==================== design 1
## config.mk

```make
export PLATFORM = sky130hd
export DESIGN_NAME = spi_top_f
export DESIGN_NICKNAME = d
export VERILOG_FILES = /design/src/rtl/spi_top_f.sv
export SDC_FILE = /design/constraint.sdc
export NUM_CORES = 1
export LEC_CHECK = 0
export ABC_AREA = 1
export CORE_MARGIN = 2
export CORE_UTILIZATION = 35
export CTS_BUF_LIST = sky130_fd_sc_hd__clkbuf_4 sky130_fd_sc_hd__clkbuf_8
export DETAILED_ROUTE_END_ITERATION = 12
export SYNTH_ARGS = -nofsm -noshare
export SYNTH_HDL_FRONTEND = slang
export SYNTH_SLANG_ARGS = --single-unit
export TNS_END_PERCENT = 100
```

## constraint.sdc

```tcl
create_clock -name clk -period 3.35 [get_ports clk]
set_clock_uncertainty 0.2 [all_clocks]
set_input_delay 1.005 -clock clk [delete_from_list [all_inputs] [get_ports clk]]
set_output_delay 1.005 -clock clk [all_outputs]
set_load 0.02 [all_outputs]
```

## src/rtl/spi_top_f.sv

```systemverilog
// SPI subsystem: one mode-0, MSB-first master driving two internal slave shift registers.
// Bus pins are exported purely for observation; everything runs on a single clock.
module spi_top_f #(
    parameter int unsigned       DATA_W      = 8,
    parameter int unsigned       SCLK_HALF   = 1,
    parameter logic [DATA_W-1:0] MASTER_INIT = 8'hA5,
    parameter logic [DATA_W-1:0] SLV1_INIT   = 8'h3C,
    parameter logic [DATA_W-1:0] SLV2_INIT   = 8'hC3
) (
    input  logic       clk,
    input  logic       rst,
    input  logic [1:0] dtf,
    input  logic [1:0] slave,
    output logic       sclk,
    output logic       mosi,
    output logic       miso,
    output logic       ssb1,
    output logic       ssb2
);

    localparam int unsigned CW = (DATA_W > 1) ? $clog2(DATA_W) : 1;
    localparam int unsigned HW = (SCLK_HALF > 1) ? $clog2(SCLK_HALF) : 1;
    localparam logic [CW-1:0] BIT_LAST  = CW'(DATA_W - 1);
    localparam logic [HW-1:0] HALF_LAST = HW'(SCLK_HALF - 1);

    typedef enum logic [1:0] {
        StIdle,
        StXfer,
        StGap
    } state_e;

    state_e            state_q;
    logic [1:0]        sel_q;
    logic              mode_q;
    logic [CW-1:0]     bcnt_q;
    logic [HW-1:0]     hcnt_q;
    logic              sclk_q;
    logic              ssb1_q;
    logic              ssb2_q;
    logic              msmp_q;
    logic              ssmp_q;
    logic [DATA_W-1:0] mreg_q;
    logic [DATA_W-1:0] s1_q;
    logic [DATA_W-1:0] s2_q;

    logic start;
    logic xfer;
    logic slv_msb;

    assign start = dtf[1] && (slave == 2'b01 || slave == 2'b10);
    assign xfer  = (state_q == StXfer);

    always_comb begin
        slv_msb = 1'b0;
        if (sel_q == 2'b01) begin
            slv_msb = s1_q[DATA_W-1];
        end else if (sel_q == 2'b10) begin
            slv_msb = s2_q[DATA_W-1];
        end
    end

    // Data pins are forced low outside XFER so GAP/IDLE show a quiet bus.
    assign mosi = xfer & mreg_q[DATA_W-1];
    assign miso = xfer & slv_msb;
    assign sclk = sclk_q;
    assign ssb1 = ssb1_q;
    assign ssb2 = ssb2_q;

    always_ff @(posedge clk or negedge rst) begin
        if (!rst) begin
            state_q <= StIdle;
            sel_q   <= 2'b00;
            mode_q  <= 1'b0;
            bcnt_q  <= '0;
            hcnt_q  <= '0;
            sclk_q  <= 1'b0;
            ssb1_q  <= 1'b1;
            ssb2_q  <= 1'b1;
            msmp_q  <= 1'b0;
            ssmp_q  <= 1'b0;
            mreg_q  <= MASTER_INIT;
            s1_q    <= SLV1_INIT;
            s2_q    <= SLV2_INIT;
        end else begin
            case (state_q)
                StIdle: begin
                    if (start) begin
                        state_q <= StXfer;
                        sel_q   <= slave;
                        mode_q  <= dtf[0];
                        bcnt_q  <= '0;
                        hcnt_q  <= '0;
                        sclk_q  <= 1'b0;
                        ssb1_q  <= (slave != 2'b01);
                        ssb2_q  <= (slave != 2'b10);
                    end
                end
                StXfer: begin
                    if (hcnt_q == HALF_LAST) begin
                        hcnt_q <= '0;
                        if (!sclk_q) begin
                            // Rising sclk: both ends sample the opposite pin.
                            sclk_q <= 1'b1;
                            msmp_q <= miso;
                            ssmp_q <= mosi;
                        end else begin
                            // Falling sclk: shift; write mode recirculates the master MSB.
                            sclk_q <= 1'b0;
                            mreg_q <= {mreg_q[DATA_W-2:0], mode_q ? msmp_q : mreg_q[DATA_W-1]};
                            if (sel_q == 2'b01) begin
                                s1_q <= {s1_q[DATA_W-2:0], ssmp_q};
                            end else begin
                                s2_q <= {s2_q[DATA_W-2:0], ssmp_q};
                            end
                            bcnt_q <= bcnt_q + CW'(1);
                            if (bcnt_q == BIT_LAST) begin
                                state_q <= StGap;
                                ssb1_q  <= 1'b1;
                                ssb2_q  <= 1'b1;
                            end
                        end
                    end else begin
                        hcnt_q <= hcnt_q + HW'(1);
                    end
                end
                StGap: begin
                    state_q <= StIdle;
                end
                default: begin
                    state_q <= StIdle;
                end
            endcase
        end
    end

endmodule

```

==================== design 2
$ cat config.mk
export PLATFORM = sky130hd
export DESIGN_NAME = qdr2p_port_arbiter
export DESIGN_NICKNAME = d
export VERILOG_FILES = /design/src/rtl/qdr2p_port_arbiter.sv
export SDC_FILE = /design/constraint.sdc
export NUM_CORES = 1
export LEC_CHECK = 0
export ABC_CLOCK_PERIOD_IN_PS = 31000
export CORE_AREA = 3 3 486 488
export CTS_CLUSTER_SIZE = 25
export DETAILED_ROUTE_END_ITERATION = 10
export DIE_AREA = 0 0 489 491
export HOLD_SLACK_MARGIN = 0.05
export PLACE_DENSITY_LB_ADDON = 0.1
export RECOVER_POWER = 25
export SYNTH_ARGS = -nofsm -noshare
export SYNTH_HDL_FRONTEND = slang
export SYNTH_SLANG_ARGS = --single-unit
$ cat constraint.sdc
create_clock -name clk_ctl -period 31 [get_ports clk_ctl]
set_input_delay 4.65 -clock clk_ctl [delete_from_list [all_inputs] [get_ports clk_ctl]]
set_output_delay 4.65 -clock clk_ctl [all_outputs]
set_load 0.01 [all_outputs]
$ cat src/rtl/qdr2p_port_arbiter.sv
// Multi-port round-robin front end for the QDR-II+ controller: one write and one read
// per cycle, in-order read tag tracking with credit limit and orphan detection.
module qdr2p_port_arbiter #(
    parameter int NUM_PORTS       = 4,
    parameter int ADDR_BITS       = 18,
    parameter int DATA_WIDTH      = 144,
    parameter int TAG_BITS        = 4,
    parameter int MAX_OUTSTANDING = 16
) (
    input  logic                                   clk_ctl,
    input  logic                                   rst,
    input  logic [NUM_PORTS-1:0]                   port_wr_valid,
    output logic [NUM_PORTS-1:0]                   port_wr_ready,
    input  logic [NUM_PORTS*ADDR_BITS-1:0]         port_wr_addr,
    input  logic [NUM_PORTS*DATA_WIDTH-1:0]        port_wr_data,
    input  logic [NUM_PORTS-1:0]                   port_rd_valid,
    output logic [NUM_PORTS-1:0]                   port_rd_ready,
    input  logic [NUM_PORTS*ADDR_BITS-1:0]         port_rd_addr,
    input  logic [NUM_PORTS*TAG_BITS-1:0]          port_rd_tag,
    output logic [NUM_PORTS-1:0]                   port_rsp_valid,
    output logic [TAG_BITS-1:0]                    port_rsp_tag,
    output logic [DATA_WIDTH-1:0]                  port_rsp_data,
    output logic                                   mem_wr_en,
    output logic [ADDR_BITS-1:0]                   mem_wr_addr,
    output logic [DATA_WIDTH-1:0]                  mem_wr_data,
    output logic                                   mem_rd_en,
    output logic [ADDR_BITS-1:0]                   mem_rd_addr,
    input  logic                                   mem_rd_valid,
    input  logic [DATA_WIDTH-1:0]                  mem_rd_data,
    output logic [$clog2(MAX_OUTSTANDING):0]       rd_outstanding,
    output logic                                   rsp_orphan
);

    localparam int PIDX_W = $clog2(NUM_PORTS);
    localparam int QPTR_W = $clog2(MAX_OUTSTANDING);
    localparam int CNT_W  = QPTR_W + 1;

    // Returns {found, index} of the first requester at or above ptr, wrapping.
    function automatic logic [PIDX_W:0] rr_pick(input logic [NUM_PORTS-1:0] req,
                                                input logic [PIDX_W-1:0]    ptr);
        logic [PIDX_W:0] res;
        int              j;
        res = '0;
        for (int k = 0; k < NUM_PORTS; k++) begin
            j = int'(ptr) + k;
            if (j >= NUM_PORTS) begin
                j = j - NUM_PORTS;
            end else begin
                j = j;
            end
            if (!res[PIDX_W] && req[PIDX_W'(j)]) begin
                res = {1'b1, PIDX_W'(j)};
            end else begin
                res = res;
            end
        end
        return res;
    endfunction

    function automatic logic [PIDX_W-1:0] rr_next(input logic [PIDX_W-1:0] idx);
        logic [PIDX_W-1:0] nxt;
        if (idx == PIDX_W'(NUM_PORTS - 1)) begin
            nxt = '0;
        end else begin
            nxt = idx + PIDX_W'(1);
        end
        return nxt;
    endfunction

    logic [PIDX_W-1:0]     wr_rr_q, rd_rr_q;
    logic [CNT_W-1:0]      rd_cnt_q, rd_cnt_d;
    logic [QPTR_W-1:0]     q_wptr_q, q_rptr_q;
    logic [PIDX_W-1:0]     q_port_mem [MAX_OUTSTANDING];
    logic [TAG_BITS-1:0]   q_tag_mem  [MAX_OUTSTANDING];

    logic                  mem_wr_en_q, mem_rd_en_q;
    logic [ADDR_BITS-1:0]  mem_wr_addr_q, mem_rd_addr_q;
    logic [DATA_WIDTH-1:0] mem_wr_data_q;
    logic [NUM_PORTS-1:0]  rsp_valid_q;
    logic [TAG_BITS-1:0]   rsp_tag_q;
    logic [DATA_WIDTH-1:0] rsp_data_q;
    logic                  orphan_q;

    logic [PIDX_W:0]       wr_pick_s, rd_pick_s;
    logic                  wr_found_s, rd_found_s;
    logic [PIDX_W-1:0]     wr_idx_s, rd_idx_s;
    logic                  rd_credit_s, push_s, pop_s, orphan_s;

    // Arbitration, credit gating and queue push/pop decisions.
    always_comb begin
        rd_credit_s = (rd_cnt_q < CNT_W'(MAX_OUTSTANDING));
        wr_pick_s   = rr_pick(port_wr_valid, wr_rr_q);
        rd_pick_s   = rr_pick(port_rd_valid & {NUM_PORTS{rd_credit_s}}, rd_rr_q);
        wr_found_s  = wr_pick_s[PIDX_W] & ~rst;
        rd_found_s  = rd_pick_s[PIDX_W] & ~rst;
        wr_idx_s    = wr_pick_s[PIDX_W-1:0];
        rd_idx_s    = rd_pick_s[PIDX_W-1:0];
        push_s      = rd_found_s;
        // Emptiness is judged on the registered count, before any same-cycle push.
        pop_s       = mem_rd_valid && (rd_cnt_q != CNT_W'(0));
        orphan_s    = mem_rd_valid && (rd_cnt_q == CNT_W'(0));
        if (wr_found_s) begin
            port_wr_ready = NUM_PORTS'(1'b1) << wr_idx_s;
        end else begin
            port_wr_ready = '0;
        end
        if (rd_found_s) begin
            port_rd_ready = NUM_PORTS'(1'b1) << rd_idx_s;
        end else begin
            port_rd_ready = '0;
        end
    end

    // Outstanding-read count next state.
    always_comb begin
        case ({push_s, pop_s})
            2'b10:   rd_cnt_d = rd_cnt_q + CNT_W'(1);
            2'b01:   rd_cnt_d = rd_cnt_q - CNT_W'(1);
            default: rd_cnt_d = rd_cnt_q;
        endcase
    end

    // Tracking queue storage; contents are don't-care until pushed.
    always_ff @(posedge clk_ctl) begin
        if (push_s) begin
            q_port_mem[q_wptr_q] <= rd_idx_s;
            q_tag_mem[q_wptr_q]  <= port_rd_tag[rd_idx_s*TAG_BITS +: TAG_BITS];
        end
    end

    // Pointers, counters and all registered outputs.
    always_ff @(posedge clk_ctl or posedge rst) begin
        if (rst) begin
            wr_rr_q       <= '0;
            rd_rr_q       <= '0;
            rd_cnt_q      <= '0;
            q_wptr_q      <= '0;
            q_rptr_q      <= '0;
            mem_wr_en_q   <= 1'b0;
            mem_wr_addr_q <= '0;
            mem_wr_data_q <= '0;
            mem_rd_en_q   <= 1'b0;
            mem_rd_addr_q <= '0;
            rsp_valid_q   <= '0;
            rsp_tag_q     <= '0;
            rsp_data_q    <= '0;
            orphan_q      <= 1'b0;
        end else begin
            rd_cnt_q    <= rd_cnt_d;
            mem_wr_en_q <= wr_found_s;
            mem_rd_en_q <= rd_found_s;
            if (wr_found_s) begin
                wr_rr_q       <= rr_next(wr_idx_s);
                mem_wr_addr_q <= port_wr_addr[wr_idx_s*ADDR_BITS +: ADDR_BITS];
                mem_wr_data_q <= port_wr_data[wr_idx_s*DATA_WIDTH +: DATA_WIDTH];
            end else begin
                mem_wr_addr_q <= '0;
                mem_wr_data_q <= '0;
            end
            if (rd_found_s) begin
                rd_rr_q       <= rr_next(rd_idx_s);
                q_wptr_q      <= q_wptr_q + QPTR_W'(1);
                mem_rd_addr_q <= port_rd_addr[rd_idx_s*ADDR_BITS +: ADDR_BITS];
            end else begin
                mem_rd_addr_q <= '0;
            end
            if (pop_s) begin
                q_rptr_q    <= q_rptr_q + QPTR_W'(1);
                rsp_valid_q <= NUM_PORTS'(1'b1) << q_port_mem[q_rptr_q];
                rsp_tag_q   <= q_tag_mem[q_rptr_q];
                rsp_data_q  <= mem_rd_data;
            end else begin
                rsp_valid_q <= '0;
                rsp_tag_q   <= '0;
                rsp_data_q  <= '0;
            end
            if (orphan_s) begin
                orphan_q <= 1'b1;
            end
        end
    end

    assign mem_wr_en      = mem_wr_en_q;
    assign mem_wr_addr    = mem_wr_addr_q;
    assign mem_wr_data    = mem_wr_data_q;
    assign mem_rd_en      = mem_rd_en_q;
    assign mem_rd_addr    = mem_rd_addr_q;
    assign port_rsp_valid = rsp_valid_q;
    assign port_rsp_tag   = rsp_tag_q;
    assign port_rsp_data  = rsp_data_q;
    assign rd_outstanding = rd_cnt_q;
    assign rsp_orphan     = orphan_q;

endmodule


==> layout pictures side by side <==
Clock wiring as the flow saved it.
image #1
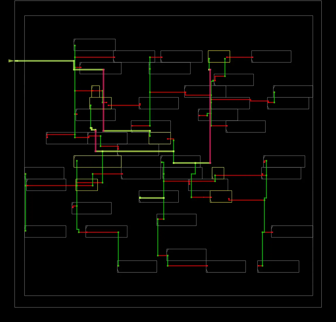
image #2
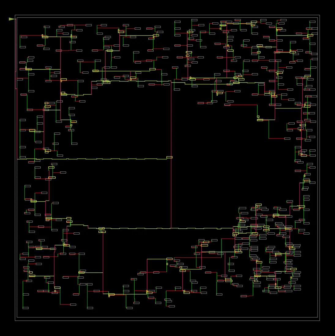
design 1 -> image #1
design 2 -> image #2

==> design_1/ff_map.png <==
(4 px per um) Other sequential cells in the stronger grey, the rest of the logic in the fainter grey.
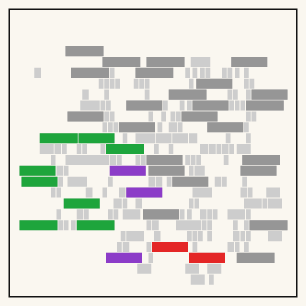
- red: `state_q` (flops 2)
- green: `mreg_q` (flops 8; where west)
- purple: `bcnt_q` (flops 3)
- not coloured: 24
Seq/total area: 0.512
Flop area: 943 um^2
Post-Route Utilization: 0.420

==> design_1/port_trees.png <==
(4 px per um)
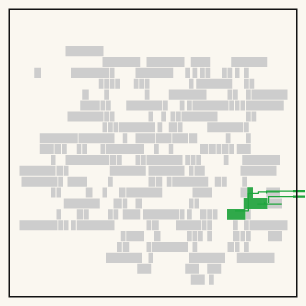
- green: `slave` (bits 2; direction input; end cells 4; buffers 2; wire 38.1 um)
number of I/O pins: 11
Buffers on Ports: 10

==> impl_metrics.csv, design 1 <==
group,metric,value,unit
global_routing,grt_max_degree,38,
cts,cts_made_buffers,5,
cts,clk_latency,300,ps
sta,fin_ws,349,ps
logic_synthesis,ys_area,1590,um^2
critical_path,crit_end,"mosi",
run,tool_warnings,27,
placed_design,dp.cells,240,
run_status,status,"completed",
run,maxCapViolCount,0,
pwr,top_power_group,"sequential cells",
sta,tns,0,ps
global_routing,antenna_found_initial,0,
logic_synthesis,ys_sh_xor,0,
layout,buf_share,0.0516,
global_routing,met3_usage,0.0366,
drt,wl_per_cell,10.7,um
global_routing,grt_usage,0.121,
logic_synthesis,netlist.area_leader.share,0.361,
==> design_2/ff_map.png <==
(1 px per um) Other sequential cells in the stronger grey, the rest of the logic in the fainter grey.
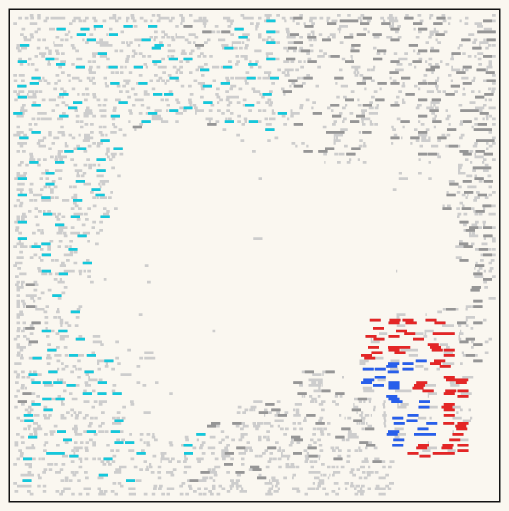
- red: `q_tag_mem` (flops 64; where south-east)
- blue: `q_port_mem` (flops 32; where south-east)
- cyan: `mem_wr_data` (flops 144)
- not coloured: 208
Post-Route Utilization: 0.163
Seq/total area: 0.308
sequential power: 0.000788 W

==> impl_metrics.csv, design 2 <==
group,metric,value,unit
layout,final_area,38000,um^2
placed_design,hpwl,134,mm
layout,flops,448,
run_status,violations,"capacitance limit, slew limit",
floorplanning,ioPinCount,1239,
sta,post-route-period-util,0.472,
layout,area_growth,93.5,%
layout,buffers,1265,
critical_path,crit_path_cell_trace,"dlygate4sd3_1, clkinvlp_2, clkbuf_1",
logic_synthesis,adder_share,0.0108,
sta,finalSetupViolations,0,
logic_synthesis,syn-cell-area,19600,um^2
drt,wl_met1,55.3,mm
sta,finalMaxSlewViolations,463,
placed_design,pre_cts_ws,18890,ps
run,maxCapViolCount,8,
critical_path,path_max_fanout,128,
drt,dr_wl_met2,84.7,mm
run_status,status,"finished, violations left",

==================== design 3
==> design_3/util_map.png <==
38 x 38 tiles, from dark purple (low) to yellow (high), 0 to 100% covered.
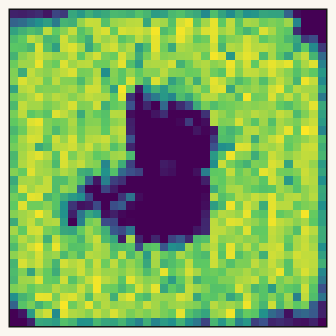

`src/rtl/led_display_package.sv`:
```
// rtl/led_display_package.sv - shared LED display types and constants
package led_display_package;

    localparam int GL_NUM_COLS  = 64;
    localparam int GL_NUM_ROWS  = 32;
    localparam int GL_NUM_LANES = 1;
    localparam int GL_ADDR_W    = $clog2(GL_NUM_ROWS / 2);
    localparam int GL_BITS_W    = $clog2(GL_NUM_COLS + 2);
    localparam int GL_OE_CNT_W  = 16;

    typedef struct packed {
        logic [GL_NUM_COLS-1:0] top_r;
        logic [GL_NUM_COLS-1:0] top_g;
        logic [GL_NUM_COLS-1:0] top_b;
        logic [GL_NUM_COLS-1:0] bot_r;
        logic [GL_NUM_COLS-1:0] bot_g;
        logic [GL_NUM_COLS-1:0] bot_b;
    } rgb_row_t;

    typedef struct packed {
        rgb_row_t [GL_NUM_LANES-1:0] data;
        logic [GL_ADDR_W-1:0]        addr;
        logic [GL_BITS_W-1:0]        bits;
        logic                        err;
        logic [GL_OE_CNT_W-1:0]      oe_cycles;
    } hub75_row_entry_t;

    localparam int GL_ROW_ENTRY_W = $bits(hub75_row_entry_t);

    // Flat width of a row entry for non-default geometries; same field order as hub75_row_entry_t.
    function automatic int row_entry_w(input int cols, input int lanes, input int addr_w, input int oe_w);
        return 6 * cols * lanes + addr_w + $clog2(cols + 2) + 1 + oe_w;
    endfunction

endpackage

```
`src/rtl/row_fifo.sv`:
```
// rtl/row_fifo.sv - generic synchronous first-word-fall-through FIFO
module row_fifo #(
    parameter int WIDTH = 8,
    parameter int DEPTH = 4
) (
    input  logic             clk,
    input  logic             reset,
    input  logic             push,
    input  logic [WIDTH-1:0] push_data,
    input  logic             pop,
    output logic [WIDTH-1:0] pop_data,
    output logic             full,
    output logic             empty
);
    localparam int PTR_W = $clog2(DEPTH);

    logic [WIDTH-1:0] mem [DEPTH];
    logic [PTR_W-1:0] wr_ptr;
    logic [PTR_W-1:0] rd_ptr;
    logic [PTR_W:0]   count;
    logic             do_push;
    logic             do_pop;

    assign full     = (count == (PTR_W + 1)'(DEPTH));
    assign empty    = (count == '0);
    assign do_pop   = pop && !empty;
    // A pop frees the slot in the same cycle, so a full FIFO still takes the push.
    assign do_push  = push && (!full || do_pop);
    assign pop_data = mem[rd_ptr];

    always_ff @(posedge clk) begin
        if (reset) begin
            wr_ptr <= '0;
            rd_ptr <= '0;
            count  <= '0;
            for (int i = 0; i < DEPTH; i++) begin
                mem[i] <= '0;
            end
        end else begin
            if (do_push) begin
                mem[wr_ptr] <= push_data;
                wr_ptr      <= wr_ptr + PTR_W'(1);
            end
            if (do_pop) begin
                rd_ptr <= rd_ptr + PTR_W'(1);
            end
            case ({do_push, do_pop})
                2'b10:   count <= count + (PTR_W + 1)'(1);
                2'b01:   count <= count - (PTR_W + 1)'(1);
                default: count <= count;
            endcase
        end
    end

endmodule

```
`src/rtl/hub75_row_monitor.sv`:
```
// rtl/hub75_row_monitor.sv - HUB75 row receiver: oversampled shift capture, per-row checks, FIFO output
module hub75_row_monitor
    import led_display_package::*;
#(
    parameter int NUM_COLS   = GL_NUM_COLS,
    parameter int NUM_ROWS   = GL_NUM_ROWS,
    parameter int NUM_LANES  = GL_NUM_LANES,
    parameter int FIFO_DEPTH = 4,
    parameter int OE_CNT_W   = GL_OE_CNT_W,
    parameter int ADDR_W     = $clog2(NUM_ROWS / 2),
    parameter int BITS_W     = $clog2(NUM_COLS + 2)
) (
    input  logic                          clk,
    input  logic                          reset,
    input  logic                          bclk,
    input  logic [3*NUM_LANES-1:0]        rgb_top,
    input  logic [3*NUM_LANES-1:0]        rgb_bot,
    input  logic [ADDR_W-1:0]             addr_in,
    input  logic                          oe_in,
    input  logic                          le_in,
    output logic                          row_valid,
    input  logic                          row_ready,
    output logic [6*NUM_COLS*NUM_LANES-1:0] row_data,
    output logic [ADDR_W-1:0]             row_addr,
    output logic [BITS_W-1:0]             row_bits,
    output logic                          row_err,
    output logic [OE_CNT_W-1:0]           row_oe_cycles,
    output logic                          overflow,
    output logic [7:0]                    drop_cnt
);
    localparam int NCH     = 6 * NUM_LANES;
    localparam int DATA_W  = NCH * NUM_COLS;
    localparam int ENTRY_W = row_entry_w(NUM_COLS, NUM_LANES, ADDR_W, OE_CNT_W);
    localparam logic [BITS_W-1:0] BITS_MAX = BITS_W'(NUM_COLS + 1);

    logic [1:0]                      bclk_s, le_s, oe_s;
    logic                            bclk_prev, le_prev;
    logic [1:0][3*NUM_LANES-1:0]     top_d, bot_d;
    logic [1:0][ADDR_W-1:0]          addr_d;
    logic [1:0]                      arm_cnt;

    logic [NCH-1:0][NUM_COLS-1:0]    sh, sh_next;
    logic [NCH-1:0]                  in_bit;
    logic [DATA_W-1:0]               row_d;
    logic [BITS_W-1:0]               bit_cnt, bit_cnt_next;
    logic [OE_CNT_W-1:0]             oe_cnt, oe_cnt_next;

    logic                            armed, bclk_rise, le_rise;
    logic                            pop, drop, fifo_full, fifo_empty;
    logic [ENTRY_W-1:0]              push_entry, head;

    always_comb begin
        armed        = (arm_cnt == 2'd3);
        bclk_rise    = armed && bclk_s[1] && !bclk_prev;
        le_rise      = armed && le_s[1] && !le_prev;
        in_bit       = '0;
        sh_next      = sh;
        bit_cnt_next = bit_cnt;
        oe_cnt_next  = oe_cnt;
        row_d        = '0;
        for (int l = 0; l < NUM_LANES; l++) begin
            for (int c = 0; c < 3; c++) begin
                in_bit[l*6 + c]     = top_d[1][3*l + c];
                in_bit[l*6 + 3 + c] = bot_d[1][3*l + c];
            end
        end
        if (bclk_rise) begin
            for (int k = 0; k < NCH; k++) begin
                sh_next[k] = {sh[k][NUM_COLS-2:0], in_bit[k]};
            end
            if (bit_cnt != BITS_MAX) begin
                bit_cnt_next = bit_cnt + BITS_W'(1);
            end
        end
        if (!oe_s[1] && oe_cnt != '1) begin
            oe_cnt_next = oe_cnt + OE_CNT_W'(1);
        end
        // Lane block order is top.r first (MSBs) down to bot.b; lane 0 sits in the LSBs.
        for (int l = 0; l < NUM_LANES; l++) begin
            for (int c = 0; c < 6; c++) begin
                row_d[l*6*NUM_COLS + (5 - c)*NUM_COLS +: NUM_COLS] = sh_next[l*6 + c];
            end
        end
    end

    assign push_entry = {row_d, addr_d[1], bit_cnt_next,
                         (bit_cnt_next != BITS_W'(NUM_COLS)), oe_cnt_next};
    assign row_valid  = !fifo_empty;
    assign pop        = row_valid && row_ready;
    assign drop       = le_rise && fifo_full && !pop;
    assign {row_data, row_addr, row_bits, row_err, row_oe_cycles} = head;

    always_ff @(posedge clk) begin
        if (reset) begin
            bclk_s    <= '0;
            le_s      <= '0;
            oe_s      <= '1;
            bclk_prev <= 1'b0;
            le_prev   <= 1'b0;
            top_d     <= '0;
            bot_d     <= '0;
            addr_d    <= '0;
            arm_cnt   <= '0;
            sh        <= '0;
            bit_cnt   <= '0;
            oe_cnt    <= '0;
            overflow  <= 1'b0;
            drop_cnt  <= '0;
        end else begin
            bclk_s    <= {bclk_s[0], bclk};
            le_s      <= {le_s[0], le_in};
            oe_s      <= {oe_s[0], oe_in};
            bclk_prev <= bclk_s[1];
            le_prev   <= le_s[1];
            top_d     <= {top_d[0], rgb_top};
            bot_d     <= {bot_d[0], rgb_bot};
            addr_d    <= {addr_d[0], addr_in};
            if (!armed) begin
                arm_cnt <= arm_cnt + 2'd1;
            end
            sh      <= sh_next;
            bit_cnt <= le_rise ? '0 : bit_cnt_next;
            oe_cnt  <= le_rise ? '0 : oe_cnt_next;
            if (drop) begin
                overflow <= 1'b1;
                if (drop_cnt != 8'hFF) begin
                    drop_cnt <= drop_cnt + 8'd1;
                end
            end
        end
    end

    row_fifo #(
        .WIDTH (ENTRY_W),
        .DEPTH (FIFO_DEPTH)
    ) u_row_fifo (
        .clk       (clk),
        .reset     (reset),
        .push      (le_rise),
        .push_data (push_entry),
        .pop       (pop),
        .pop_data  (head),
        .full      (fifo_full),
        .empty     (fifo_empty)
    );

endmodule
```
`config.mk`:
```
export PLATFORM = sky130hd
export DESIGN_NAME = hub75_row_monitor
export DESIGN_NICKNAME = d
export VERILOG_FILES = /design/src/rtl/led_display_package.sv /design/src/rtl/row_fifo.sv /design/src/rtl/hub75_row_monitor.sv
export SDC_FILE = /design/constraint.sdc
export NUM_CORES = 2
export LEC_CHECK = 0
export CORE_MARGIN = 1
export CORE_UTILIZATION = 60
export DETAILED_ROUTE_END_ITERATION = 10
export GPL_ROUTABILITY_DRIVEN = 0
export HOLD_SLACK_MARGIN = 0.1
export PLACE_DENSITY = 0.82
export REMOVE_ABC_BUFFERS = 1
export SYNTH_ARGS = -nofsm -noshare
export SYNTH_HDL_FRONTEND = slang
export SYNTH_SLANG_ARGS = --single-unit
```
`constraint.sdc`:
```
create_clock -name clk -period 76.8 [get_ports clk]
set_input_delay 7.68 -clock clk [delete_from_list [all_inputs] [get_ports clk]]
set_output_delay 7.68 -clock clk [all_outputs]
set_load 0.005 [all_outputs]
```
==================== design 4
--- src/rtl/gcd_pkg.sv ---
// Shared defaults and compare-outcome type for the GCD request master and its expect FIFO.
package gcd_pkg;

  localparam int GCD_W     = 16;
  localparam int GCD_CNT_W = 8;

  typedef enum logic {
    CMP_PASS = 1'b0,
    CMP_FAIL = 1'b1
  } cmp_e;

endpackage

--- src/rtl/gcd_req_fifo.sv ---
// Synchronous expect-value FIFO with DEPTH entries; a push into a full FIFO is taken when a pop
// happens in the same cycle. The head is read combinationally so a result can be compared on arrival.
module gcd_req_fifo
  import gcd_pkg::*;
#(
  parameter int W     = GCD_W,
  parameter int DEPTH = 4
) (
  input  logic         clk,
  input  logic         reset,
  input  logic         push,
  input  logic [W-1:0] push_data,
  input  logic         pop,
  output logic [W-1:0] head,
  output logic         full,
  output logic         empty
);

  localparam int AW = $clog2(DEPTH);

  logic [W-1:0]  r_mem [DEPTH];
  logic [AW-1:0] r_wr_ptr;
  logic [AW-1:0] r_rd_ptr;
  logic [AW:0]   r_count;

  logic w_push;
  logic w_pop;

  assign w_pop  = pop & ~empty;
  assign w_push = push & (~full | w_pop);

  always_ff @(posedge clk) begin
    if (reset) begin
      r_wr_ptr <= '0;
      r_rd_ptr <= '0;
      r_count  <= '0;
    end else begin
      if (w_push) r_wr_ptr <= r_wr_ptr + 1'b1;
      if (w_pop)  r_rd_ptr <= r_rd_ptr + 1'b1;
      r_count <= r_count + {{AW{1'b0}}, w_push} - {{AW{1'b0}}, w_pop};
    end
  end

  // Storage carries no reset; occupancy alone decides what is valid.
  always_ff @(posedge clk) begin
    if (w_push) r_mem[r_wr_ptr] <= push_data;
  end

  assign head  = r_mem[r_rd_ptr];
  assign full  = (r_count == (AW+1)'(DEPTH));
  assign empty = (r_count == '0);

endmodule

--- src/rtl/gcd_req_master.sv ---
// Test master for a GCD coprocessor: issues operand pairs, queues expected results, tallies compares.
// Optional watchdog enabled with the GCD_REQ_TIMEOUT_EN macro.
module gcd_req_master
  import gcd_pkg::*;
#(
  parameter int W              = GCD_W,
  parameter int DEPTH          = 4,
  parameter int CNT_W          = GCD_CNT_W,
  parameter int TIMEOUT_CYCLES = 256
) (
  input  logic             clk,
  input  logic             reset,
  input  logic             cmd_val,
  output logic             cmd_rdy,
  input  logic [W-1:0]     cmd_bits_A,
  input  logic [W-1:0]     cmd_bits_B,
  input  logic [W-1:0]     cmd_bits_expect,
  output logic             operands_val,
  input  logic             operands_rdy,
  output logic [W-1:0]     operands_bits_A,
  output logic [W-1:0]     operands_bits_B,
  input  logic             result_val,
  output logic             result_rdy,
  input  logic [W-1:0]     result_bits,
  output logic [CNT_W-1:0] pass_count,
  output logic [CNT_W-1:0] fail_count,
  output logic             mismatch,
  output logic             idle,
  output logic             timeout
);

  logic             r_iss_val;
  logic [W-1:0]     r_iss_a;
  logic [W-1:0]     r_iss_b;
  logic [CNT_W-1:0] r_pass;
  logic [CNT_W-1:0] r_fail;
  logic             r_mismatch;

  logic         w_cmd_fire;
  logic         w_op_fire;
  logic         w_res_fire;
  logic         w_fifo_full;
  logic         w_fifo_empty;
  logic [W-1:0] w_exp_head;
  cmp_e         w_cmp;

  assign w_op_fire  = r_iss_val & operands_rdy;
  assign w_res_fire = result_val & result_rdy;
  assign w_cmd_fire = cmd_val & cmd_rdy;

  // A result pop in the same cycle frees the slot a full FIFO would otherwise block.
  assign cmd_rdy    = (~r_iss_val | operands_rdy) & (~w_fifo_full | w_res_fire);
  assign result_rdy = ~w_fifo_empty;

  gcd_req_fifo #(
    .W     (W),
    .DEPTH (DEPTH)
  ) u_expect_fifo (
    .clk       (clk),
    .reset     (reset),
    .push      (w_cmd_fire),
    .push_data (cmd_bits_expect),
    .pop       (w_res_fire),
    .head      (w_exp_head),
    .full      (w_fifo_full),
    .empty     (w_fifo_empty)
  );

  always_ff @(posedge clk) begin
    if (reset) begin
      r_iss_val <= 1'b0;
    end else if (w_cmd_fire) begin
      r_iss_val <= 1'b1;
    end else if (w_op_fire) begin
      r_iss_val <= 1'b0;
    end
  end

  always_ff @(posedge clk) begin
    if (reset) begin
      r_iss_a <= '0;
      r_iss_b <= '0;
    end else if (w_cmd_fire) begin
      r_iss_a <= cmd_bits_A;
      r_iss_b <= cmd_bits_B;
    end
  end

  assign w_cmp = (result_bits == w_exp_head) ? CMP_PASS : CMP_FAIL;

  // Tallies saturate at all-ones rather than wrapping.
  always_ff @(posedge clk) begin
    if (reset) begin
      r_pass     <= '0;
      r_fail     <= '0;
      r_mismatch <= 1'b0;
    end else begin
      r_mismatch <= w_res_fire & (w_cmp == CMP_FAIL);
      if (w_res_fire && (w_cmp == CMP_PASS) && (r_pass != {CNT_W{1'b1}}))
        r_pass <= r_pass + 1'b1;
      if (w_res_fire && (w_cmp == CMP_FAIL) && (r_fail != {CNT_W{1'b1}}))
        r_fail <= r_fail + 1'b1;
    end
  end

`ifdef GCD_REQ_TIMEOUT_EN
  localparam int WD_W = $clog2(TIMEOUT_CYCLES + 1);

  logic [WD_W-1:0] r_wd_cnt;
  logic            r_timeout;

  // Counts stalled cycles with work outstanding; the flag latches once the limit is reached.
  always_ff @(posedge clk) begin
    if (reset) begin
      r_wd_cnt  <= '0;
      r_timeout <= 1'b0;
    end else if (w_res_fire || w_fifo_empty) begin
      r_wd_cnt <= '0;
    end else if (r_wd_cnt == WD_W'(TIMEOUT_CYCLES - 1)) begin
      r_timeout <= 1'b1;
    end else begin
      r_wd_cnt <= r_wd_cnt + 1'b1;
    end
  end

  assign timeout = r_timeout;
`else
  // Without the watchdog the flag is constant low for any positive limit.
  assign timeout = (TIMEOUT_CYCLES < 0);
`endif

  assign operands_val    = r_iss_val;
  assign operands_bits_A = r_iss_a;
  assign operands_bits_B = r_iss_b;
  assign pass_count      = r_pass;
  assign fail_count      = r_fail;
  assign mismatch        = r_mismatch;
  assign idle            = ~r_iss_val & w_fifo_empty;

endmodule

--- config.mk ---
export PLATFORM = sky130hd
export DESIGN_NAME = gcd_req_master
export DESIGN_NICKNAME = d
export VERILOG_FILES = /design/src/rtl/gcd_pkg.sv /design/src/rtl/gcd_req_fifo.sv /design/src/rtl/gcd_req_master.sv
export SDC_FILE = /design/constraint.sdc
export NUM_CORES = 1
export LEC_CHECK = 0
export CORE_MARGIN = 4
export CORE_UTILIZATION = 53
export DETAILED_ROUTE_END_ITERATION = 7
export PLACE_DENSITY_LB_ADDON = 0.05
export SLEW_MARGIN = 20
export SYNTH_ARGS = -nofsm -noshare
export SYNTH_HDL_FRONTEND = slang
export SYNTH_SLANG_ARGS = --single-unit
--- constraint.sdc ---
create_clock -name clk -period 6.35 [get_ports clk]
set_input_delay 1.27 -clock clk [delete_from_list [all_inputs] [get_ports clk]]
set_output_delay 1.27 -clock clk [all_outputs]
set_load 0.1 [all_outputs]
==================== design 5
<file path="config.mk">
export PLATFORM = sky130hd
export DESIGN_NAME = id_stage
export DESIGN_NICKNAME = d
export VERILOG_FILES = /design/src/rtl/riscv_pkg.sv /design/src/rtl/reg_file.sv /design/src/rtl/id_stage.sv
export SDC_FILE = /design/constraint.sdc
export NUM_CORES = 2
export LEC_CHECK = 0
export CAP_MARGIN = 20
export CORE_UTILIZATION = 42
export CTS_CLUSTER_DIAMETER = 120
export DETAILED_ROUTE_END_ITERATION = 8
export GPL_TIMING_DRIVEN = 1
export PLACE_DENSITY = 0.58
export SYNTH_ARGS = -nofsm -noshare
export SYNTH_HDL_FRONTEND = slang
export SYNTH_SLANG_ARGS = --single-unit
</file>
<file path="constraint.sdc">
create_clock -name clk -period 3.8 [get_ports clk]
set_input_delay 0.57 -clock clk [delete_from_list [all_inputs] [get_ports clk]]
set_output_delay 0.57 -clock clk [all_outputs]
set_load 0.01 [all_outputs]
</file>
<file path="src/rtl/riscv_pkg.sv">
// Shared RV32-subset encodings: opcodes, ALU operations, memory-access kinds
// and the packed control bundle produced by the decode stage.
package riscv_pkg;

  localparam int unsigned XLEN   = 32;
  localparam int unsigned REG_AW = 5;
  localparam int unsigned NREGS  = 32;

  localparam logic [6:0] OP_R     = 7'b0110011;
  localparam logic [6:0] OP_I     = 7'b0010011;
  localparam logic [6:0] OP_LOAD  = 7'b0000011;
  localparam logic [6:0] OP_STORE = 7'b0100011;

  localparam logic [6:0] F7_ZERO = 7'b0000000;
  localparam logic [6:0] F7_ALT  = 7'b0100000;

  localparam logic [2:0] ALU_ADD = 3'b000;
  localparam logic [2:0] ALU_SUB = 3'b001;
  localparam logic [2:0] ALU_AND = 3'b010;
  localparam logic [2:0] ALU_OR  = 3'b011;
  localparam logic [2:0] ALU_XOR = 3'b100;
  localparam logic [2:0] ALU_SLT = 3'b101;
  localparam logic [2:0] ALU_SLL = 3'b110;
  localparam logic [2:0] ALU_SRL = 3'b111;

  localparam logic [1:0] MEM_NONE  = 2'b00;
  localparam logic [1:0] MEM_LOAD  = 2'b01;
  localparam logic [1:0] MEM_STORE = 2'b10;

  typedef struct packed {
    logic       reg_write;
    logic       alu_src;
    logic [1:0] mem_ctrl;
    logic [2:0] alu_ctrl;
  } ctrl_t;

  // Returns {supported, alu_op} for an ALU funct3; 011 (SLTU) is not supported.
  function automatic logic [3:0] alu_from_funct3(input logic [2:0] f3);
    case (f3)
      3'b000:  return {1'b1, ALU_ADD};
      3'b001:  return {1'b1, ALU_SLL};
      3'b010:  return {1'b1, ALU_SLT};
      3'b100:  return {1'b1, ALU_XOR};
      3'b101:  return {1'b1, ALU_SRL};
      3'b110:  return {1'b1, ALU_OR};
      3'b111:  return {1'b1, ALU_AND};
      default: return {1'b0, ALU_ADD};
    endcase
  endfunction

endpackage

</file>
<file path="src/rtl/reg_file.sv">
// 2R1W 32x32 register file: x0 hardwired to zero, same-cycle write-through
// bypass on both read ports, asynchronous active-low clear.
module reg_file
  import riscv_pkg::*;
(
  input  logic              clk,
  input  logic              rst_n,
  input  logic [REG_AW-1:0] ra1,
  input  logic [REG_AW-1:0] ra2,
  input  logic              we,
  input  logic [REG_AW-1:0] wa,
  input  logic [XLEN-1:0]   wd,
  output logic [XLEN-1:0]   rd1,
  output logic [XLEN-1:0]   rd2
);

  logic [XLEN-1:0] mem [NREGS];
  logic            wr_valid;

  assign wr_valid = we && (wa != '0);

  always_ff @(posedge clk or negedge rst_n) begin
    if (!rst_n) begin
      for (int i = 0; i < int'(NREGS); i++) mem[i] <= '0;
    end else if (wr_valid) begin
      mem[wa] <= wd;
    end
  end

  // x0 reads zero; a pending writeback to the read address wins over the array.
  always_comb begin
    rd1 = mem[ra1];
    rd2 = mem[ra2];
    if (ra1 == '0)                  rd1 = '0;
    else if (wr_valid && wa == ra1) rd1 = wd;
    if (ra2 == '0)                  rd2 = '0;
    else if (wr_valid && wa == ra2) rd2 = wd;
  end

endmodule

</file>
<file path="src/rtl/id_stage.sv">
// Instruction decode stage: register file, main/ALU decode, immediate
// generation, load-use stall detection and a sticky illegal-instruction flag.
module id_stage
  import riscv_pkg::*;
(
  input  logic        clk,
  input  logic        rst_n,
  input  logic [31:0] InstrD,
  input  logic        RegWriteW,
  input  logic [4:0]  A3_W,
  input  logic [31:0] ResultW,
  input  logic [1:0]  MEM_CtrlE,
  input  logic [4:0]  A3E,
  output logic [31:0] RD1D,
  output logic [31:0] RD2D,
  output logic [4:0]  A3D,
  output logic [31:0] SignImmD,
  output logic [2:0]  funct3D,
  output logic        RegWriteD,
  output logic        ALUSrcD,
  output logic [1:0]  MEM_CtrlD,
  output logic [2:0]  ALUControlD,
  output logic        StallD,
  output logic        IllegalD
);

  logic [6:0]      opcode;
  logic [4:0]      rd, rs1, rs2;
  logic [2:0]      f3;
  logic [6:0]      f7;
  logic [XLEN-1:0] i_imm, s_imm;
  logic [XLEN-1:0] rf_rd1, rf_rd2;
  logic [3:0]      alu_lu;

  ctrl_t           ctrl_raw;
  ctrl_t           ctrl_out;
  logic            decode_ok;
  logic            use_rs1, use_rs2;
  logic [XLEN-1:0] imm;
  logic [4:0]      a3;
  logic            stall_c;
  logic            illegal_q;

  assign opcode = InstrD[6:0];
  assign rd     = InstrD[11:7];
  assign f3     = InstrD[14:12];
  assign rs1    = InstrD[19:15];
  assign rs2    = InstrD[24:20];
  assign f7     = InstrD[31:25];
  assign i_imm  = {{20{InstrD[31]}}, InstrD[31:20]};
  assign s_imm  = {{20{InstrD[31]}}, InstrD[31:25], InstrD[11:7]};
  assign alu_lu = alu_from_funct3(f3);

  reg_file u_reg_file (
    .clk   (clk),
    .rst_n (rst_n),
    .ra1   (rs1),
    .ra2   (rs2),
    .we    (RegWriteW),
    .wa    (A3_W),
    .wd    (ResultW),
    .rd1   (rf_rd1),
    .rd2   (rf_rd2)
  );

  // Main decode; operand fields pass through even when the funct fields are bad.
  always_comb begin
    ctrl_raw  = '0;
    decode_ok = 1'b0;
    use_rs1   = 1'b0;
    use_rs2   = 1'b0;
    imm       = '0;
    a3        = '0;
    case (opcode)
      OP_R: begin
        use_rs1            = 1'b1;
        use_rs2            = 1'b1;
        a3                 = rd;
        ctrl_raw.reg_write = 1'b1;
        if (f3 == 3'b000 && f7 == F7_ALT) begin
          decode_ok         = 1'b1;
          ctrl_raw.alu_ctrl = ALU_SUB;
        end else begin
          decode_ok         = alu_lu[3] && (f7 == F7_ZERO);
          ctrl_raw.alu_ctrl = alu_lu[2:0];
        end
      end
      OP_I: begin
        use_rs1            = 1'b1;
        a3                 = rd;
        imm                = i_imm;
        ctrl_raw.reg_write = 1'b1;
        ctrl_raw.alu_src   = 1'b1;
        ctrl_raw.alu_ctrl  = alu_lu[2:0];
        decode_ok          = alu_lu[3] && !((f3 == 3'b001 || f3 == 3'b101) && f7 != F7_ZERO);
      end
      OP_LOAD: begin
        use_rs1            = 1'b1;
        a3                 = rd;
        imm                = i_imm;
        ctrl_raw.reg_write = 1'b1;
        ctrl_raw.alu_src   = 1'b1;
        ctrl_raw.mem_ctrl  = MEM_LOAD;
        ctrl_raw.alu_ctrl  = ALU_ADD;
        decode_ok          = f3 inside {3'b000, 3'b001, 3'b010, 3'b100, 3'b101};
      end
      OP_STORE: begin
        use_rs1           = 1'b1;
        use_rs2           = 1'b1;
        imm               = s_imm;
        ctrl_raw.alu_src  = 1'b1;
        ctrl_raw.mem_ctrl = MEM_STORE;
        ctrl_raw.alu_ctrl = ALU_ADD;
        decode_ok         = f3 inside {3'b000, 3'b001, 3'b010};
      end
      default: decode_ok = (InstrD == '0);
    endcase
  end

  assign stall_c = (MEM_CtrlE == MEM_LOAD) && (A3E != '0) &&
                   ((use_rs1 && A3E == rs1) || (use_rs2 && A3E == rs2));

  // Controls become a bubble on reset, stall or any malformed instruction.
  assign ctrl_out    = (rst_n && decode_ok && !stall_c) ? ctrl_raw : '0;
  assign RegWriteD   = ctrl_out.reg_write;
  assign ALUSrcD     = ctrl_out.alu_src;
  assign MEM_CtrlD   = ctrl_out.mem_ctrl;
  assign ALUControlD = ctrl_out.alu_ctrl;
  assign StallD      = rst_n && stall_c;
  assign RD1D        = rst_n ? rf_rd1 : '0;
  assign RD2D        = rst_n ? rf_rd2 : '0;
  assign A3D         = rst_n ? a3 : '0;
  assign SignImmD    = rst_n ? imm : '0;
  assign funct3D     = rst_n ? f3 : '0;

  // Sticky flag; an instruction held by a stall is judged once it issues.
  always_ff @(posedge clk or negedge rst_n) begin
    if (!rst_n)                       illegal_q <= 1'b0;
    else if (!decode_ok && !stall_c)  illegal_q <= 1'b1;
  end

  assign IllegalD = illegal_q;

endmodule

</file>
==================== design 6
`src/rtl/cpu_pkg.sv`:
```
// Shared types and encodings for the multi-cycle control unit.
package cpu_pkg;
  typedef enum logic [2:0] {FETCH, DECODE, EXECUTE, WRITEBACK, TRAP} state_t;

  typedef enum logic [1:0] {
    ALU_ADD = 2'b00,
    ALU_SUB = 2'b01,
    ALU_AND = 2'b10,
    ALU_OR  = 2'b11
  } alu_op_t;

  localparam logic [5:0] OP_RTYPE = 6'h00;
  localparam logic [5:0] OP_J     = 6'h02;
  localparam logic [5:0] OP_BEQ   = 6'h04;
  localparam logic [5:0] OP_ADDI  = 6'h08;

  localparam logic [5:0] FN_ADD = 6'h20;
  localparam logic [5:0] FN_SUB = 6'h22;
  localparam logic [5:0] FN_AND = 6'h24;
  localparam logic [5:0] FN_OR  = 6'h25;
endpackage

```
`src/rtl/instr_decoder.sv`:
```
// Combinational decode of the latched instruction register into fields and class flags.
module instr_decoder
  import cpu_pkg::*;
(
  input  logic [31:0] ir,
  output logic [4:0]  rs,
  output logic [4:0]  rt,
  output logic [4:0]  rd,
  output logic [25:0] jidx,
  output logic [31:0] imm_ext,
  output alu_op_t     alu_op,
  output logic        alu_src_imm,
  output logic        illegal,
  output logic        is_branch,
  output logic        is_jump,
  output logic        reg_dst_rd,
  output logic        is_arith,
  output logic        writes_reg
);
  assign rs      = ir[25:21];
  assign rt      = ir[20:16];
  assign rd      = ir[15:11];
  assign jidx    = ir[25:0];
  assign imm_ext = {{16{ir[15]}}, ir[15:0]};

  always_comb begin
    alu_op      = ALU_ADD;
    alu_src_imm = 1'b0;
    illegal     = 1'b0;
    is_branch   = 1'b0;
    is_jump     = 1'b0;
    reg_dst_rd  = 1'b0;
    is_arith    = 1'b0;
    case (ir[31:26])
      OP_RTYPE: begin
        reg_dst_rd = 1'b1;
        case (ir[5:0])
          FN_ADD:  is_arith = 1'b1;
          FN_SUB: begin alu_op = ALU_SUB; is_arith = 1'b1; end
          FN_AND:  alu_op = ALU_AND;
          FN_OR:   alu_op = ALU_OR;
          default: begin illegal = 1'b1; reg_dst_rd = 1'b0; end
        endcase
      end
      OP_ADDI: begin alu_src_imm = 1'b1; is_arith = 1'b1; end
      OP_BEQ:  begin alu_op = ALU_SUB; is_branch = 1'b1; end
      OP_J:    is_jump = 1'b1;
      default: illegal = 1'b1;
    endcase
  end

  assign writes_reg = reg_dst_rd | alu_src_imm;
endmodule

```
`src/rtl/control_unit.sv`:
```
// Multi-cycle FETCH/DECODE/EXECUTE/WRITEBACK sequencer with a sticky TRAP state.
module control_unit
  import cpu_pkg::*;
#(
  parameter int PC_STEP = 4
) (
  input  logic        clk,
  input  logic        clr,
  input  logic        instr_valid,
  input  logic [31:0] instr,
  output logic        instr_ready,
  input  logic [31:0] pc_q,
  input  logic        f_zero,
  input  logic        f_overflow,
  output logic [4:0]  read_reg_1,
  output logic [4:0]  read_reg_2,
  output logic [4:0]  write_reg,
  output logic        write,
  output logic        inc,
  output logic        ld,
  output logic [31:0] pc_target,
  output logic [1:0]  alu_op,
  output logic        alu_src_imm,
  output logic [31:0] imm_ext,
  output logic        err
);
  if (PC_STEP != 4) begin : g_step_chk
    $error("control_unit assumes a 4-byte PC step");
  end

  state_t      state_q, state_d;
  logic [31:0] ir_q, ir_d;

  logic [4:0]  rs, rt, rd;
  logic [25:0] jidx;
  alu_op_t     dec_alu_op;
  logic        illegal, is_branch, is_jump, reg_dst_rd, is_arith, writes_reg;

  instr_decoder u_dec (
    .ir          (ir_q),
    .rs          (rs),
    .rt          (rt),
    .rd          (rd),
    .jidx        (jidx),
    .imm_ext     (imm_ext),
    .alu_op      (dec_alu_op),
    .alu_src_imm (alu_src_imm),
    .illegal     (illegal),
    .is_branch   (is_branch),
    .is_jump     (is_jump),
    .reg_dst_rd  (reg_dst_rd),
    .is_arith    (is_arith),
    .writes_reg  (writes_reg)
  );

  // Fields come straight from ir, so they stay stable for the whole instruction.
  assign read_reg_1  = rs;
  assign read_reg_2  = rt;
  assign write_reg   = reg_dst_rd ? rd : (writes_reg ? rt : 5'd0);
  assign alu_op      = dec_alu_op;
  assign instr_ready = (state_q == FETCH);
  assign err         = (state_q == TRAP);

  always_comb begin
    state_d   = state_q;
    ir_d      = ir_q;
    inc       = 1'b0;
    ld        = 1'b0;
    write     = 1'b0;
    pc_target = 32'h0;
    case (state_q)
      FETCH: if (instr_valid) begin
        ir_d    = instr;
        inc     = 1'b1;
        state_d = DECODE;
      end
      DECODE: begin
        if (illegal) state_d = TRAP;
        else if (is_jump) begin
          ld        = 1'b1;
          pc_target = {pc_q[31:28], jidx, 2'b00};
          state_d   = FETCH;
        end else state_d = EXECUTE;
      end
      EXECUTE: state_d = WRITEBACK;
      WRITEBACK: begin
        if (is_arith && f_overflow) state_d = TRAP;
        else begin
          write = writes_reg && (write_reg != 5'd0);
          if (is_branch && f_zero) begin
            ld        = 1'b1;
            pc_target = pc_q + {imm_ext[29:0], 2'b00};
          end
          state_d = FETCH;
        end
      end
      default: state_d = TRAP;
    endcase
    // A cycle with clr asserted must not leave any side effect behind.
    if (clr) begin
      inc   = 1'b0;
      ld    = 1'b0;
      write = 1'b0;
    end
  end

  always_ff @(posedge clk) begin
    if (clr) begin
      state_q <= FETCH;
      ir_q    <= 32'h0;
    end else begin
      state_q <= state_d;
      ir_q    <= ir_d;
    end
  end
endmodule

```
`config.mk`:
```
export PLATFORM = sky130hd
export DESIGN_NAME = control_unit
export DESIGN_NICKNAME = d
export VERILOG_FILES = /design/src/rtl/cpu_pkg.sv /design/src/rtl/instr_decoder.sv /design/src/rtl/control_unit.sv
export SDC_FILE = /design/constraint.sdc
export NUM_CORES = 1
export LEC_CHECK = 0
export ABC_CLOCK_PERIOD_IN_PS = 4420
export CAP_MARGIN = 20
export CORE_MARGIN = 1.5
export CORE_UTILIZATION = 45
export DETAILED_ROUTE_END_ITERATION = 16
export PLACE_DENSITY_LB_ADDON = 0.15
export SLEW_MARGIN = 15
export SYNTH_ARGS = -nofsm -noshare
export SYNTH_HDL_FRONTEND = slang
export SYNTH_HIERARCHICAL = 1
export SYNTH_SLANG_ARGS = --single-unit
```
`constraint.sdc`:
```
create_clock -name clk -period 4.42 [get_ports clk]
set_input_delay 0.663 -clock clk [delete_from_list [all_inputs] [get_ports clk]]
set_output_delay 0.663 -clock clk [all_outputs]
set_load 0.005 [all_outputs]
```
==> design_6/gates.png <==
(4 px per um)
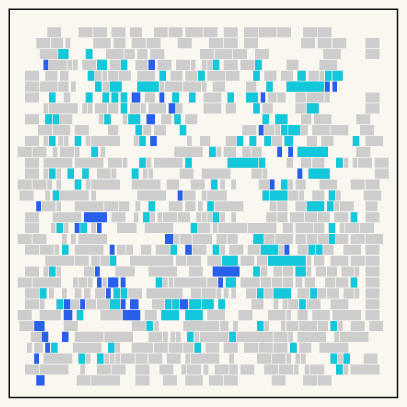
- cyan: aoi and oai cells (cells 128; most used a21oi_1; where all over the die)
- blue: nor cells (cells 44; most used nor2_1; where all over the die)
Commonest Layout Cell: clkdlybuf4s50_1
fin cells: 766
logic share of the area: 0.481

==> design_6/util_map.png <==
(3 px per um) 10 x 10 tiles, from dark purple (low) to yellow (high), 0 to 100% covered.
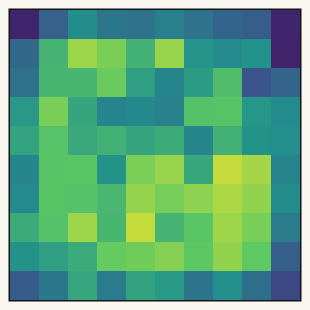
- emptiest ninth of the die: north-east
- mean over tiles: 58%
- fullest tile: 91%
- tiles over 75% full: 22%
core area: 8340 um^2
Post-Route Utilization: 0.665
Core Util at FP: 0.473

==> impl_metrics.csv, design 6 <==
group,metric,value,unit
worst_hold_path,hold_start,"ir_q[22]$_SDFFE_PP0P_",
pwr,powerComb,0.000562,W
drt,wl_met1,5.41,mm
critical_path,crit_start,"pc_q[2]",
logic_synthesis,ys_area,3950,um^2
layout,largestClassByArea,"multi-input combinational cells",
layout,flops,35,
sta,clock-skew-final,9.82,ps
sta,post-route-period-util,0.976,
layout,final_area,5550,um^2
pwr,p_sw_frac,0.349,
drt,wl_per_cell,15.7,um
logic_synthesis,synthAoiAreaFrac,0.270,
cts,clk_path_buf_depth,2,
logic_synthesis,syn_avg_cell_area,7.15,um^2
run,tool_warnings,26,
logic_synthesis,netlist_instances,552,
placed_design,dp.cells,749,
global_routing,overflow,0,
logic_synthesis,edf_count,0,
logic_synthesis,ys.flops,35,
logic_synthesis,ys.flop_type,"dfxtp_1",
run_status,status,"completed",
layout,comb_cells,411,
cts,cts_resized,15,
placed_design,portBuffers,155,
logic_synthesis,adder_share,0.0970,
layout,layout-drive-gt1-share,0.123,
floorplanning,nWellTaps,105,
floorplanning,rows,33,
cts,post_cts_buffers,4,
pwr,leakage,2.51,nW
sta,tns,0,ps
critical_path,path_max_fanout,3,
logic_synthesis,synth.area.top_cells,"dfxtp_1 (18%), buf_4 (14%), nand2_1 (10%)",
floorplanning,fp.dieW,96.7,um
global_routing,grt_pass1_vias,3951,
drt,wl_met3,638,um
critical_path,crit_type,"input pin to output port",
worst_hold_path,hp-class,"register to register",
layout,sh_seq_area,0.126,
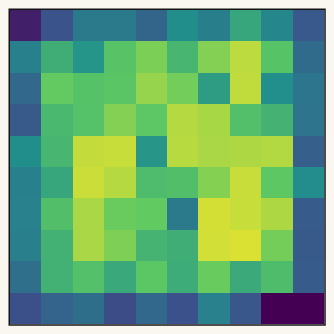
(design_4/util_map.png)
(3 px per um) 10 x 10 tiles, from dark purple (low) to yellow (high), 0 to 100% covered.
- densest ninth of the die: centre
- nearly empty tiles: 2.0%
- mean over tiles: 60%
- fullest tile: 95%
- tiles over 75% full: 32%
core area: 9200 um^2
Core Util at FP: 0.540
Post-Route Utilization: 0.735

==> impl_metrics.csv, design 4 <==
group,metric,value,unit
critical_path,cp.depth,4,
sta,finalMaxSlewViolations,0,
layout,nets,603,
pwr,seq_power,0.000970,W
pwr,p_sw_frac,0.330,
critical_path,cp.arrival,3330,ps
logic_synthesis,ys_async_sr_fraction,0,
layout,fillCellCount,644,
floorplanning,fp.dieW,105,um
layout,sh_seq_area,0.459,
logic_synthesis,yosys.cell_types.count,41,
cts,cts_tree,"done",
run,maxCapViolCount,0,
logic_synthesis,netlist_instances,403,
pwr,powerDensity,369,nW/um^2
logic_synthesis,ys_cells,403,
cts,post_cts_buffers,0,
logic_synthesis,synth.logic.top_family,"simple AND/OR/NAND/NOR gates",
layout,lay_top_count,"clkdlybuf4s50_1",
drt,wl_per_cell,16.2,um
placed_design,place_congestion,0.793,
logic_synthesis,fp_nets,481,
layout,layout-drive-gt1-share,0.0818,
pwr,p_sw,0.000823,W
global_routing,top_usage_layer,"met2",
pwr,pwr-share-seq,0.388,
critical_path,crit_type,"input pin to output port",
cts,cts_root_buf,"clkbuf_8",
worst_hold_path,hold_start,"operands_bits_B[14]$_SDFFE_PP0P_",
run_status,status,"completed",
cts,h-tree-depth,4,
floorplanning,nWellTaps,111,
global_routing,overflow,0,
pwr,top_power_group,"sequential cells",
sta,rsz0062_at_grt,"false",
pwr,p_int,0.00167,W
worst_hold_path,hp-class,"register to register",
logic_synthesis,synth.area.top_cells,"edfxtp_1 (39%), dfxtp_1 (24%), nand2_1 (5.9%)",
global_routing,grt_pass1_vias,3551,
logic_synthesis,ys_top_cells_by_count,"nand2_1 (78), edfxtp_1 (64), dfxtp_1 (59)",
layout,inverters_excl_clock,13,
sta,clock-skew-final,13.3,ps
sta,hold_violations,0,
critical_path,crit_path_top_delay_cell,"clkdlybuf4s50_1",
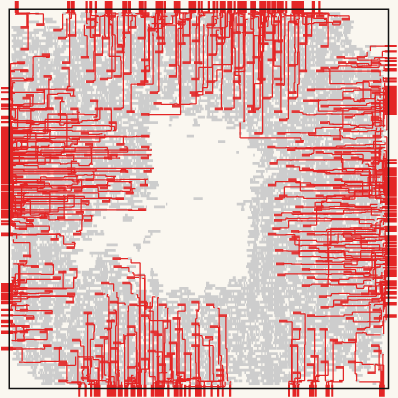
(design_3/port_trees.png)
(1 px per um)
- red: `row_data` (bits 384; direction output; end cells 384; buffers 384; wire 26.4 mm)
number of I/O pins: 438
Buffers on Ports: 437

==> design_3/clock_nets.png <==
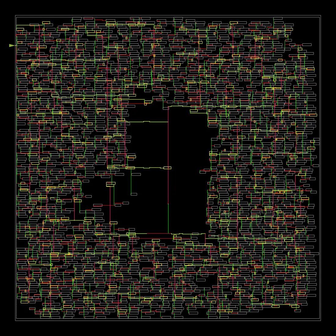
Clock group: 0.000988 W
CTS buffer count: 200
flip-flops: 2103
clk latency of the worst-skew pair: 810 ps

About design_3/util_map.png:
- tiles over 75% full: 57%
- fullest tile: 100%
- emptiest ninth of the die: centre
core area: 140000 um^2
Post-Route Utilization: 0.694
Core Util at FP: 0.606

==> impl_metrics.csv, design 3 <==
group,metric,value,unit
placed_design,dp.cells,7871,
drt,wirelength,193,mm
logic_synthesis,yosys.cell_types.count,54,
drt,routed.top_layer,"met5",
pwr,top_power_group,"sequential cells",
floorplanning,nWellTaps,1876,
layout,layout-drive-gt1-share,0.176,
drt,drt_iter0_markers,4493,
pwr,leakage,36.5,nW
run,tool_warnings,42,
layout,nets,6220,
layout,largestRegisters,"u_row_fifo.mem: 1648 flops, sh: 384 flops, oe_cnt: 16 flops",
global_routing,top_usage_layer,"met2",
run_status,status,"completed",
pwr,seq_power,0.00126,W
critical_path,cp.arrival,7080,ps
==> design_5/port_trees.png <==
(1 px per um)
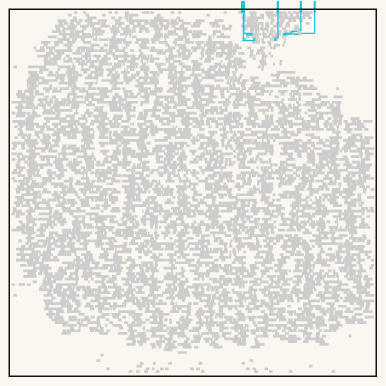
- cyan: `A3D` (bits 5; direction output; end cells 5; buffers 5; wire 195 um)
number of I/O pins: 192
Buffers on Ports: 191

==> impl_metrics.csv, design 5 <==
group,metric,value,unit
sta,fin_ws,-51.5,ps
pwr,p_sw,0.00898,W
global_routing,top_usage_layer,"met2",
sta,tns,-51.5,ps
layout,largestClassByArea,"multi-input combinational cells",
pwr,peakVddDrop,0.000395,V
run_status,status,"finished, violations left",
logic_synthesis,syn_avg_cell_area,14.2,um^2
placed_design,place_area,61400,um^2
cts,clock_sinks,1025,
logic_synthesis,ys_area,55500,um^2
critical_path,r2r_start,"u_reg_file.mem[528]$_DFFE_PN0P_",
logic_synthesis,edf_count,0,
critical_path,required,3230,ps
logic_synthesis,ys_top_cells_by_count,"dfrtp_1 (1025), mux2_2 (1023), mux4_2 (399)",
drt,dr.pass1.iters,5,
layout,final_cell_mix,"dfrtp_1 (1025), mux2_2 (1023), mux4_2 (399)",
cts,cts_tree,"done",
critical_path,cp_top_family,"simple AND/OR/NAND/NOR gates",
logic_synthesis,synthAoiAreaFrac,0.0529,
run,maxCapViolCount,0,
run_status,violations,"setup timing",
critical_path,cp.depth,9,
critical_path,crit_end,"RD2D[21]",
sta,post-route-period-util,1.01,
sta,finalSetupViolations,1,
logic_synthesis,syn-cell-area,55500,um^2
cts,cts_made_buffers,114,
cts,post_cts_buffers,2,
drt,wl_met1,83.0,mm

==================== design 7
[src/rtl/sid_pkg.sv]
// sid_pkg: shared types and constants for the SID voice amplifier slice.
//   dca_state_t  : control states of the voice DCA (IDLE, MUL, HOLD)
//   WAVE_MID     : oscillator code that represents a zero-level sample
//   trunc_shift(): number of product LSBs dropped to form the output
package sid_pkg;

  typedef enum logic [1:0] {
    IDLE = 2'd0,
    MUL  = 2'd1,
    HOLD = 2'd2
  } dca_state_t;

  localparam logic [11:0] WAVE_MID = 12'h800;

  // Dropping the low (prod_w - out_w) bits of a two's-complement product is
  // an arithmetic shift right, so the result floors toward minus infinity.
  function automatic int trunc_shift(input int prod_w, input int out_w);
    return prod_w - out_w;
  endfunction

endpackage

[src/rtl/sid_serial_mul.sv]
// sid_serial_mul: signed-by-unsigned shift-add multiplier, one partial
// product per step.
//   clk, reset  : clock, asynchronous active-high reset
//   start       : load operands, clear accumulator and iteration counter
//   step        : perform one iteration (add if multiplier LSB set, shift)
//   mcand_in    : signed two's-complement multiplicand (WAVE_W bits)
//   mplier_in   : unsigned multiplier (ENV_W bits)
//   done        : the iteration performed by the current step is the last
//   result      : top OUT_W bits of the sum this step produces; valid to
//                 capture on the cycle done is high
module sid_serial_mul
  import sid_pkg::*;
#(
  parameter int WAVE_W = 12,
  parameter int ENV_W  = 8,
  parameter int OUT_W  = 16
) (
  input  logic              clk,
  input  logic              reset,
  input  logic              start,
  input  logic              step,
  input  logic [WAVE_W-1:0] mcand_in,
  input  logic [ENV_W-1:0]  mplier_in,
  output logic              done,
  output logic [OUT_W-1:0]  result
);

  localparam int P     = WAVE_W + ENV_W;
  localparam int SHIFT = trunc_shift(P, OUT_W);
  localparam int CNT_W = $clog2(ENV_W);

  logic [P-1:0]     acc_q;
  logic [P-1:0]     mcand_q;
  logic [P-1:0]     sum_next;
  logic [ENV_W-1:0] mplier_q;
  logic [CNT_W-1:0] cnt_q;

  // The multiplicand is sign-extended to the full product width, so plain
  // modulo-2^P addition yields the exact signed product.
  assign sum_next = mplier_q[0] ? acc_q + mcand_q : acc_q;
  assign done     = (cnt_q == CNT_W'(ENV_W - 1));
  assign result   = sum_next[SHIFT +: OUT_W];

  // NOTE: sequential state uses non-blocking assignments so every register
  // samples the pre-edge values of the others, independent of block order.
  // The operand registers are reset as well so a reset mid-multiply leaves
  // no stale partial product behind.
  always_ff @(posedge clk or posedge reset) begin
    if (reset) begin
      acc_q    <= '0;
      mcand_q  <= '0;
      mplier_q <= '0;
      cnt_q    <= '0;
    end else if (start) begin
      acc_q    <= '0;
      mcand_q  <= {{ENV_W{mcand_in[WAVE_W-1]}}, mcand_in};
      mplier_q <= mplier_in;
      cnt_q    <= '0;
    end else if (step) begin
      acc_q    <= sum_next;
      mcand_q  <= mcand_q << 1;
      mplier_q <= mplier_q >> 1;
      cnt_q    <= cnt_q + CNT_W'(1);
    end
  end

endmodule

[src/rtl/sid_voice_dca.sv]
// sid_voice_dca: voice digitally controlled amplifier. Scales one unsigned
// oscillator sample by the envelope volume with a serial multiplier and
// hands the signed result to the mixer over valid/ready.
//   clk, reset          : clock, asynchronous active-high reset
//   clk_en              : voice clock enable; all state advances only when high
//   wave                : unsigned oscillator sample, WAVE_MID is zero level
//   vol                 : unsigned envelope volume
//   in_valid / in_ready : input handshake (ready only in IDLE)
//   out                 : signed scaled sample, top OUT_W bits of the product
//   out_valid/out_ready : output handshake; out holds after the handshake
module sid_voice_dca
  import sid_pkg::*;
#(
  parameter int WAVE_W = 12,
  parameter int ENV_W  = 8,
  parameter int OUT_W  = 16
) (
  input  logic              clk,
  input  logic              reset,
  input  logic              clk_en,
  input  logic [WAVE_W-1:0] wave,
  input  logic [ENV_W-1:0]  vol,
  input  logic              in_valid,
  output logic              in_ready,
  output logic [OUT_W-1:0]  out,
  output logic              out_valid,
  input  logic              out_ready
);

  dca_state_t        state_q, state_d;
  logic              out_valid_q, out_valid_d;
  logic [OUT_W-1:0]  out_q;
  logic              mul_start, mul_step, mul_done, load_out;
  logic [OUT_W-1:0]  mul_result;
  logic [WAVE_W-1:0] wave_signed;

  // Removing the mid-scale offset turns the unsigned code into a
  // two's-complement sample in -2^(WAVE_W-1) .. 2^(WAVE_W-1)-1.
  assign wave_signed = wave - WAVE_W'(WAVE_MID);

  sid_serial_mul #(
    .WAVE_W (WAVE_W),
    .ENV_W  (ENV_W),
    .OUT_W  (OUT_W)
  ) u_mul (
    .clk       (clk),
    .reset     (reset),
    .start     (mul_start),
    .step      (mul_step),
    .mcand_in  (wave_signed),
    .mplier_in (vol),
    .done      (mul_done),
    .result    (mul_result)
  );

  // start/step go straight to the datapath, so they are qualified with
  // clk_en here; everything else is only registered on enabled cycles.
  // NOTE: every output of this block gets a default first so no path
  // through the case leaves a signal unassigned and infers a latch.
  always_comb begin
    state_d     = state_q;
    out_valid_d = out_valid_q;
    in_ready    = 1'b0;
    mul_start   = 1'b0;
    mul_step    = 1'b0;
    load_out    = 1'b0;
    unique case (state_q)
      IDLE: begin
        in_ready    = 1'b1;
        out_valid_d = 1'b0;
        if (in_valid) begin
          mul_start = clk_en;
          state_d   = MUL;
        end
      end
      MUL: begin
        mul_step = clk_en;
        if (mul_done) begin
          load_out    = 1'b1;
          out_valid_d = 1'b1;
          state_d     = HOLD;
        end
      end
      HOLD: begin
        out_valid_d = 1'b1;
        if (out_ready) begin
          out_valid_d = 1'b0;
          state_d     = IDLE;
        end
      end
      default: begin
        out_valid_d = 1'b0;
        state_d     = IDLE;
      end
    endcase
  end

  always_ff @(posedge clk or posedge reset) begin
    if (reset) begin
      state_q     <= IDLE;
      out_valid_q <= 1'b0;
      out_q       <= '0;
    end else if (clk_en) begin
      state_q     <= state_d;
      out_valid_q <= out_valid_d;
      if (load_out) begin
        out_q <= mul_result;
      end
    end
  end

  assign out       = out_q;
  assign out_valid = out_valid_q;

endmodule

[config.mk]
export PLATFORM = sky130hd
export DESIGN_NAME = sid_voice_dca
export DESIGN_NICKNAME = d
export VERILOG_FILES = /design/src/rtl/sid_pkg.sv /design/src/rtl/sid_serial_mul.sv /design/src/rtl/sid_voice_dca.sv
export SDC_FILE = /design/constraint.sdc
export NUM_CORES = 1
export LEC_CHECK = 0
export ABC_AREA = 1
export CAP_MARGIN = 20
export CORE_MARGIN = 2
export CORE_UTILIZATION = 45
export CTS_CLUSTER_DIAMETER = 150
export DETAILED_ROUTE_END_ITERATION = 8
export GPL_TIMING_DRIVEN = 0
export HOLD_SLACK_MARGIN = 0.02
export PLACE_DENSITY = 0.65
export SLEW_MARGIN = 5
export SYNTH_ARGS = -nofsm -noshare
export SYNTH_HDL_FRONTEND = slang
export SYNTH_SLANG_ARGS = --single-unit
[constraint.sdc]
create_clock -name clk -period 2.7 [get_ports clk]
set_input_delay 0.54 -clock clk [delete_from_list [all_inputs] [get_ports clk]]
set_output_delay 0.54 -clock clk [all_outputs]
set_load 0.02 [all_outputs]
==================== design 8
[src/rtl/uart_cmd_ctrl_if.sv]
// -----------------------------------------------------------------------------
// uart_cmd_ctrl_if
// Purpose : Bundles every non-clock signal of the UART command sequencer.
//           This covers the uart_rx byte strobe, the SDRAM write/read
//           request ports, the uart_tx start/busy handshake and the
//           status outputs.
// Modports: master - the sequencer (drives requests, tx_start, err_flag, busy)
//           slave  - the surrounding system (uart_rx, SDRAM ctrl, uart_tx)
// Signals : po_flag/rx_data          received byte strobe and value
//           wr_req/wr_addr/wr_data   SDRAM write request (level until wr_ack)
//           wr_ack                   write accepted
//           rd_req/rd_addr           SDRAM read request (level until rd_ack)
//           rd_ack                   read accepted
//           rd_valid/rd_data         read data strobe and value
//           tx_start/tx_data         one-cycle transmit strobe and byte
//           tx_busy                  transmitter busy
//           err_flag                 one-cycle error pulse
//           busy                     sequencer not idle
// -----------------------------------------------------------------------------
interface uart_cmd_ctrl_if #(
    parameter int ADDR_W = 16
);
    logic              po_flag;
    logic [7:0]        rx_data;
    logic              wr_req;
    logic [ADDR_W-1:0] wr_addr;
    logic [7:0]        wr_data;
    logic              wr_ack;
    logic              rd_req;
    logic [ADDR_W-1:0] rd_addr;
    logic              rd_ack;
    logic              rd_valid;
    logic [7:0]        rd_data;
    logic              tx_start;
    logic [7:0]        tx_data;
    logic              tx_busy;
    logic              err_flag;
    logic              busy;

    modport master (
        input  po_flag, rx_data, wr_ack, rd_ack, rd_valid, rd_data, tx_busy,
        output wr_req, wr_addr, wr_data, rd_req, rd_addr, tx_start, tx_data,
               err_flag, busy
    );

    modport slave (
        output po_flag, rx_data, wr_ack, rd_ack, rd_valid, rd_data, tx_busy,
        input  wr_req, wr_addr, wr_data, rd_req, rd_addr, tx_start, tx_data,
               err_flag, busy
    );
endinterface

[src/rtl/uart_cmd_ctrl.sv]
// -----------------------------------------------------------------------------
// uart_cmd_ctrl
// Purpose : Collects 4-byte host frames (opcode, addr_hi, addr_lo, data) from
//           uart_rx and issues one SDRAM write or read request per frame.
//           Read data is returned through uart_tx. Bad opcodes and bytes
//           that arrive while a command is in flight (overruns) pulse
//           err_flag once.
// Ports   : clk  - system clock
//           rst  - asynchronous, active-low reset
//           bus  - uart_cmd_ctrl_if.master (see interface file for signals)
// Params  : ADDR_W (>=16), CMD_WR, CMD_RD, TIMEOUT_CYC
// Config  : UART_CMD_TIMEOUT_EN - when defined, a stalled partial frame is
//           abandoned after TIMEOUT_CYC idle cycles with an err_flag pulse.
//           When undefined, a partial frame waits until reset.
// -----------------------------------------------------------------------------
module uart_cmd_ctrl #(
    parameter int         ADDR_W      = 16,
    parameter logic [7:0] CMD_WR      = 8'h55,
    parameter logic [7:0] CMD_RD      = 8'hAA,
    parameter int         TIMEOUT_CYC = 12000
) (
    input  logic            clk,
    input  logic            rst,
    uart_cmd_ctrl_if.master bus
);

    typedef enum logic [2:0] {
        IDLE    = 3'd0,
        GET_AH  = 3'd1,
        GET_AL  = 3'd2,
        GET_D   = 3'd3,
        WR_REQ  = 3'd4,
        RD_REQ  = 3'd5,
        RD_WAIT = 3'd6,
        TX_WAIT = 3'd7
    } state_t;

    state_t      state_q, state_d;
    logic        op_wr_q, op_wr_d;       // 1: frame is a write, 0: a read
    logic [15:0] addr_q, addr_d;
    logic [7:0]  data_q, data_d;
    logic [7:0]  tx_data_q, tx_data_d;
    logic        wr_req_q, wr_req_d;
    logic        rd_req_q, rd_req_d;
    logic        tx_start_q, tx_start_d;
    logic        err_q, err_d;
    logic        busy_q, busy_d;
    logic        tmo_hit_s;

`ifdef UART_CMD_TIMEOUT_EN
    localparam int               CNT_W    = $clog2(TIMEOUT_CYC);
    localparam logic [CNT_W-1:0] CNT_LAST = CNT_W'(TIMEOUT_CYC - 1);

    logic [CNT_W-1:0] cnt_q, cnt_d;
    logic             in_frame_s;

    // Inter-byte idle counter: runs only while a frame is partially received.
    always_comb begin
        in_frame_s = (state_q == GET_AH) || (state_q == GET_AL) || (state_q == GET_D);
        // An arriving byte wins over an expiring count on the same cycle.
        tmo_hit_s  = in_frame_s && !bus.po_flag && (cnt_q == CNT_LAST);
        if (!in_frame_s || bus.po_flag || tmo_hit_s) begin
            cnt_d = '0;
        end else begin
            cnt_d = cnt_q + {{(CNT_W-1){1'b0}}, 1'b1};
        end
    end

    // Idle counter register.
    always_ff @(posedge clk or negedge rst) begin
        if (!rst) begin
            cnt_q <= '0;
        end else begin
            cnt_q <= cnt_d;
        end
    end
`else
    assign tmo_hit_s = 1'b0;
`endif

    // Next-state and next-output logic of the frame sequencer.
    always_comb begin
        state_d    = state_q;
        op_wr_d    = op_wr_q;
        addr_d     = addr_q;
        data_d     = data_q;
        tx_data_d  = tx_data_q;
        tx_start_d = 1'b0;
        err_d      = 1'b0;

        case (state_q)
            IDLE: begin
                if (bus.po_flag) begin
                    if ((bus.rx_data == CMD_WR) || (bus.rx_data == CMD_RD)) begin
                        op_wr_d = (bus.rx_data == CMD_WR);
                        state_d = GET_AH;
                    end else begin
                        err_d = 1'b1;
                    end
                end else begin
                    state_d = IDLE;
                end
            end
            GET_AH: begin
                if (bus.po_flag) begin
                    addr_d[15:8] = bus.rx_data;
                    state_d      = GET_AL;
                end else if (tmo_hit_s) begin
                    err_d   = 1'b1;
                    state_d = IDLE;
                end else begin
                    state_d = GET_AH;
                end
            end
            GET_AL: begin
                if (bus.po_flag) begin
                    addr_d[7:0] = bus.rx_data;
                    state_d     = GET_D;
                end else if (tmo_hit_s) begin
                    err_d   = 1'b1;
                    state_d = IDLE;
                end else begin
                    state_d = GET_AL;
                end
            end
            GET_D: begin
                if (bus.po_flag) begin
                    data_d  = bus.rx_data;
                    state_d = op_wr_q ? WR_REQ : RD_REQ;
                end else if (tmo_hit_s) begin
                    err_d   = 1'b1;
                    state_d = IDLE;
                end else begin
                    state_d = GET_D;
                end
            end
            // In the four busy states any incoming byte is an overrun: it is
            // dropped and flagged, even when it coincides with a transition.
            WR_REQ: begin
                err_d = bus.po_flag;
                if (bus.wr_ack) begin
                    state_d = IDLE;
                end else begin
                    state_d = WR_REQ;
                end
            end
            RD_REQ: begin
                err_d = bus.po_flag;
                if (bus.rd_ack) begin
                    state_d = RD_WAIT;
                end else begin
                    state_d = RD_REQ;
                end
            end
            RD_WAIT: begin
                err_d = bus.po_flag;
                if (bus.rd_valid) begin
                    tx_data_d = bus.rd_data;
                    state_d   = TX_WAIT;
                end else begin
                    state_d = RD_WAIT;
                end
            end
            TX_WAIT: begin
                err_d = bus.po_flag;
                if (!bus.tx_busy) begin
                    tx_start_d = 1'b1;
                    state_d    = IDLE;
                end else begin
                    state_d = TX_WAIT;
                end
            end
            default: begin
                state_d = IDLE;
            end
        endcase

        // Requests are derived from the next state so they rise on the edge
        // that accepts the last byte and fall on the edge that samples ack.
        wr_req_d = (state_d == WR_REQ);
        rd_req_d = (state_d == RD_REQ);
        busy_d   = (state_d != IDLE);
    end

    // State and output registers.
    always_ff @(posedge clk or negedge rst) begin
        if (!rst) begin
            state_q    <= IDLE;
            op_wr_q    <= 1'b0;
            addr_q     <= 16'h0000;
            data_q     <= 8'h00;
            tx_data_q  <= 8'h00;
            wr_req_q   <= 1'b0;
            rd_req_q   <= 1'b0;
            tx_start_q <= 1'b0;
            err_q      <= 1'b0;
            busy_q     <= 1'b0;
        end else begin
            state_q    <= state_d;
            op_wr_q    <= op_wr_d;
            addr_q     <= addr_d;
            data_q     <= data_d;
            tx_data_q  <= tx_data_d;
            wr_req_q   <= wr_req_d;
            rd_req_q   <= rd_req_d;
            tx_start_q <= tx_start_d;
            err_q      <= err_d;
            busy_q     <= busy_d;
        end
    end

    // The frame carries 16 address bits; wider ports are zero-extended.
    assign bus.wr_req   = wr_req_q;
    assign bus.wr_addr  = ADDR_W'(addr_q);
    assign bus.wr_data  = data_q;
    assign bus.rd_req   = rd_req_q;
    assign bus.rd_addr  = ADDR_W'(addr_q);
    assign bus.tx_start = tx_start_q;
    assign bus.tx_data  = tx_data_q;
    assign bus.err_flag = err_q;
    assign bus.busy     = busy_q;

endmodule

[src/flat_wrapper.sv]
// flat-port wrapper written by rule: the top's interface ports become plain ports
module uart_cmd_ctrl_flat 
#(
    parameter int         ADDR_W      = 16,
    parameter logic [7:0] CMD_WR      = 8'h55,
    parameter logic [7:0] CMD_RD      = 8'hAA,
    parameter int         TIMEOUT_CYC = 12000
)
  (clk, rst, bus_po_flag, bus_rx_data, bus_wr_ack, bus_rd_ack, bus_rd_valid, bus_rd_data, bus_tx_busy, bus_wr_req, bus_wr_addr, bus_wr_data, bus_rd_req, bus_rd_addr, bus_tx_start, bus_tx_data, bus_err_flag, bus_busy);
  uart_cmd_ctrl_if #(.ADDR_W(ADDR_W)) bus_i ();
  input  logic clk;
  input  logic rst;
  input wire logic [$bits(bus_i.po_flag)-1:0] bus_po_flag;
  input wire logic [$bits(bus_i.rx_data)-1:0] bus_rx_data;
  input wire logic [$bits(bus_i.wr_ack)-1:0] bus_wr_ack;
  input wire logic [$bits(bus_i.rd_ack)-1:0] bus_rd_ack;
  input wire logic [$bits(bus_i.rd_valid)-1:0] bus_rd_valid;
  input wire logic [$bits(bus_i.rd_data)-1:0] bus_rd_data;
  input wire logic [$bits(bus_i.tx_busy)-1:0] bus_tx_busy;
  output wire logic [$bits(bus_i.wr_req)-1:0] bus_wr_req;
  output wire logic [$bits(bus_i.wr_addr)-1:0] bus_wr_addr;
  output wire logic [$bits(bus_i.wr_data)-1:0] bus_wr_data;
  output wire logic [$bits(bus_i.rd_req)-1:0] bus_rd_req;
  output wire logic [$bits(bus_i.rd_addr)-1:0] bus_rd_addr;
  output wire logic [$bits(bus_i.tx_start)-1:0] bus_tx_start;
  output wire logic [$bits(bus_i.tx_data)-1:0] bus_tx_data;
  output wire logic [$bits(bus_i.err_flag)-1:0] bus_err_flag;
  output wire logic [$bits(bus_i.busy)-1:0] bus_busy;
  assign bus_i.po_flag = bus_po_flag;
  assign bus_i.rx_data = bus_rx_data;
  assign bus_i.wr_ack = bus_wr_ack;
  assign bus_i.rd_ack = bus_rd_ack;
  assign bus_i.rd_valid = bus_rd_valid;
  assign bus_i.rd_data = bus_rd_data;
  assign bus_i.tx_busy = bus_tx_busy;
  assign bus_wr_req = bus_i.wr_req;
  assign bus_wr_addr = bus_i.wr_addr;
  assign bus_wr_data = bus_i.wr_data;
  assign bus_rd_req = bus_i.rd_req;
  assign bus_rd_addr = bus_i.rd_addr;
  assign bus_tx_start = bus_i.tx_start;
  assign bus_tx_data = bus_i.tx_data;
  assign bus_err_flag = bus_i.err_flag;
  assign bus_busy = bus_i.busy;
  uart_cmd_ctrl #(.ADDR_W(ADDR_W), .CMD_WR(CMD_WR), .CMD_RD(CMD_RD), .TIMEOUT_CYC(TIMEOUT_CYC)) u_core (.clk(clk), .rst(rst), .bus(bus_i));
endmodule
[config.mk]
export PLATFORM = sky130hd
export DESIGN_NAME = uart_cmd_ctrl_flat
export DESIGN_NICKNAME = d
export VERILOG_FILES = /design/src/rtl/uart_cmd_ctrl_if.sv /design/src/rtl/uart_cmd_ctrl.sv /design/src/flat_wrapper.sv
export SDC_FILE = /design/constraint.sdc
export NUM_CORES = 1
export LEC_CHECK = 0
export CAP_MARGIN = 0
export CORE_MARGIN = 8
export CORE_UTILIZATION = 40
export CTS_CLUSTER_DIAMETER = 150
export CTS_CLUSTER_SIZE = 25
export DETAILED_ROUTE_END_ITERATION = 12
export PLACE_DENSITY = 0.75
export SLEW_MARGIN = 10
export SYNTH_ARGS = -nofsm -noshare
export SYNTH_HDL_FRONTEND = slang
export SYNTH_SLANG_ARGS = --single-unit
[constraint.sdc]
create_clock -name clk -period 3.1 [get_ports clk]
set_input_delay 0.31 -clock clk [delete_from_list [all_inputs] [get_ports clk]]
set_output_delay 0.31 -clock clk [all_outputs]
set_load 0.01 [all_outputs]
==================== design 9
**config.mk**
```make
export PLATFORM = sky130hd
export DESIGN_NAME = frame_buffer_scheduler_flat
export DESIGN_NICKNAME = d
export VERILOG_FILES = /design/src/rtl/frame_buffer_scheduler_if.sv /design/src/rtl/frame_buffer_scheduler.sv /design/src/flat_wrapper.sv
export SDC_FILE = /design/constraint.sdc
export NUM_CORES = 1
export LEC_CHECK = 0
export CAP_MARGIN = 20
export CORE_MARGIN = 5
export CORE_UTILIZATION = 32
export DETAILED_ROUTE_END_ITERATION = 10
export PLACE_DENSITY = 0.8
export SLEW_MARGIN = 40
export SYNTH_ARGS = -nofsm -noshare
export SYNTH_HDL_FRONTEND = slang
export SYNTH_SLANG_ARGS = --single-unit
```
**constraint.sdc**
```tcl
create_clock -name clk_100Mhz -period 1.47 [get_ports clk_100Mhz]
set_clock_uncertainty 0.1 [all_clocks]
set_input_delay 0.294 -clock clk_100Mhz [delete_from_list [all_inputs] [get_ports clk_100Mhz]]
set_output_delay 0.294 -clock clk_100Mhz [all_outputs]
set_load 0.005 [all_outputs]
```
**src/rtl/frame_buffer_scheduler_if.sv**
```systemverilog
// rtl/frame_buffer_scheduler_if.sv - Writer/reader control inputs and slot outputs of the frame buffer scheduler
interface frame_buffer_scheduler_if #(
    parameter int AXI_ADDR_WIDTH = 32
);
    logic                      wr_frame_done;
    logic                      wr_burst_active;
    logic                      rd_frame_start;
    logic [AXI_ADDR_WIDTH-1:0] wr_base_addr;
    logic [1:0]                wr_buf_idx;
    logic [AXI_ADDR_WIDTH-1:0] rd_base_addr;
    logic [1:0]                rd_buf_idx;
    logic                      rd_new_frame;
    logic                      swap_pending;
    logic [15:0]               drop_count;
    logic [15:0]               repeat_count;

    modport master (
        output wr_frame_done, wr_burst_active, rd_frame_start,
        input  wr_base_addr, wr_buf_idx, rd_base_addr, rd_buf_idx,
               rd_new_frame, swap_pending, drop_count, repeat_count
    );

    modport slave (
        input  wr_frame_done, wr_burst_active, rd_frame_start,
        output wr_base_addr, wr_buf_idx, rd_base_addr, rd_buf_idx,
               rd_new_frame, swap_pending, drop_count, repeat_count
    );
endinterface

```
**src/rtl/frame_buffer_scheduler.sv**
```systemverilog
// rtl/frame_buffer_scheduler.sv - Triple-buffer slot scheduler for DDR frame store writer and HDMI reader
// Optional drop/repeat statistics counters enabled by defining FB_STATS_EN.
module frame_buffer_scheduler #(
    parameter int          AXI_ADDR_WIDTH  = 32,
    parameter logic [31:0] FRAME_BASE_ADDR = 32'h0100_0000,
    parameter logic [31:0] FRAME_STRIDE    = 32'h0020_0000
) (
    input logic                   clk_100Mhz,
    input logic                   rst,
    frame_buffer_scheduler_if.slave bus
);
    localparam logic [AXI_ADDR_WIDTH-1:0] BASE   = AXI_ADDR_WIDTH'(FRAME_BASE_ADDR);
    localparam logic [AXI_ADDR_WIDTH-1:0] STRIDE = AXI_ADDR_WIDTH'(FRAME_STRIDE);

    typedef enum logic [1:0] {S_IDLE, S_DEFER, S_COMMIT} wr_state_t;

    wr_state_t                 state_q, state_d;
    logic [1:0]                w_q, w_d, r_q, r_d, t_q, t_d;
    logic                      rv_q, rv_d;
    logic                      new_q, new_d;
    logic [AXI_ADDR_WIDTH-1:0] wr_addr_q, rd_addr_q;

    function automatic logic [AXI_ADDR_WIDTH-1:0] slot_addr(input logic [1:0] idx);
        case (idx)
            2'd0:    return BASE;
            2'd1:    return BASE + STRIDE;
            default: return BASE + STRIDE + STRIDE;
        endcase
    endfunction

    always_ff @(posedge clk_100Mhz or posedge rst) begin
        if (rst) begin
            state_q   <= S_IDLE;
            w_q       <= 2'd0;
            r_q       <= 2'd2;
            t_q       <= 2'd1;
            rv_q      <= 1'b0;
            new_q     <= 1'b0;
            wr_addr_q <= BASE;
            rd_addr_q <= BASE + STRIDE + STRIDE;
        end else begin
            state_q   <= state_d;
            w_q       <= w_d;
            r_q       <= r_d;
            t_q       <= t_d;
            rv_q      <= rv_d;
            new_q     <= new_d;
            wr_addr_q <= slot_addr(w_q);
            rd_addr_q <= slot_addr(r_q);
        end
    end

    always_comb begin
        state_d = state_q;
        w_d     = w_q;
        r_d     = r_q;
        t_d     = t_q;
        rv_d    = rv_q;
        new_d   = 1'b0;
        case (state_q)
            S_IDLE:   if (bus.wr_frame_done) state_d = bus.wr_burst_active ? S_DEFER : S_COMMIT;
            S_DEFER:  if (!bus.wr_burst_active) state_d = S_COMMIT;
            S_COMMIT: state_d = S_IDLE;
            default:  state_d = S_IDLE;
        endcase
        // Commit is applied before a coincident read so the reader gets the frame just finished.
        if (state_q == S_COMMIT) begin
            w_d  = t_q;
            t_d  = w_q;
            rv_d = 1'b1;
        end
        if (bus.rd_frame_start && rv_d) begin
            r_d   = t_d;
            t_d   = r_q;
            rv_d  = 1'b0;
            new_d = 1'b1;
        end
    end

    assign bus.wr_base_addr = wr_addr_q;
    assign bus.rd_base_addr = rd_addr_q;
    assign bus.wr_buf_idx   = w_q;
    assign bus.rd_buf_idx   = r_q;
    assign bus.rd_new_frame = new_q;
    assign bus.swap_pending = (state_q == S_DEFER);

`ifdef FB_STATS_EN
    logic [15:0] drop_q, rep_q;

    always_ff @(posedge clk_100Mhz or posedge rst) begin
        if (rst) begin
            drop_q <= 16'd0;
            rep_q  <= 16'd0;
        end else begin
            if (state_q == S_COMMIT && rv_q && drop_q != 16'hFFFF)
                drop_q <= drop_q + 16'd1;
            if (bus.rd_frame_start && !rv_q && state_q != S_COMMIT && rep_q != 16'hFFFF)
                rep_q <= rep_q + 16'd1;
        end
    end

    assign bus.drop_count   = drop_q;
    assign bus.repeat_count = rep_q;
`else
    assign bus.drop_count   = 16'd0;
    assign bus.repeat_count = 16'd0;
`endif
endmodule

```
**src/flat_wrapper.sv**
```systemverilog
// flat-port wrapper written by rule: the top's interface ports become plain ports
module frame_buffer_scheduler_flat 
#(
    parameter int          AXI_ADDR_WIDTH  = 32,
    parameter logic [31:0] FRAME_BASE_ADDR = 32'h0100_0000,
    parameter logic [31:0] FRAME_STRIDE    = 32'h0020_0000
)
  (clk_100Mhz, rst, bus_wr_frame_done, bus_wr_burst_active, bus_rd_frame_start, bus_wr_base_addr, bus_wr_buf_idx, bus_rd_base_addr, bus_rd_buf_idx, bus_rd_new_frame, bus_swap_pending, bus_drop_count, bus_repeat_count);
  frame_buffer_scheduler_if #(.AXI_ADDR_WIDTH(AXI_ADDR_WIDTH)) bus_i ();
  input logic clk_100Mhz;
  input logic rst;
  input wire logic [$bits(bus_i.wr_frame_done)-1:0] bus_wr_frame_done;
  input wire logic [$bits(bus_i.wr_burst_active)-1:0] bus_wr_burst_active;
  input wire logic [$bits(bus_i.rd_frame_start)-1:0] bus_rd_frame_start;
  output wire logic [$bits(bus_i.wr_base_addr)-1:0] bus_wr_base_addr;
  output wire logic [$bits(bus_i.wr_buf_idx)-1:0] bus_wr_buf_idx;
  output wire logic [$bits(bus_i.rd_base_addr)-1:0] bus_rd_base_addr;
  output wire logic [$bits(bus_i.rd_buf_idx)-1:0] bus_rd_buf_idx;
  output wire logic [$bits(bus_i.rd_new_frame)-1:0] bus_rd_new_frame;
  output wire logic [$bits(bus_i.swap_pending)-1:0] bus_swap_pending;
  output wire logic [$bits(bus_i.drop_count)-1:0] bus_drop_count;
  output wire logic [$bits(bus_i.repeat_count)-1:0] bus_repeat_count;
  assign bus_i.wr_frame_done = bus_wr_frame_done;
  assign bus_i.wr_burst_active = bus_wr_burst_active;
  assign bus_i.rd_frame_start = bus_rd_frame_start;
  assign bus_wr_base_addr = bus_i.wr_base_addr;
  assign bus_wr_buf_idx = bus_i.wr_buf_idx;
  assign bus_rd_base_addr = bus_i.rd_base_addr;
  assign bus_rd_buf_idx = bus_i.rd_buf_idx;
  assign bus_rd_new_frame = bus_i.rd_new_frame;
  assign bus_swap_pending = bus_i.swap_pending;
  assign bus_drop_count = bus_i.drop_count;
  assign bus_repeat_count = bus_i.repeat_count;
  frame_buffer_scheduler #(.AXI_ADDR_WIDTH(AXI_ADDR_WIDTH), .FRAME_BASE_ADDR(FRAME_BASE_ADDR), .FRAME_STRIDE(FRAME_STRIDE)) u_core (.clk_100Mhz(clk_100Mhz), .rst(rst), .bus(bus_i));
endmodule
```
==================== design 10
$ cat config.mk
export PLATFORM = sky130hd
export DESIGN_NAME = vote_collector
export DESIGN_NICKNAME = d
export VERILOG_FILES = /design/src/rtl/vote_collector.sv
export SDC_FILE = /design/constraint.sdc
export NUM_CORES = 1
export LEC_CHECK = 0
export CELL_PAD_IN_SITES_DETAIL_PLACEMENT = 0
export CELL_PAD_IN_SITES_GLOBAL_PLACEMENT = 2
export CORE_UTILIZATION = 35
export DETAILED_ROUTE_END_ITERATION = 8
export GPL_ROUTABILITY_DRIVEN = 0
export GPL_TIMING_DRIVEN = 1
export PLACE_DENSITY = 0.88
export SETUP_SLACK_MARGIN = 0.5
export SKIP_LAST_GASP = 1
export SYNTH_ARGS = -nofsm -noshare
export SYNTH_HDL_FRONTEND = slang
export SYNTH_SLANG_ARGS = --single-unit
$ cat constraint.sdc
create_clock -name clk -period 4.8 [get_ports clk]
set_clock_uncertainty 0.2 [all_clocks]
set_input_delay 0.96 -clock clk [delete_from_list [all_inputs] [get_ports clk]]
set_output_delay 0.96 -clock clk [all_outputs]
set_load 0.01 [all_outputs]
$ cat src/rtl/vote_collector.sv
// +------------------------------------------------------------------------+
// | vote_collector: sequential 4-voter ballot collector with dedup,        |
// | round timeout and a held verdict released by a valid/ready handshake.  |
// | Revision: 1.0                                                          |
// +------------------------------------------------------------------------+
`default_nettype none

module vote_collector #(
  parameter int TIMEOUT = 16,
  parameter int ROUND_W = 8
) (
  input  logic               clk,
  input  logic               rst_n,
  input  logic               ballot_valid,
  output logic               ballot_ready,
  input  logic [1:0]         ballot_id,
  input  logic               ballot_yes,
  output logic               result_valid,
  input  logic               result_ready,
  output logic [2:0]         yes_count,
  output logic [1:0]         verdict,
  output logic               timed_out,
  output logic               dup_err,
  output logic [ROUND_W-1:0] round_cnt
);

  typedef enum logic [0:0] {
    COLLECT = 1'b0,
    DONE    = 1'b1
  } state_t;

  // The timer is compared before its increment, so the round closes on the
  // edge where it would reach TIMEOUT-1.
  localparam logic [7:0] C_TIMER_LAST = 8'(TIMEOUT - 2);

  state_t             state_q, state_d;
  logic [3:0]         mask_q, mask_d;
  logic [2:0]         tally_q, tally_d;
  logic [7:0]         timer_q, timer_d;
  logic               armed_q, armed_d;
  logic               rv_q, rv_d;
  logic [2:0]         yc_q, yc_d;
  logic [1:0]         verdict_q, verdict_d;
  logic               to_q, to_d;
  logic               dup_q, dup_d;
  logic [ROUND_W-1:0] rc_q, rc_d;

  logic       w_accept;
  logic       w_is_dup;
  logic       w_complete;
  logic       w_expire;
  logic [3:0] w_id_onehot;

  assign ballot_ready = (state_q == COLLECT) && rst_n;
  assign w_accept     = ballot_valid && ballot_ready;
  assign w_id_onehot  = 4'b0001 << ballot_id;
  assign w_is_dup     = (mask_q & w_id_onehot) != 4'b0000;

  always_comb begin
    state_d    = state_q;
    mask_d     = mask_q;
    tally_d    = tally_q;
    timer_d    = timer_q;
    armed_d    = armed_q;
    rv_d       = rv_q;
    yc_d       = yc_q;
    verdict_d  = verdict_q;
    to_d       = to_q;
    rc_d       = rc_q;
    dup_d      = w_accept && w_is_dup;
    w_complete = 1'b0;
    w_expire   = 1'b0;

    case (state_q)
      COLLECT: begin
        if (w_accept && !w_is_dup) begin
          mask_d  = mask_q | w_id_onehot;
          tally_d = tally_q + {2'b00, ballot_yes};
          armed_d = 1'b1;
        end
        if (armed_q) begin
          timer_d = timer_q + 8'd1;
        end else if (w_accept) begin
          timer_d = 8'd0;
        end

        w_complete = (mask_d == 4'b1111);
        w_expire   = armed_q && (timer_q == C_TIMER_LAST);

        if (w_complete || w_expire) begin
          state_d   = DONE;
          rv_d      = 1'b1;
          yc_d      = tally_d;
          to_d      = !w_complete;
          rc_d      = rc_q + ROUND_W'(1);
          if (tally_d >= 3'd3) begin
            verdict_d = 2'b01;
          end else if (tally_d == 3'd2) begin
            verdict_d = 2'b10;
          end else begin
            verdict_d = 2'b00;
          end
        end
      end

      DONE: begin
        if (rv_q && result_ready) begin
          state_d = COLLECT;
          rv_d    = 1'b0;
          mask_d  = 4'b0000;
          tally_d = 3'd0;
          timer_d = 8'd0;
          armed_d = 1'b0;
        end
      end

      default: begin
        state_d = COLLECT;
      end
    endcase
  end

  always_ff @(posedge clk) begin
    if (!rst_n) begin
      state_q   <= COLLECT;
      mask_q    <= 4'b0000;
      tally_q   <= 3'd0;
      timer_q   <= 8'd0;
      armed_q   <= 1'b0;
      rv_q      <= 1'b0;
      yc_q      <= 3'd0;
      verdict_q <= 2'b00;
      to_q      <= 1'b0;
      dup_q     <= 1'b0;
      rc_q      <= '0;
    end else begin
      state_q   <= state_d;
      mask_q    <= mask_d;
      tally_q   <= tally_d;
      timer_q   <= timer_d;
      armed_q   <= armed_d;
      rv_q      <= rv_d;
      yc_q      <= yc_d;
      verdict_q <= verdict_d;
      to_q      <= to_d;
      dup_q     <= dup_d;
      rc_q      <= rc_d;
    end
  end

  assign result_valid = rv_q;
  assign yes_count    = yc_q;
  assign verdict      = verdict_q;
  assign timed_out    = to_q;
  assign dup_err      = dup_q;
  assign round_cnt    = rc_q;

endmodule

`default_nettype wire
==> design_9/clock_nets.png <==
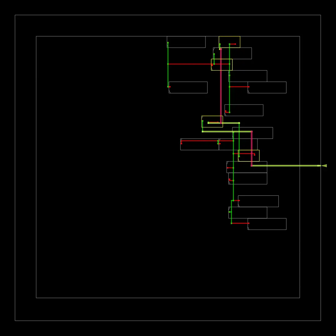
clk latency of the worst-skew pair: 240 ps
clock buf count: 4
Clock group: 0.000371 W

==> impl_metrics.csv, design 9 <==
group,metric,value,unit
run_status,status,"completed",
sta,clock.fmax,0.701,GHz
critical_path,crit_path_top_delay_cell,"dfrtp_1",
logic_synthesis,ys_sh_xor,0,
layout,inverters_excl_clock,4,
pwr,peakVddDrop,0.000286,V
drt,dr_wl_met2,1.03,mm
sta,fin_ws,43.0,ps
critical_path,cp.arrival,1460,ps
global_routing,met3_usage,0.0138,
global_routing,met1_usage,0.0588,
placed_design,place_area,1150,um^2
critical_path,critPathMaxStageDelay,370,ps
pwr,leakage,0.749,nW
logic_synthesis,netlist_instances,141,
sta,post-route-period-util,0.971,
layout,buffers,23,
critical_path,path_max_fanout,5,
drt,vias,665,
drt,drc,0,
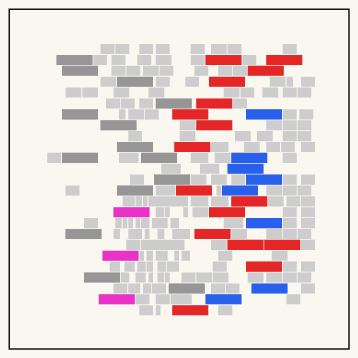
(design_8/ff_map.png)
(4 px per um) Other sequential cells in the stronger grey, the rest of the logic in the fainter grey.
- red: `u_core.bus.rd_addr` (flops 16)
- magenta: `u_core.state_q` (flops 3)
- blue: `u_core.bus.wr_data` (flops 8; where east)
Post-Route Utilization: 0.571
sequential power: 0.000983 W
Seq/total area: 0.388

==> impl_metrics.csv, design 8 <==
group,metric,value,unit
critical_path,crit_buf_inv,0,
cts,clock_sinks,41,
layout,flops,41,
global_routing,gr-usage-met2,0.232,
cts,clk_pin_slew_worst_paths,80,ps
cts,cts_tree,"done",
logic_synthesis,synth.area.top_cells,"dfrtp_1 (55%), mux2_2 (19%), buf_4 (7.2%)",
global_routing,met3_usage,0.0468,
pwr,powerDensity,1040,nW/um^2
cts,cts_root_buf,"clkbuf_8",
placed_design,pre_cts_ws,840,ps
cts,clk_path_buf_depth,2,
sta,clock-skew-final,7.68,ps
logic_synthesis,ys_top_cells_by_count,"dfrtp_1 (41), mux2_2 (32), buf_4 (18)",
global_routing,grt_pass1_wl,7.44,mm
floorplanning,ioPinCount,76,
logic_synthesis,ys_cells,140,
pwr,pwr-share-seq,0.358,
floorplanning,nWellTaps,54,
layout,inverters_excl_clock,2,
global_routing,antenna_found_initial,0,
drt,wl_met1,1.82,mm
worst_hold_path,hp-class,"input pin to asynchronous set/reset pin",
placed_design,hpwl,3.57,mm
critical_path,cp-start-kind,"register",
layout,area_growth,40.5,%
pwr,p_sw,0.000886,W
logic_synthesis,adder_share,0,
global_routing,grt_pass1_vias,1424,
sta,clock.fmax,0.474,GHz
sta,finalSetupViolations,0,
drt,wirelength,4.50,mm
logic_synthesis,ys.flop_type,"dfrtp_1",
layout,layout-drive-gt1-share,0.249,
critical_path,crit_path_top_delay_cell,"nor2b_1",
logic_synthesis,syn-cell-area,1880,um^2
sta,finalMaxSlewViolations,0,
logic_synthesis,synthAoiAreaFrac,0.0619,
run_status,status,"completed",
critical_path,cp.arrival,2280,ps
pwr,combPwrFrac,0.493,
cts,ctsHoldBuffers,0,
layout,diodes,0,
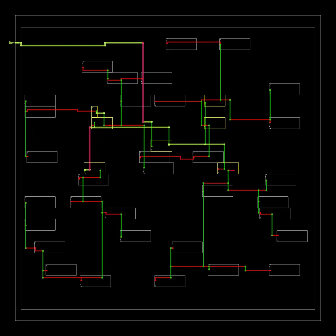
(design_10/clock_nets.png)
clk latency of the worst-skew pair: 280 ps
CTS buffer count: 5
clock buf count: 7

==> impl_metrics.csv, design 10 <==
group,metric,value,unit
run_status,status,"completed",
floorplanning,ioPinCount,24,
floorplanning,fp-utilization,0.372,
layout,fillCellCount,504,
pwr,p_sw,0.000148,W
layout,area_growth,19.5,%
logic_synthesis,ys_sh_xor,0.00488,
cts,clock_sinks,33,
layout,nets,250,
cts,ctsHoldBuffers,0,
pwr,power.total,0.000575,W
global_routing,overflow,0,
pwr,peakVddDrop,0.000159,V
layout,final_cell_mix,"dfxtp_1 (33), nor2_1 (26), clkdlybuf4s50_1 (23)",
placed_design,portBuffers,23,
pwr,powerComb,0.0000669,W
drt,routed_via_density,5.37,
critical_path,crit_path_cell_trace,"clkdlybuf4s50_1, inv_1, buf_4, nor2_1, clkdlybuf4s50_1",
critical_path,end_kind,"output port",
drt,wl_met1,2.27,mm
layout,inverters_excl_clock,6,
layout,flops,33,
critical_path,critPathMostFrequentCell,"clkdlybuf4s50_1",
critical_path,path_max_fanout,23,
critical_path,reg2reg_to,"round_cnt[7]$_SDFFE_PN0P_",
layout,final_area,2140,um^2
logic_synthesis,ys_cells,218,
logic_synthesis,ys_area,1790,um^2
logic_synthesis,yosys.cell_types.count,49,
cts,cts_resized,0,
worst_hold_path,holdPathEnd,"verdict[0]$_SDFFE_PN0P_",
logic_synthesis,synth.area.top_cells,"dfxtp_1 (37%), nor2_1 (5.4%), a21oi_1 (4.7%)",
global_routing,grt_max_degree,24,
==> design_7/util_map.png <==
(3 px per um) 10 x 10 tiles, from dark purple (low) to yellow (high), 0 to 100% covered.
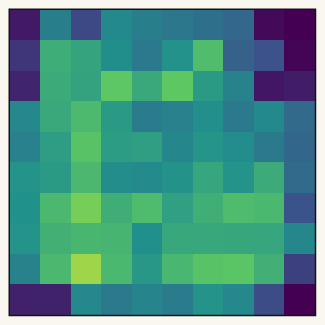
- nearly empty tiles: 3.0%
- fullest tile: 85%
- mean over tiles: 48%
core area: 9240 um^2
Post-Route Utilization: 0.549

==> impl_metrics.csv, design 7 <==
group,metric,value,unit
cts,clk_path_buf_depth,2,
logic_synthesis,ys.flop_type,"dfrtp_1",
cts,cts_made_buffers,9,
logic_synthesis,netlist_instances,576,
global_routing,grt_pass1_wl,18.6,mm
layout,nets,680,
placed_design,portBuffers,42,
pwr,p_sw,0.00259,W
drt,dr_wl_met2,4.93,mm
logic_synthesis,synth.logic.top_family,"simple AND/OR/NAND/NOR gates",
layout,comb_cells,418,
cts,ctsHoldBuffers,0,
sta,max_slew_margin,0.554,
drt,drc,0,
cts,clk_latency,350,ps
global_routing,met3_usage,0.0483,
critical_path,cp_top_family,"buffers and inverters",
run_status,status,"completed",
sta,finalMaxSlewViolations,0,
floorplanning,nWellTaps,129,
layout,lay_top_count,"nand2_1",
layout,clk_share,0.0343,
global_routing,gr-usage-met2,0.365,
layout,regArea,1750,um^2
drt,dr.pass1.iters,4,
pwr,p_sw_frac,0.476,
floorplanning,die_h,102,um
critical_path,cp.depth,3,
placed_design,dp.cells,748,
pwr,powerDensity,1070,nW/um^2
critical_path,path_max_fanout,4,
layout,area_growth,18.3,%
layout,buf_share,0.102,
drt,vias,3823,
pwr,pg_clk,0.000774,W


## Gallery

I/O nets highlighted.
(a)
(1 px per um)
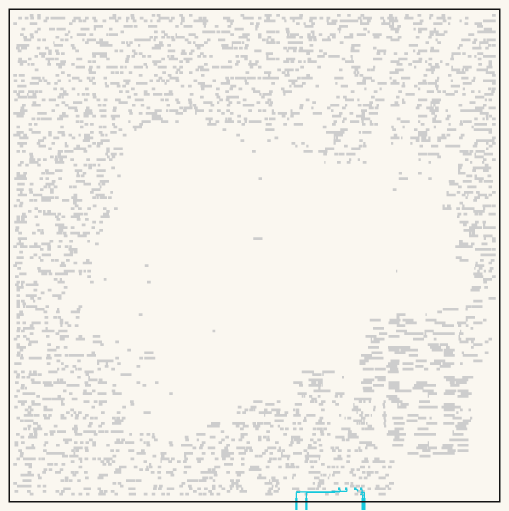
(b)
(4 px per um)
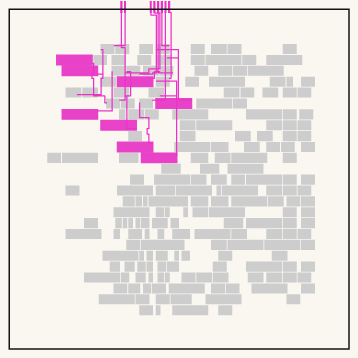
(c)
(4 px per um)
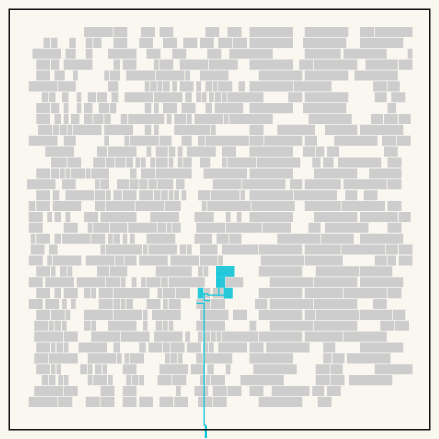
(d)
(4 px per um)
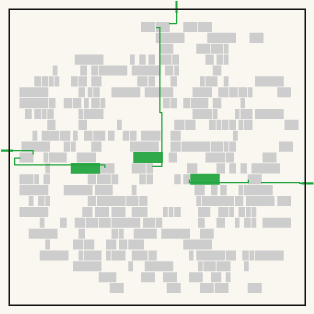
(e)
(4 px per um)
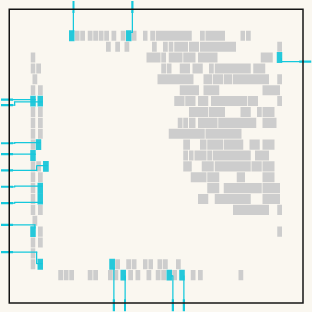
(f)
(4 px per um)
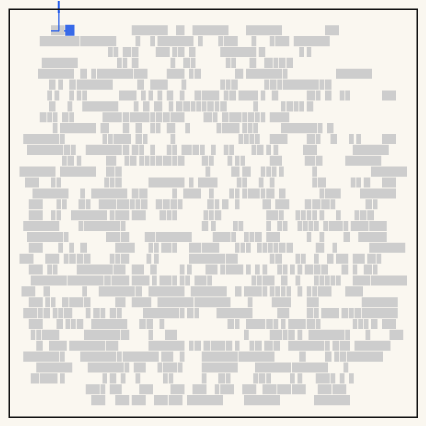
- fewest cells: (e)
(a) comes from design 2.
(b) comes from design 8.
(f) comes from design 7.
(c) comes from design 4.
(d) comes from design 10.
(e) comes from design 9.

Key to (f):
- blue: `reset` (bits 1; direction input; end cells 1; buffers 1; wire 7.30 um)


==> gallery <==
Sequential cells grouped by signal name.
picture 1
(4 px per um) Other sequential cells in the stronger grey, the rest of the logic in the fainter grey.
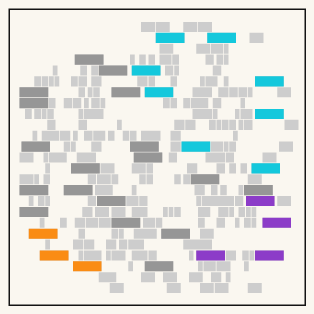
picture 2
(4 px per um) Other cells in grey.
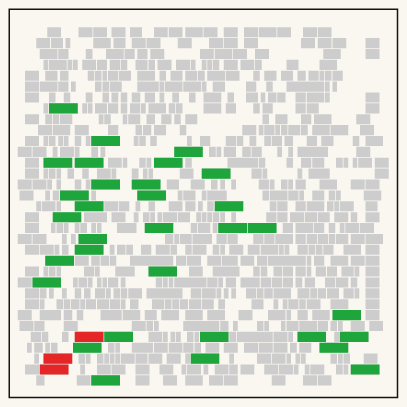
picture 3
(1 px per um) Other sequential cells in the stronger grey, the rest of the logic in the fainter grey.
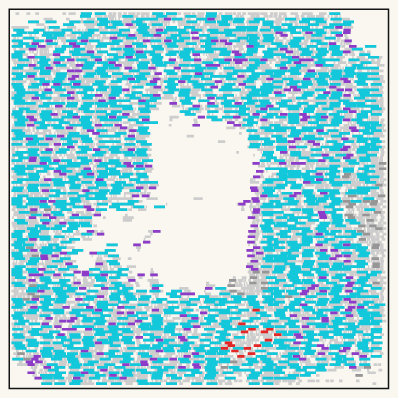
picture 4
(4 px per um) Other sequential cells in the stronger grey, the rest of the logic in the fainter grey.
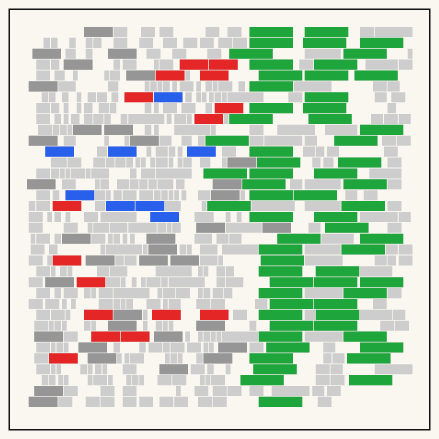
picture 5
(4 px per um) Other sequential cells in the stronger grey, the rest of the logic in the fainter grey.
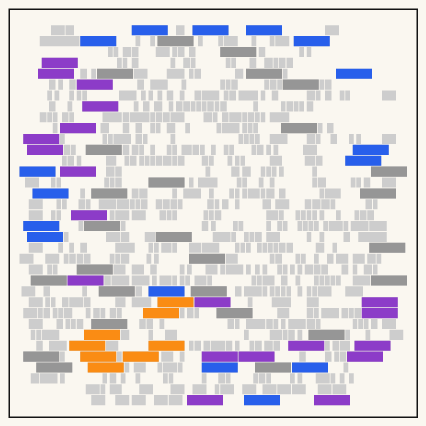
Picture 1 comes from design 10.
Picture 2 comes from design 6.
Picture 4 comes from design 4.
Picture 5 comes from design 7.
Picture 3 comes from design 3.

Power is estimated from default activity; no workload was simulated.
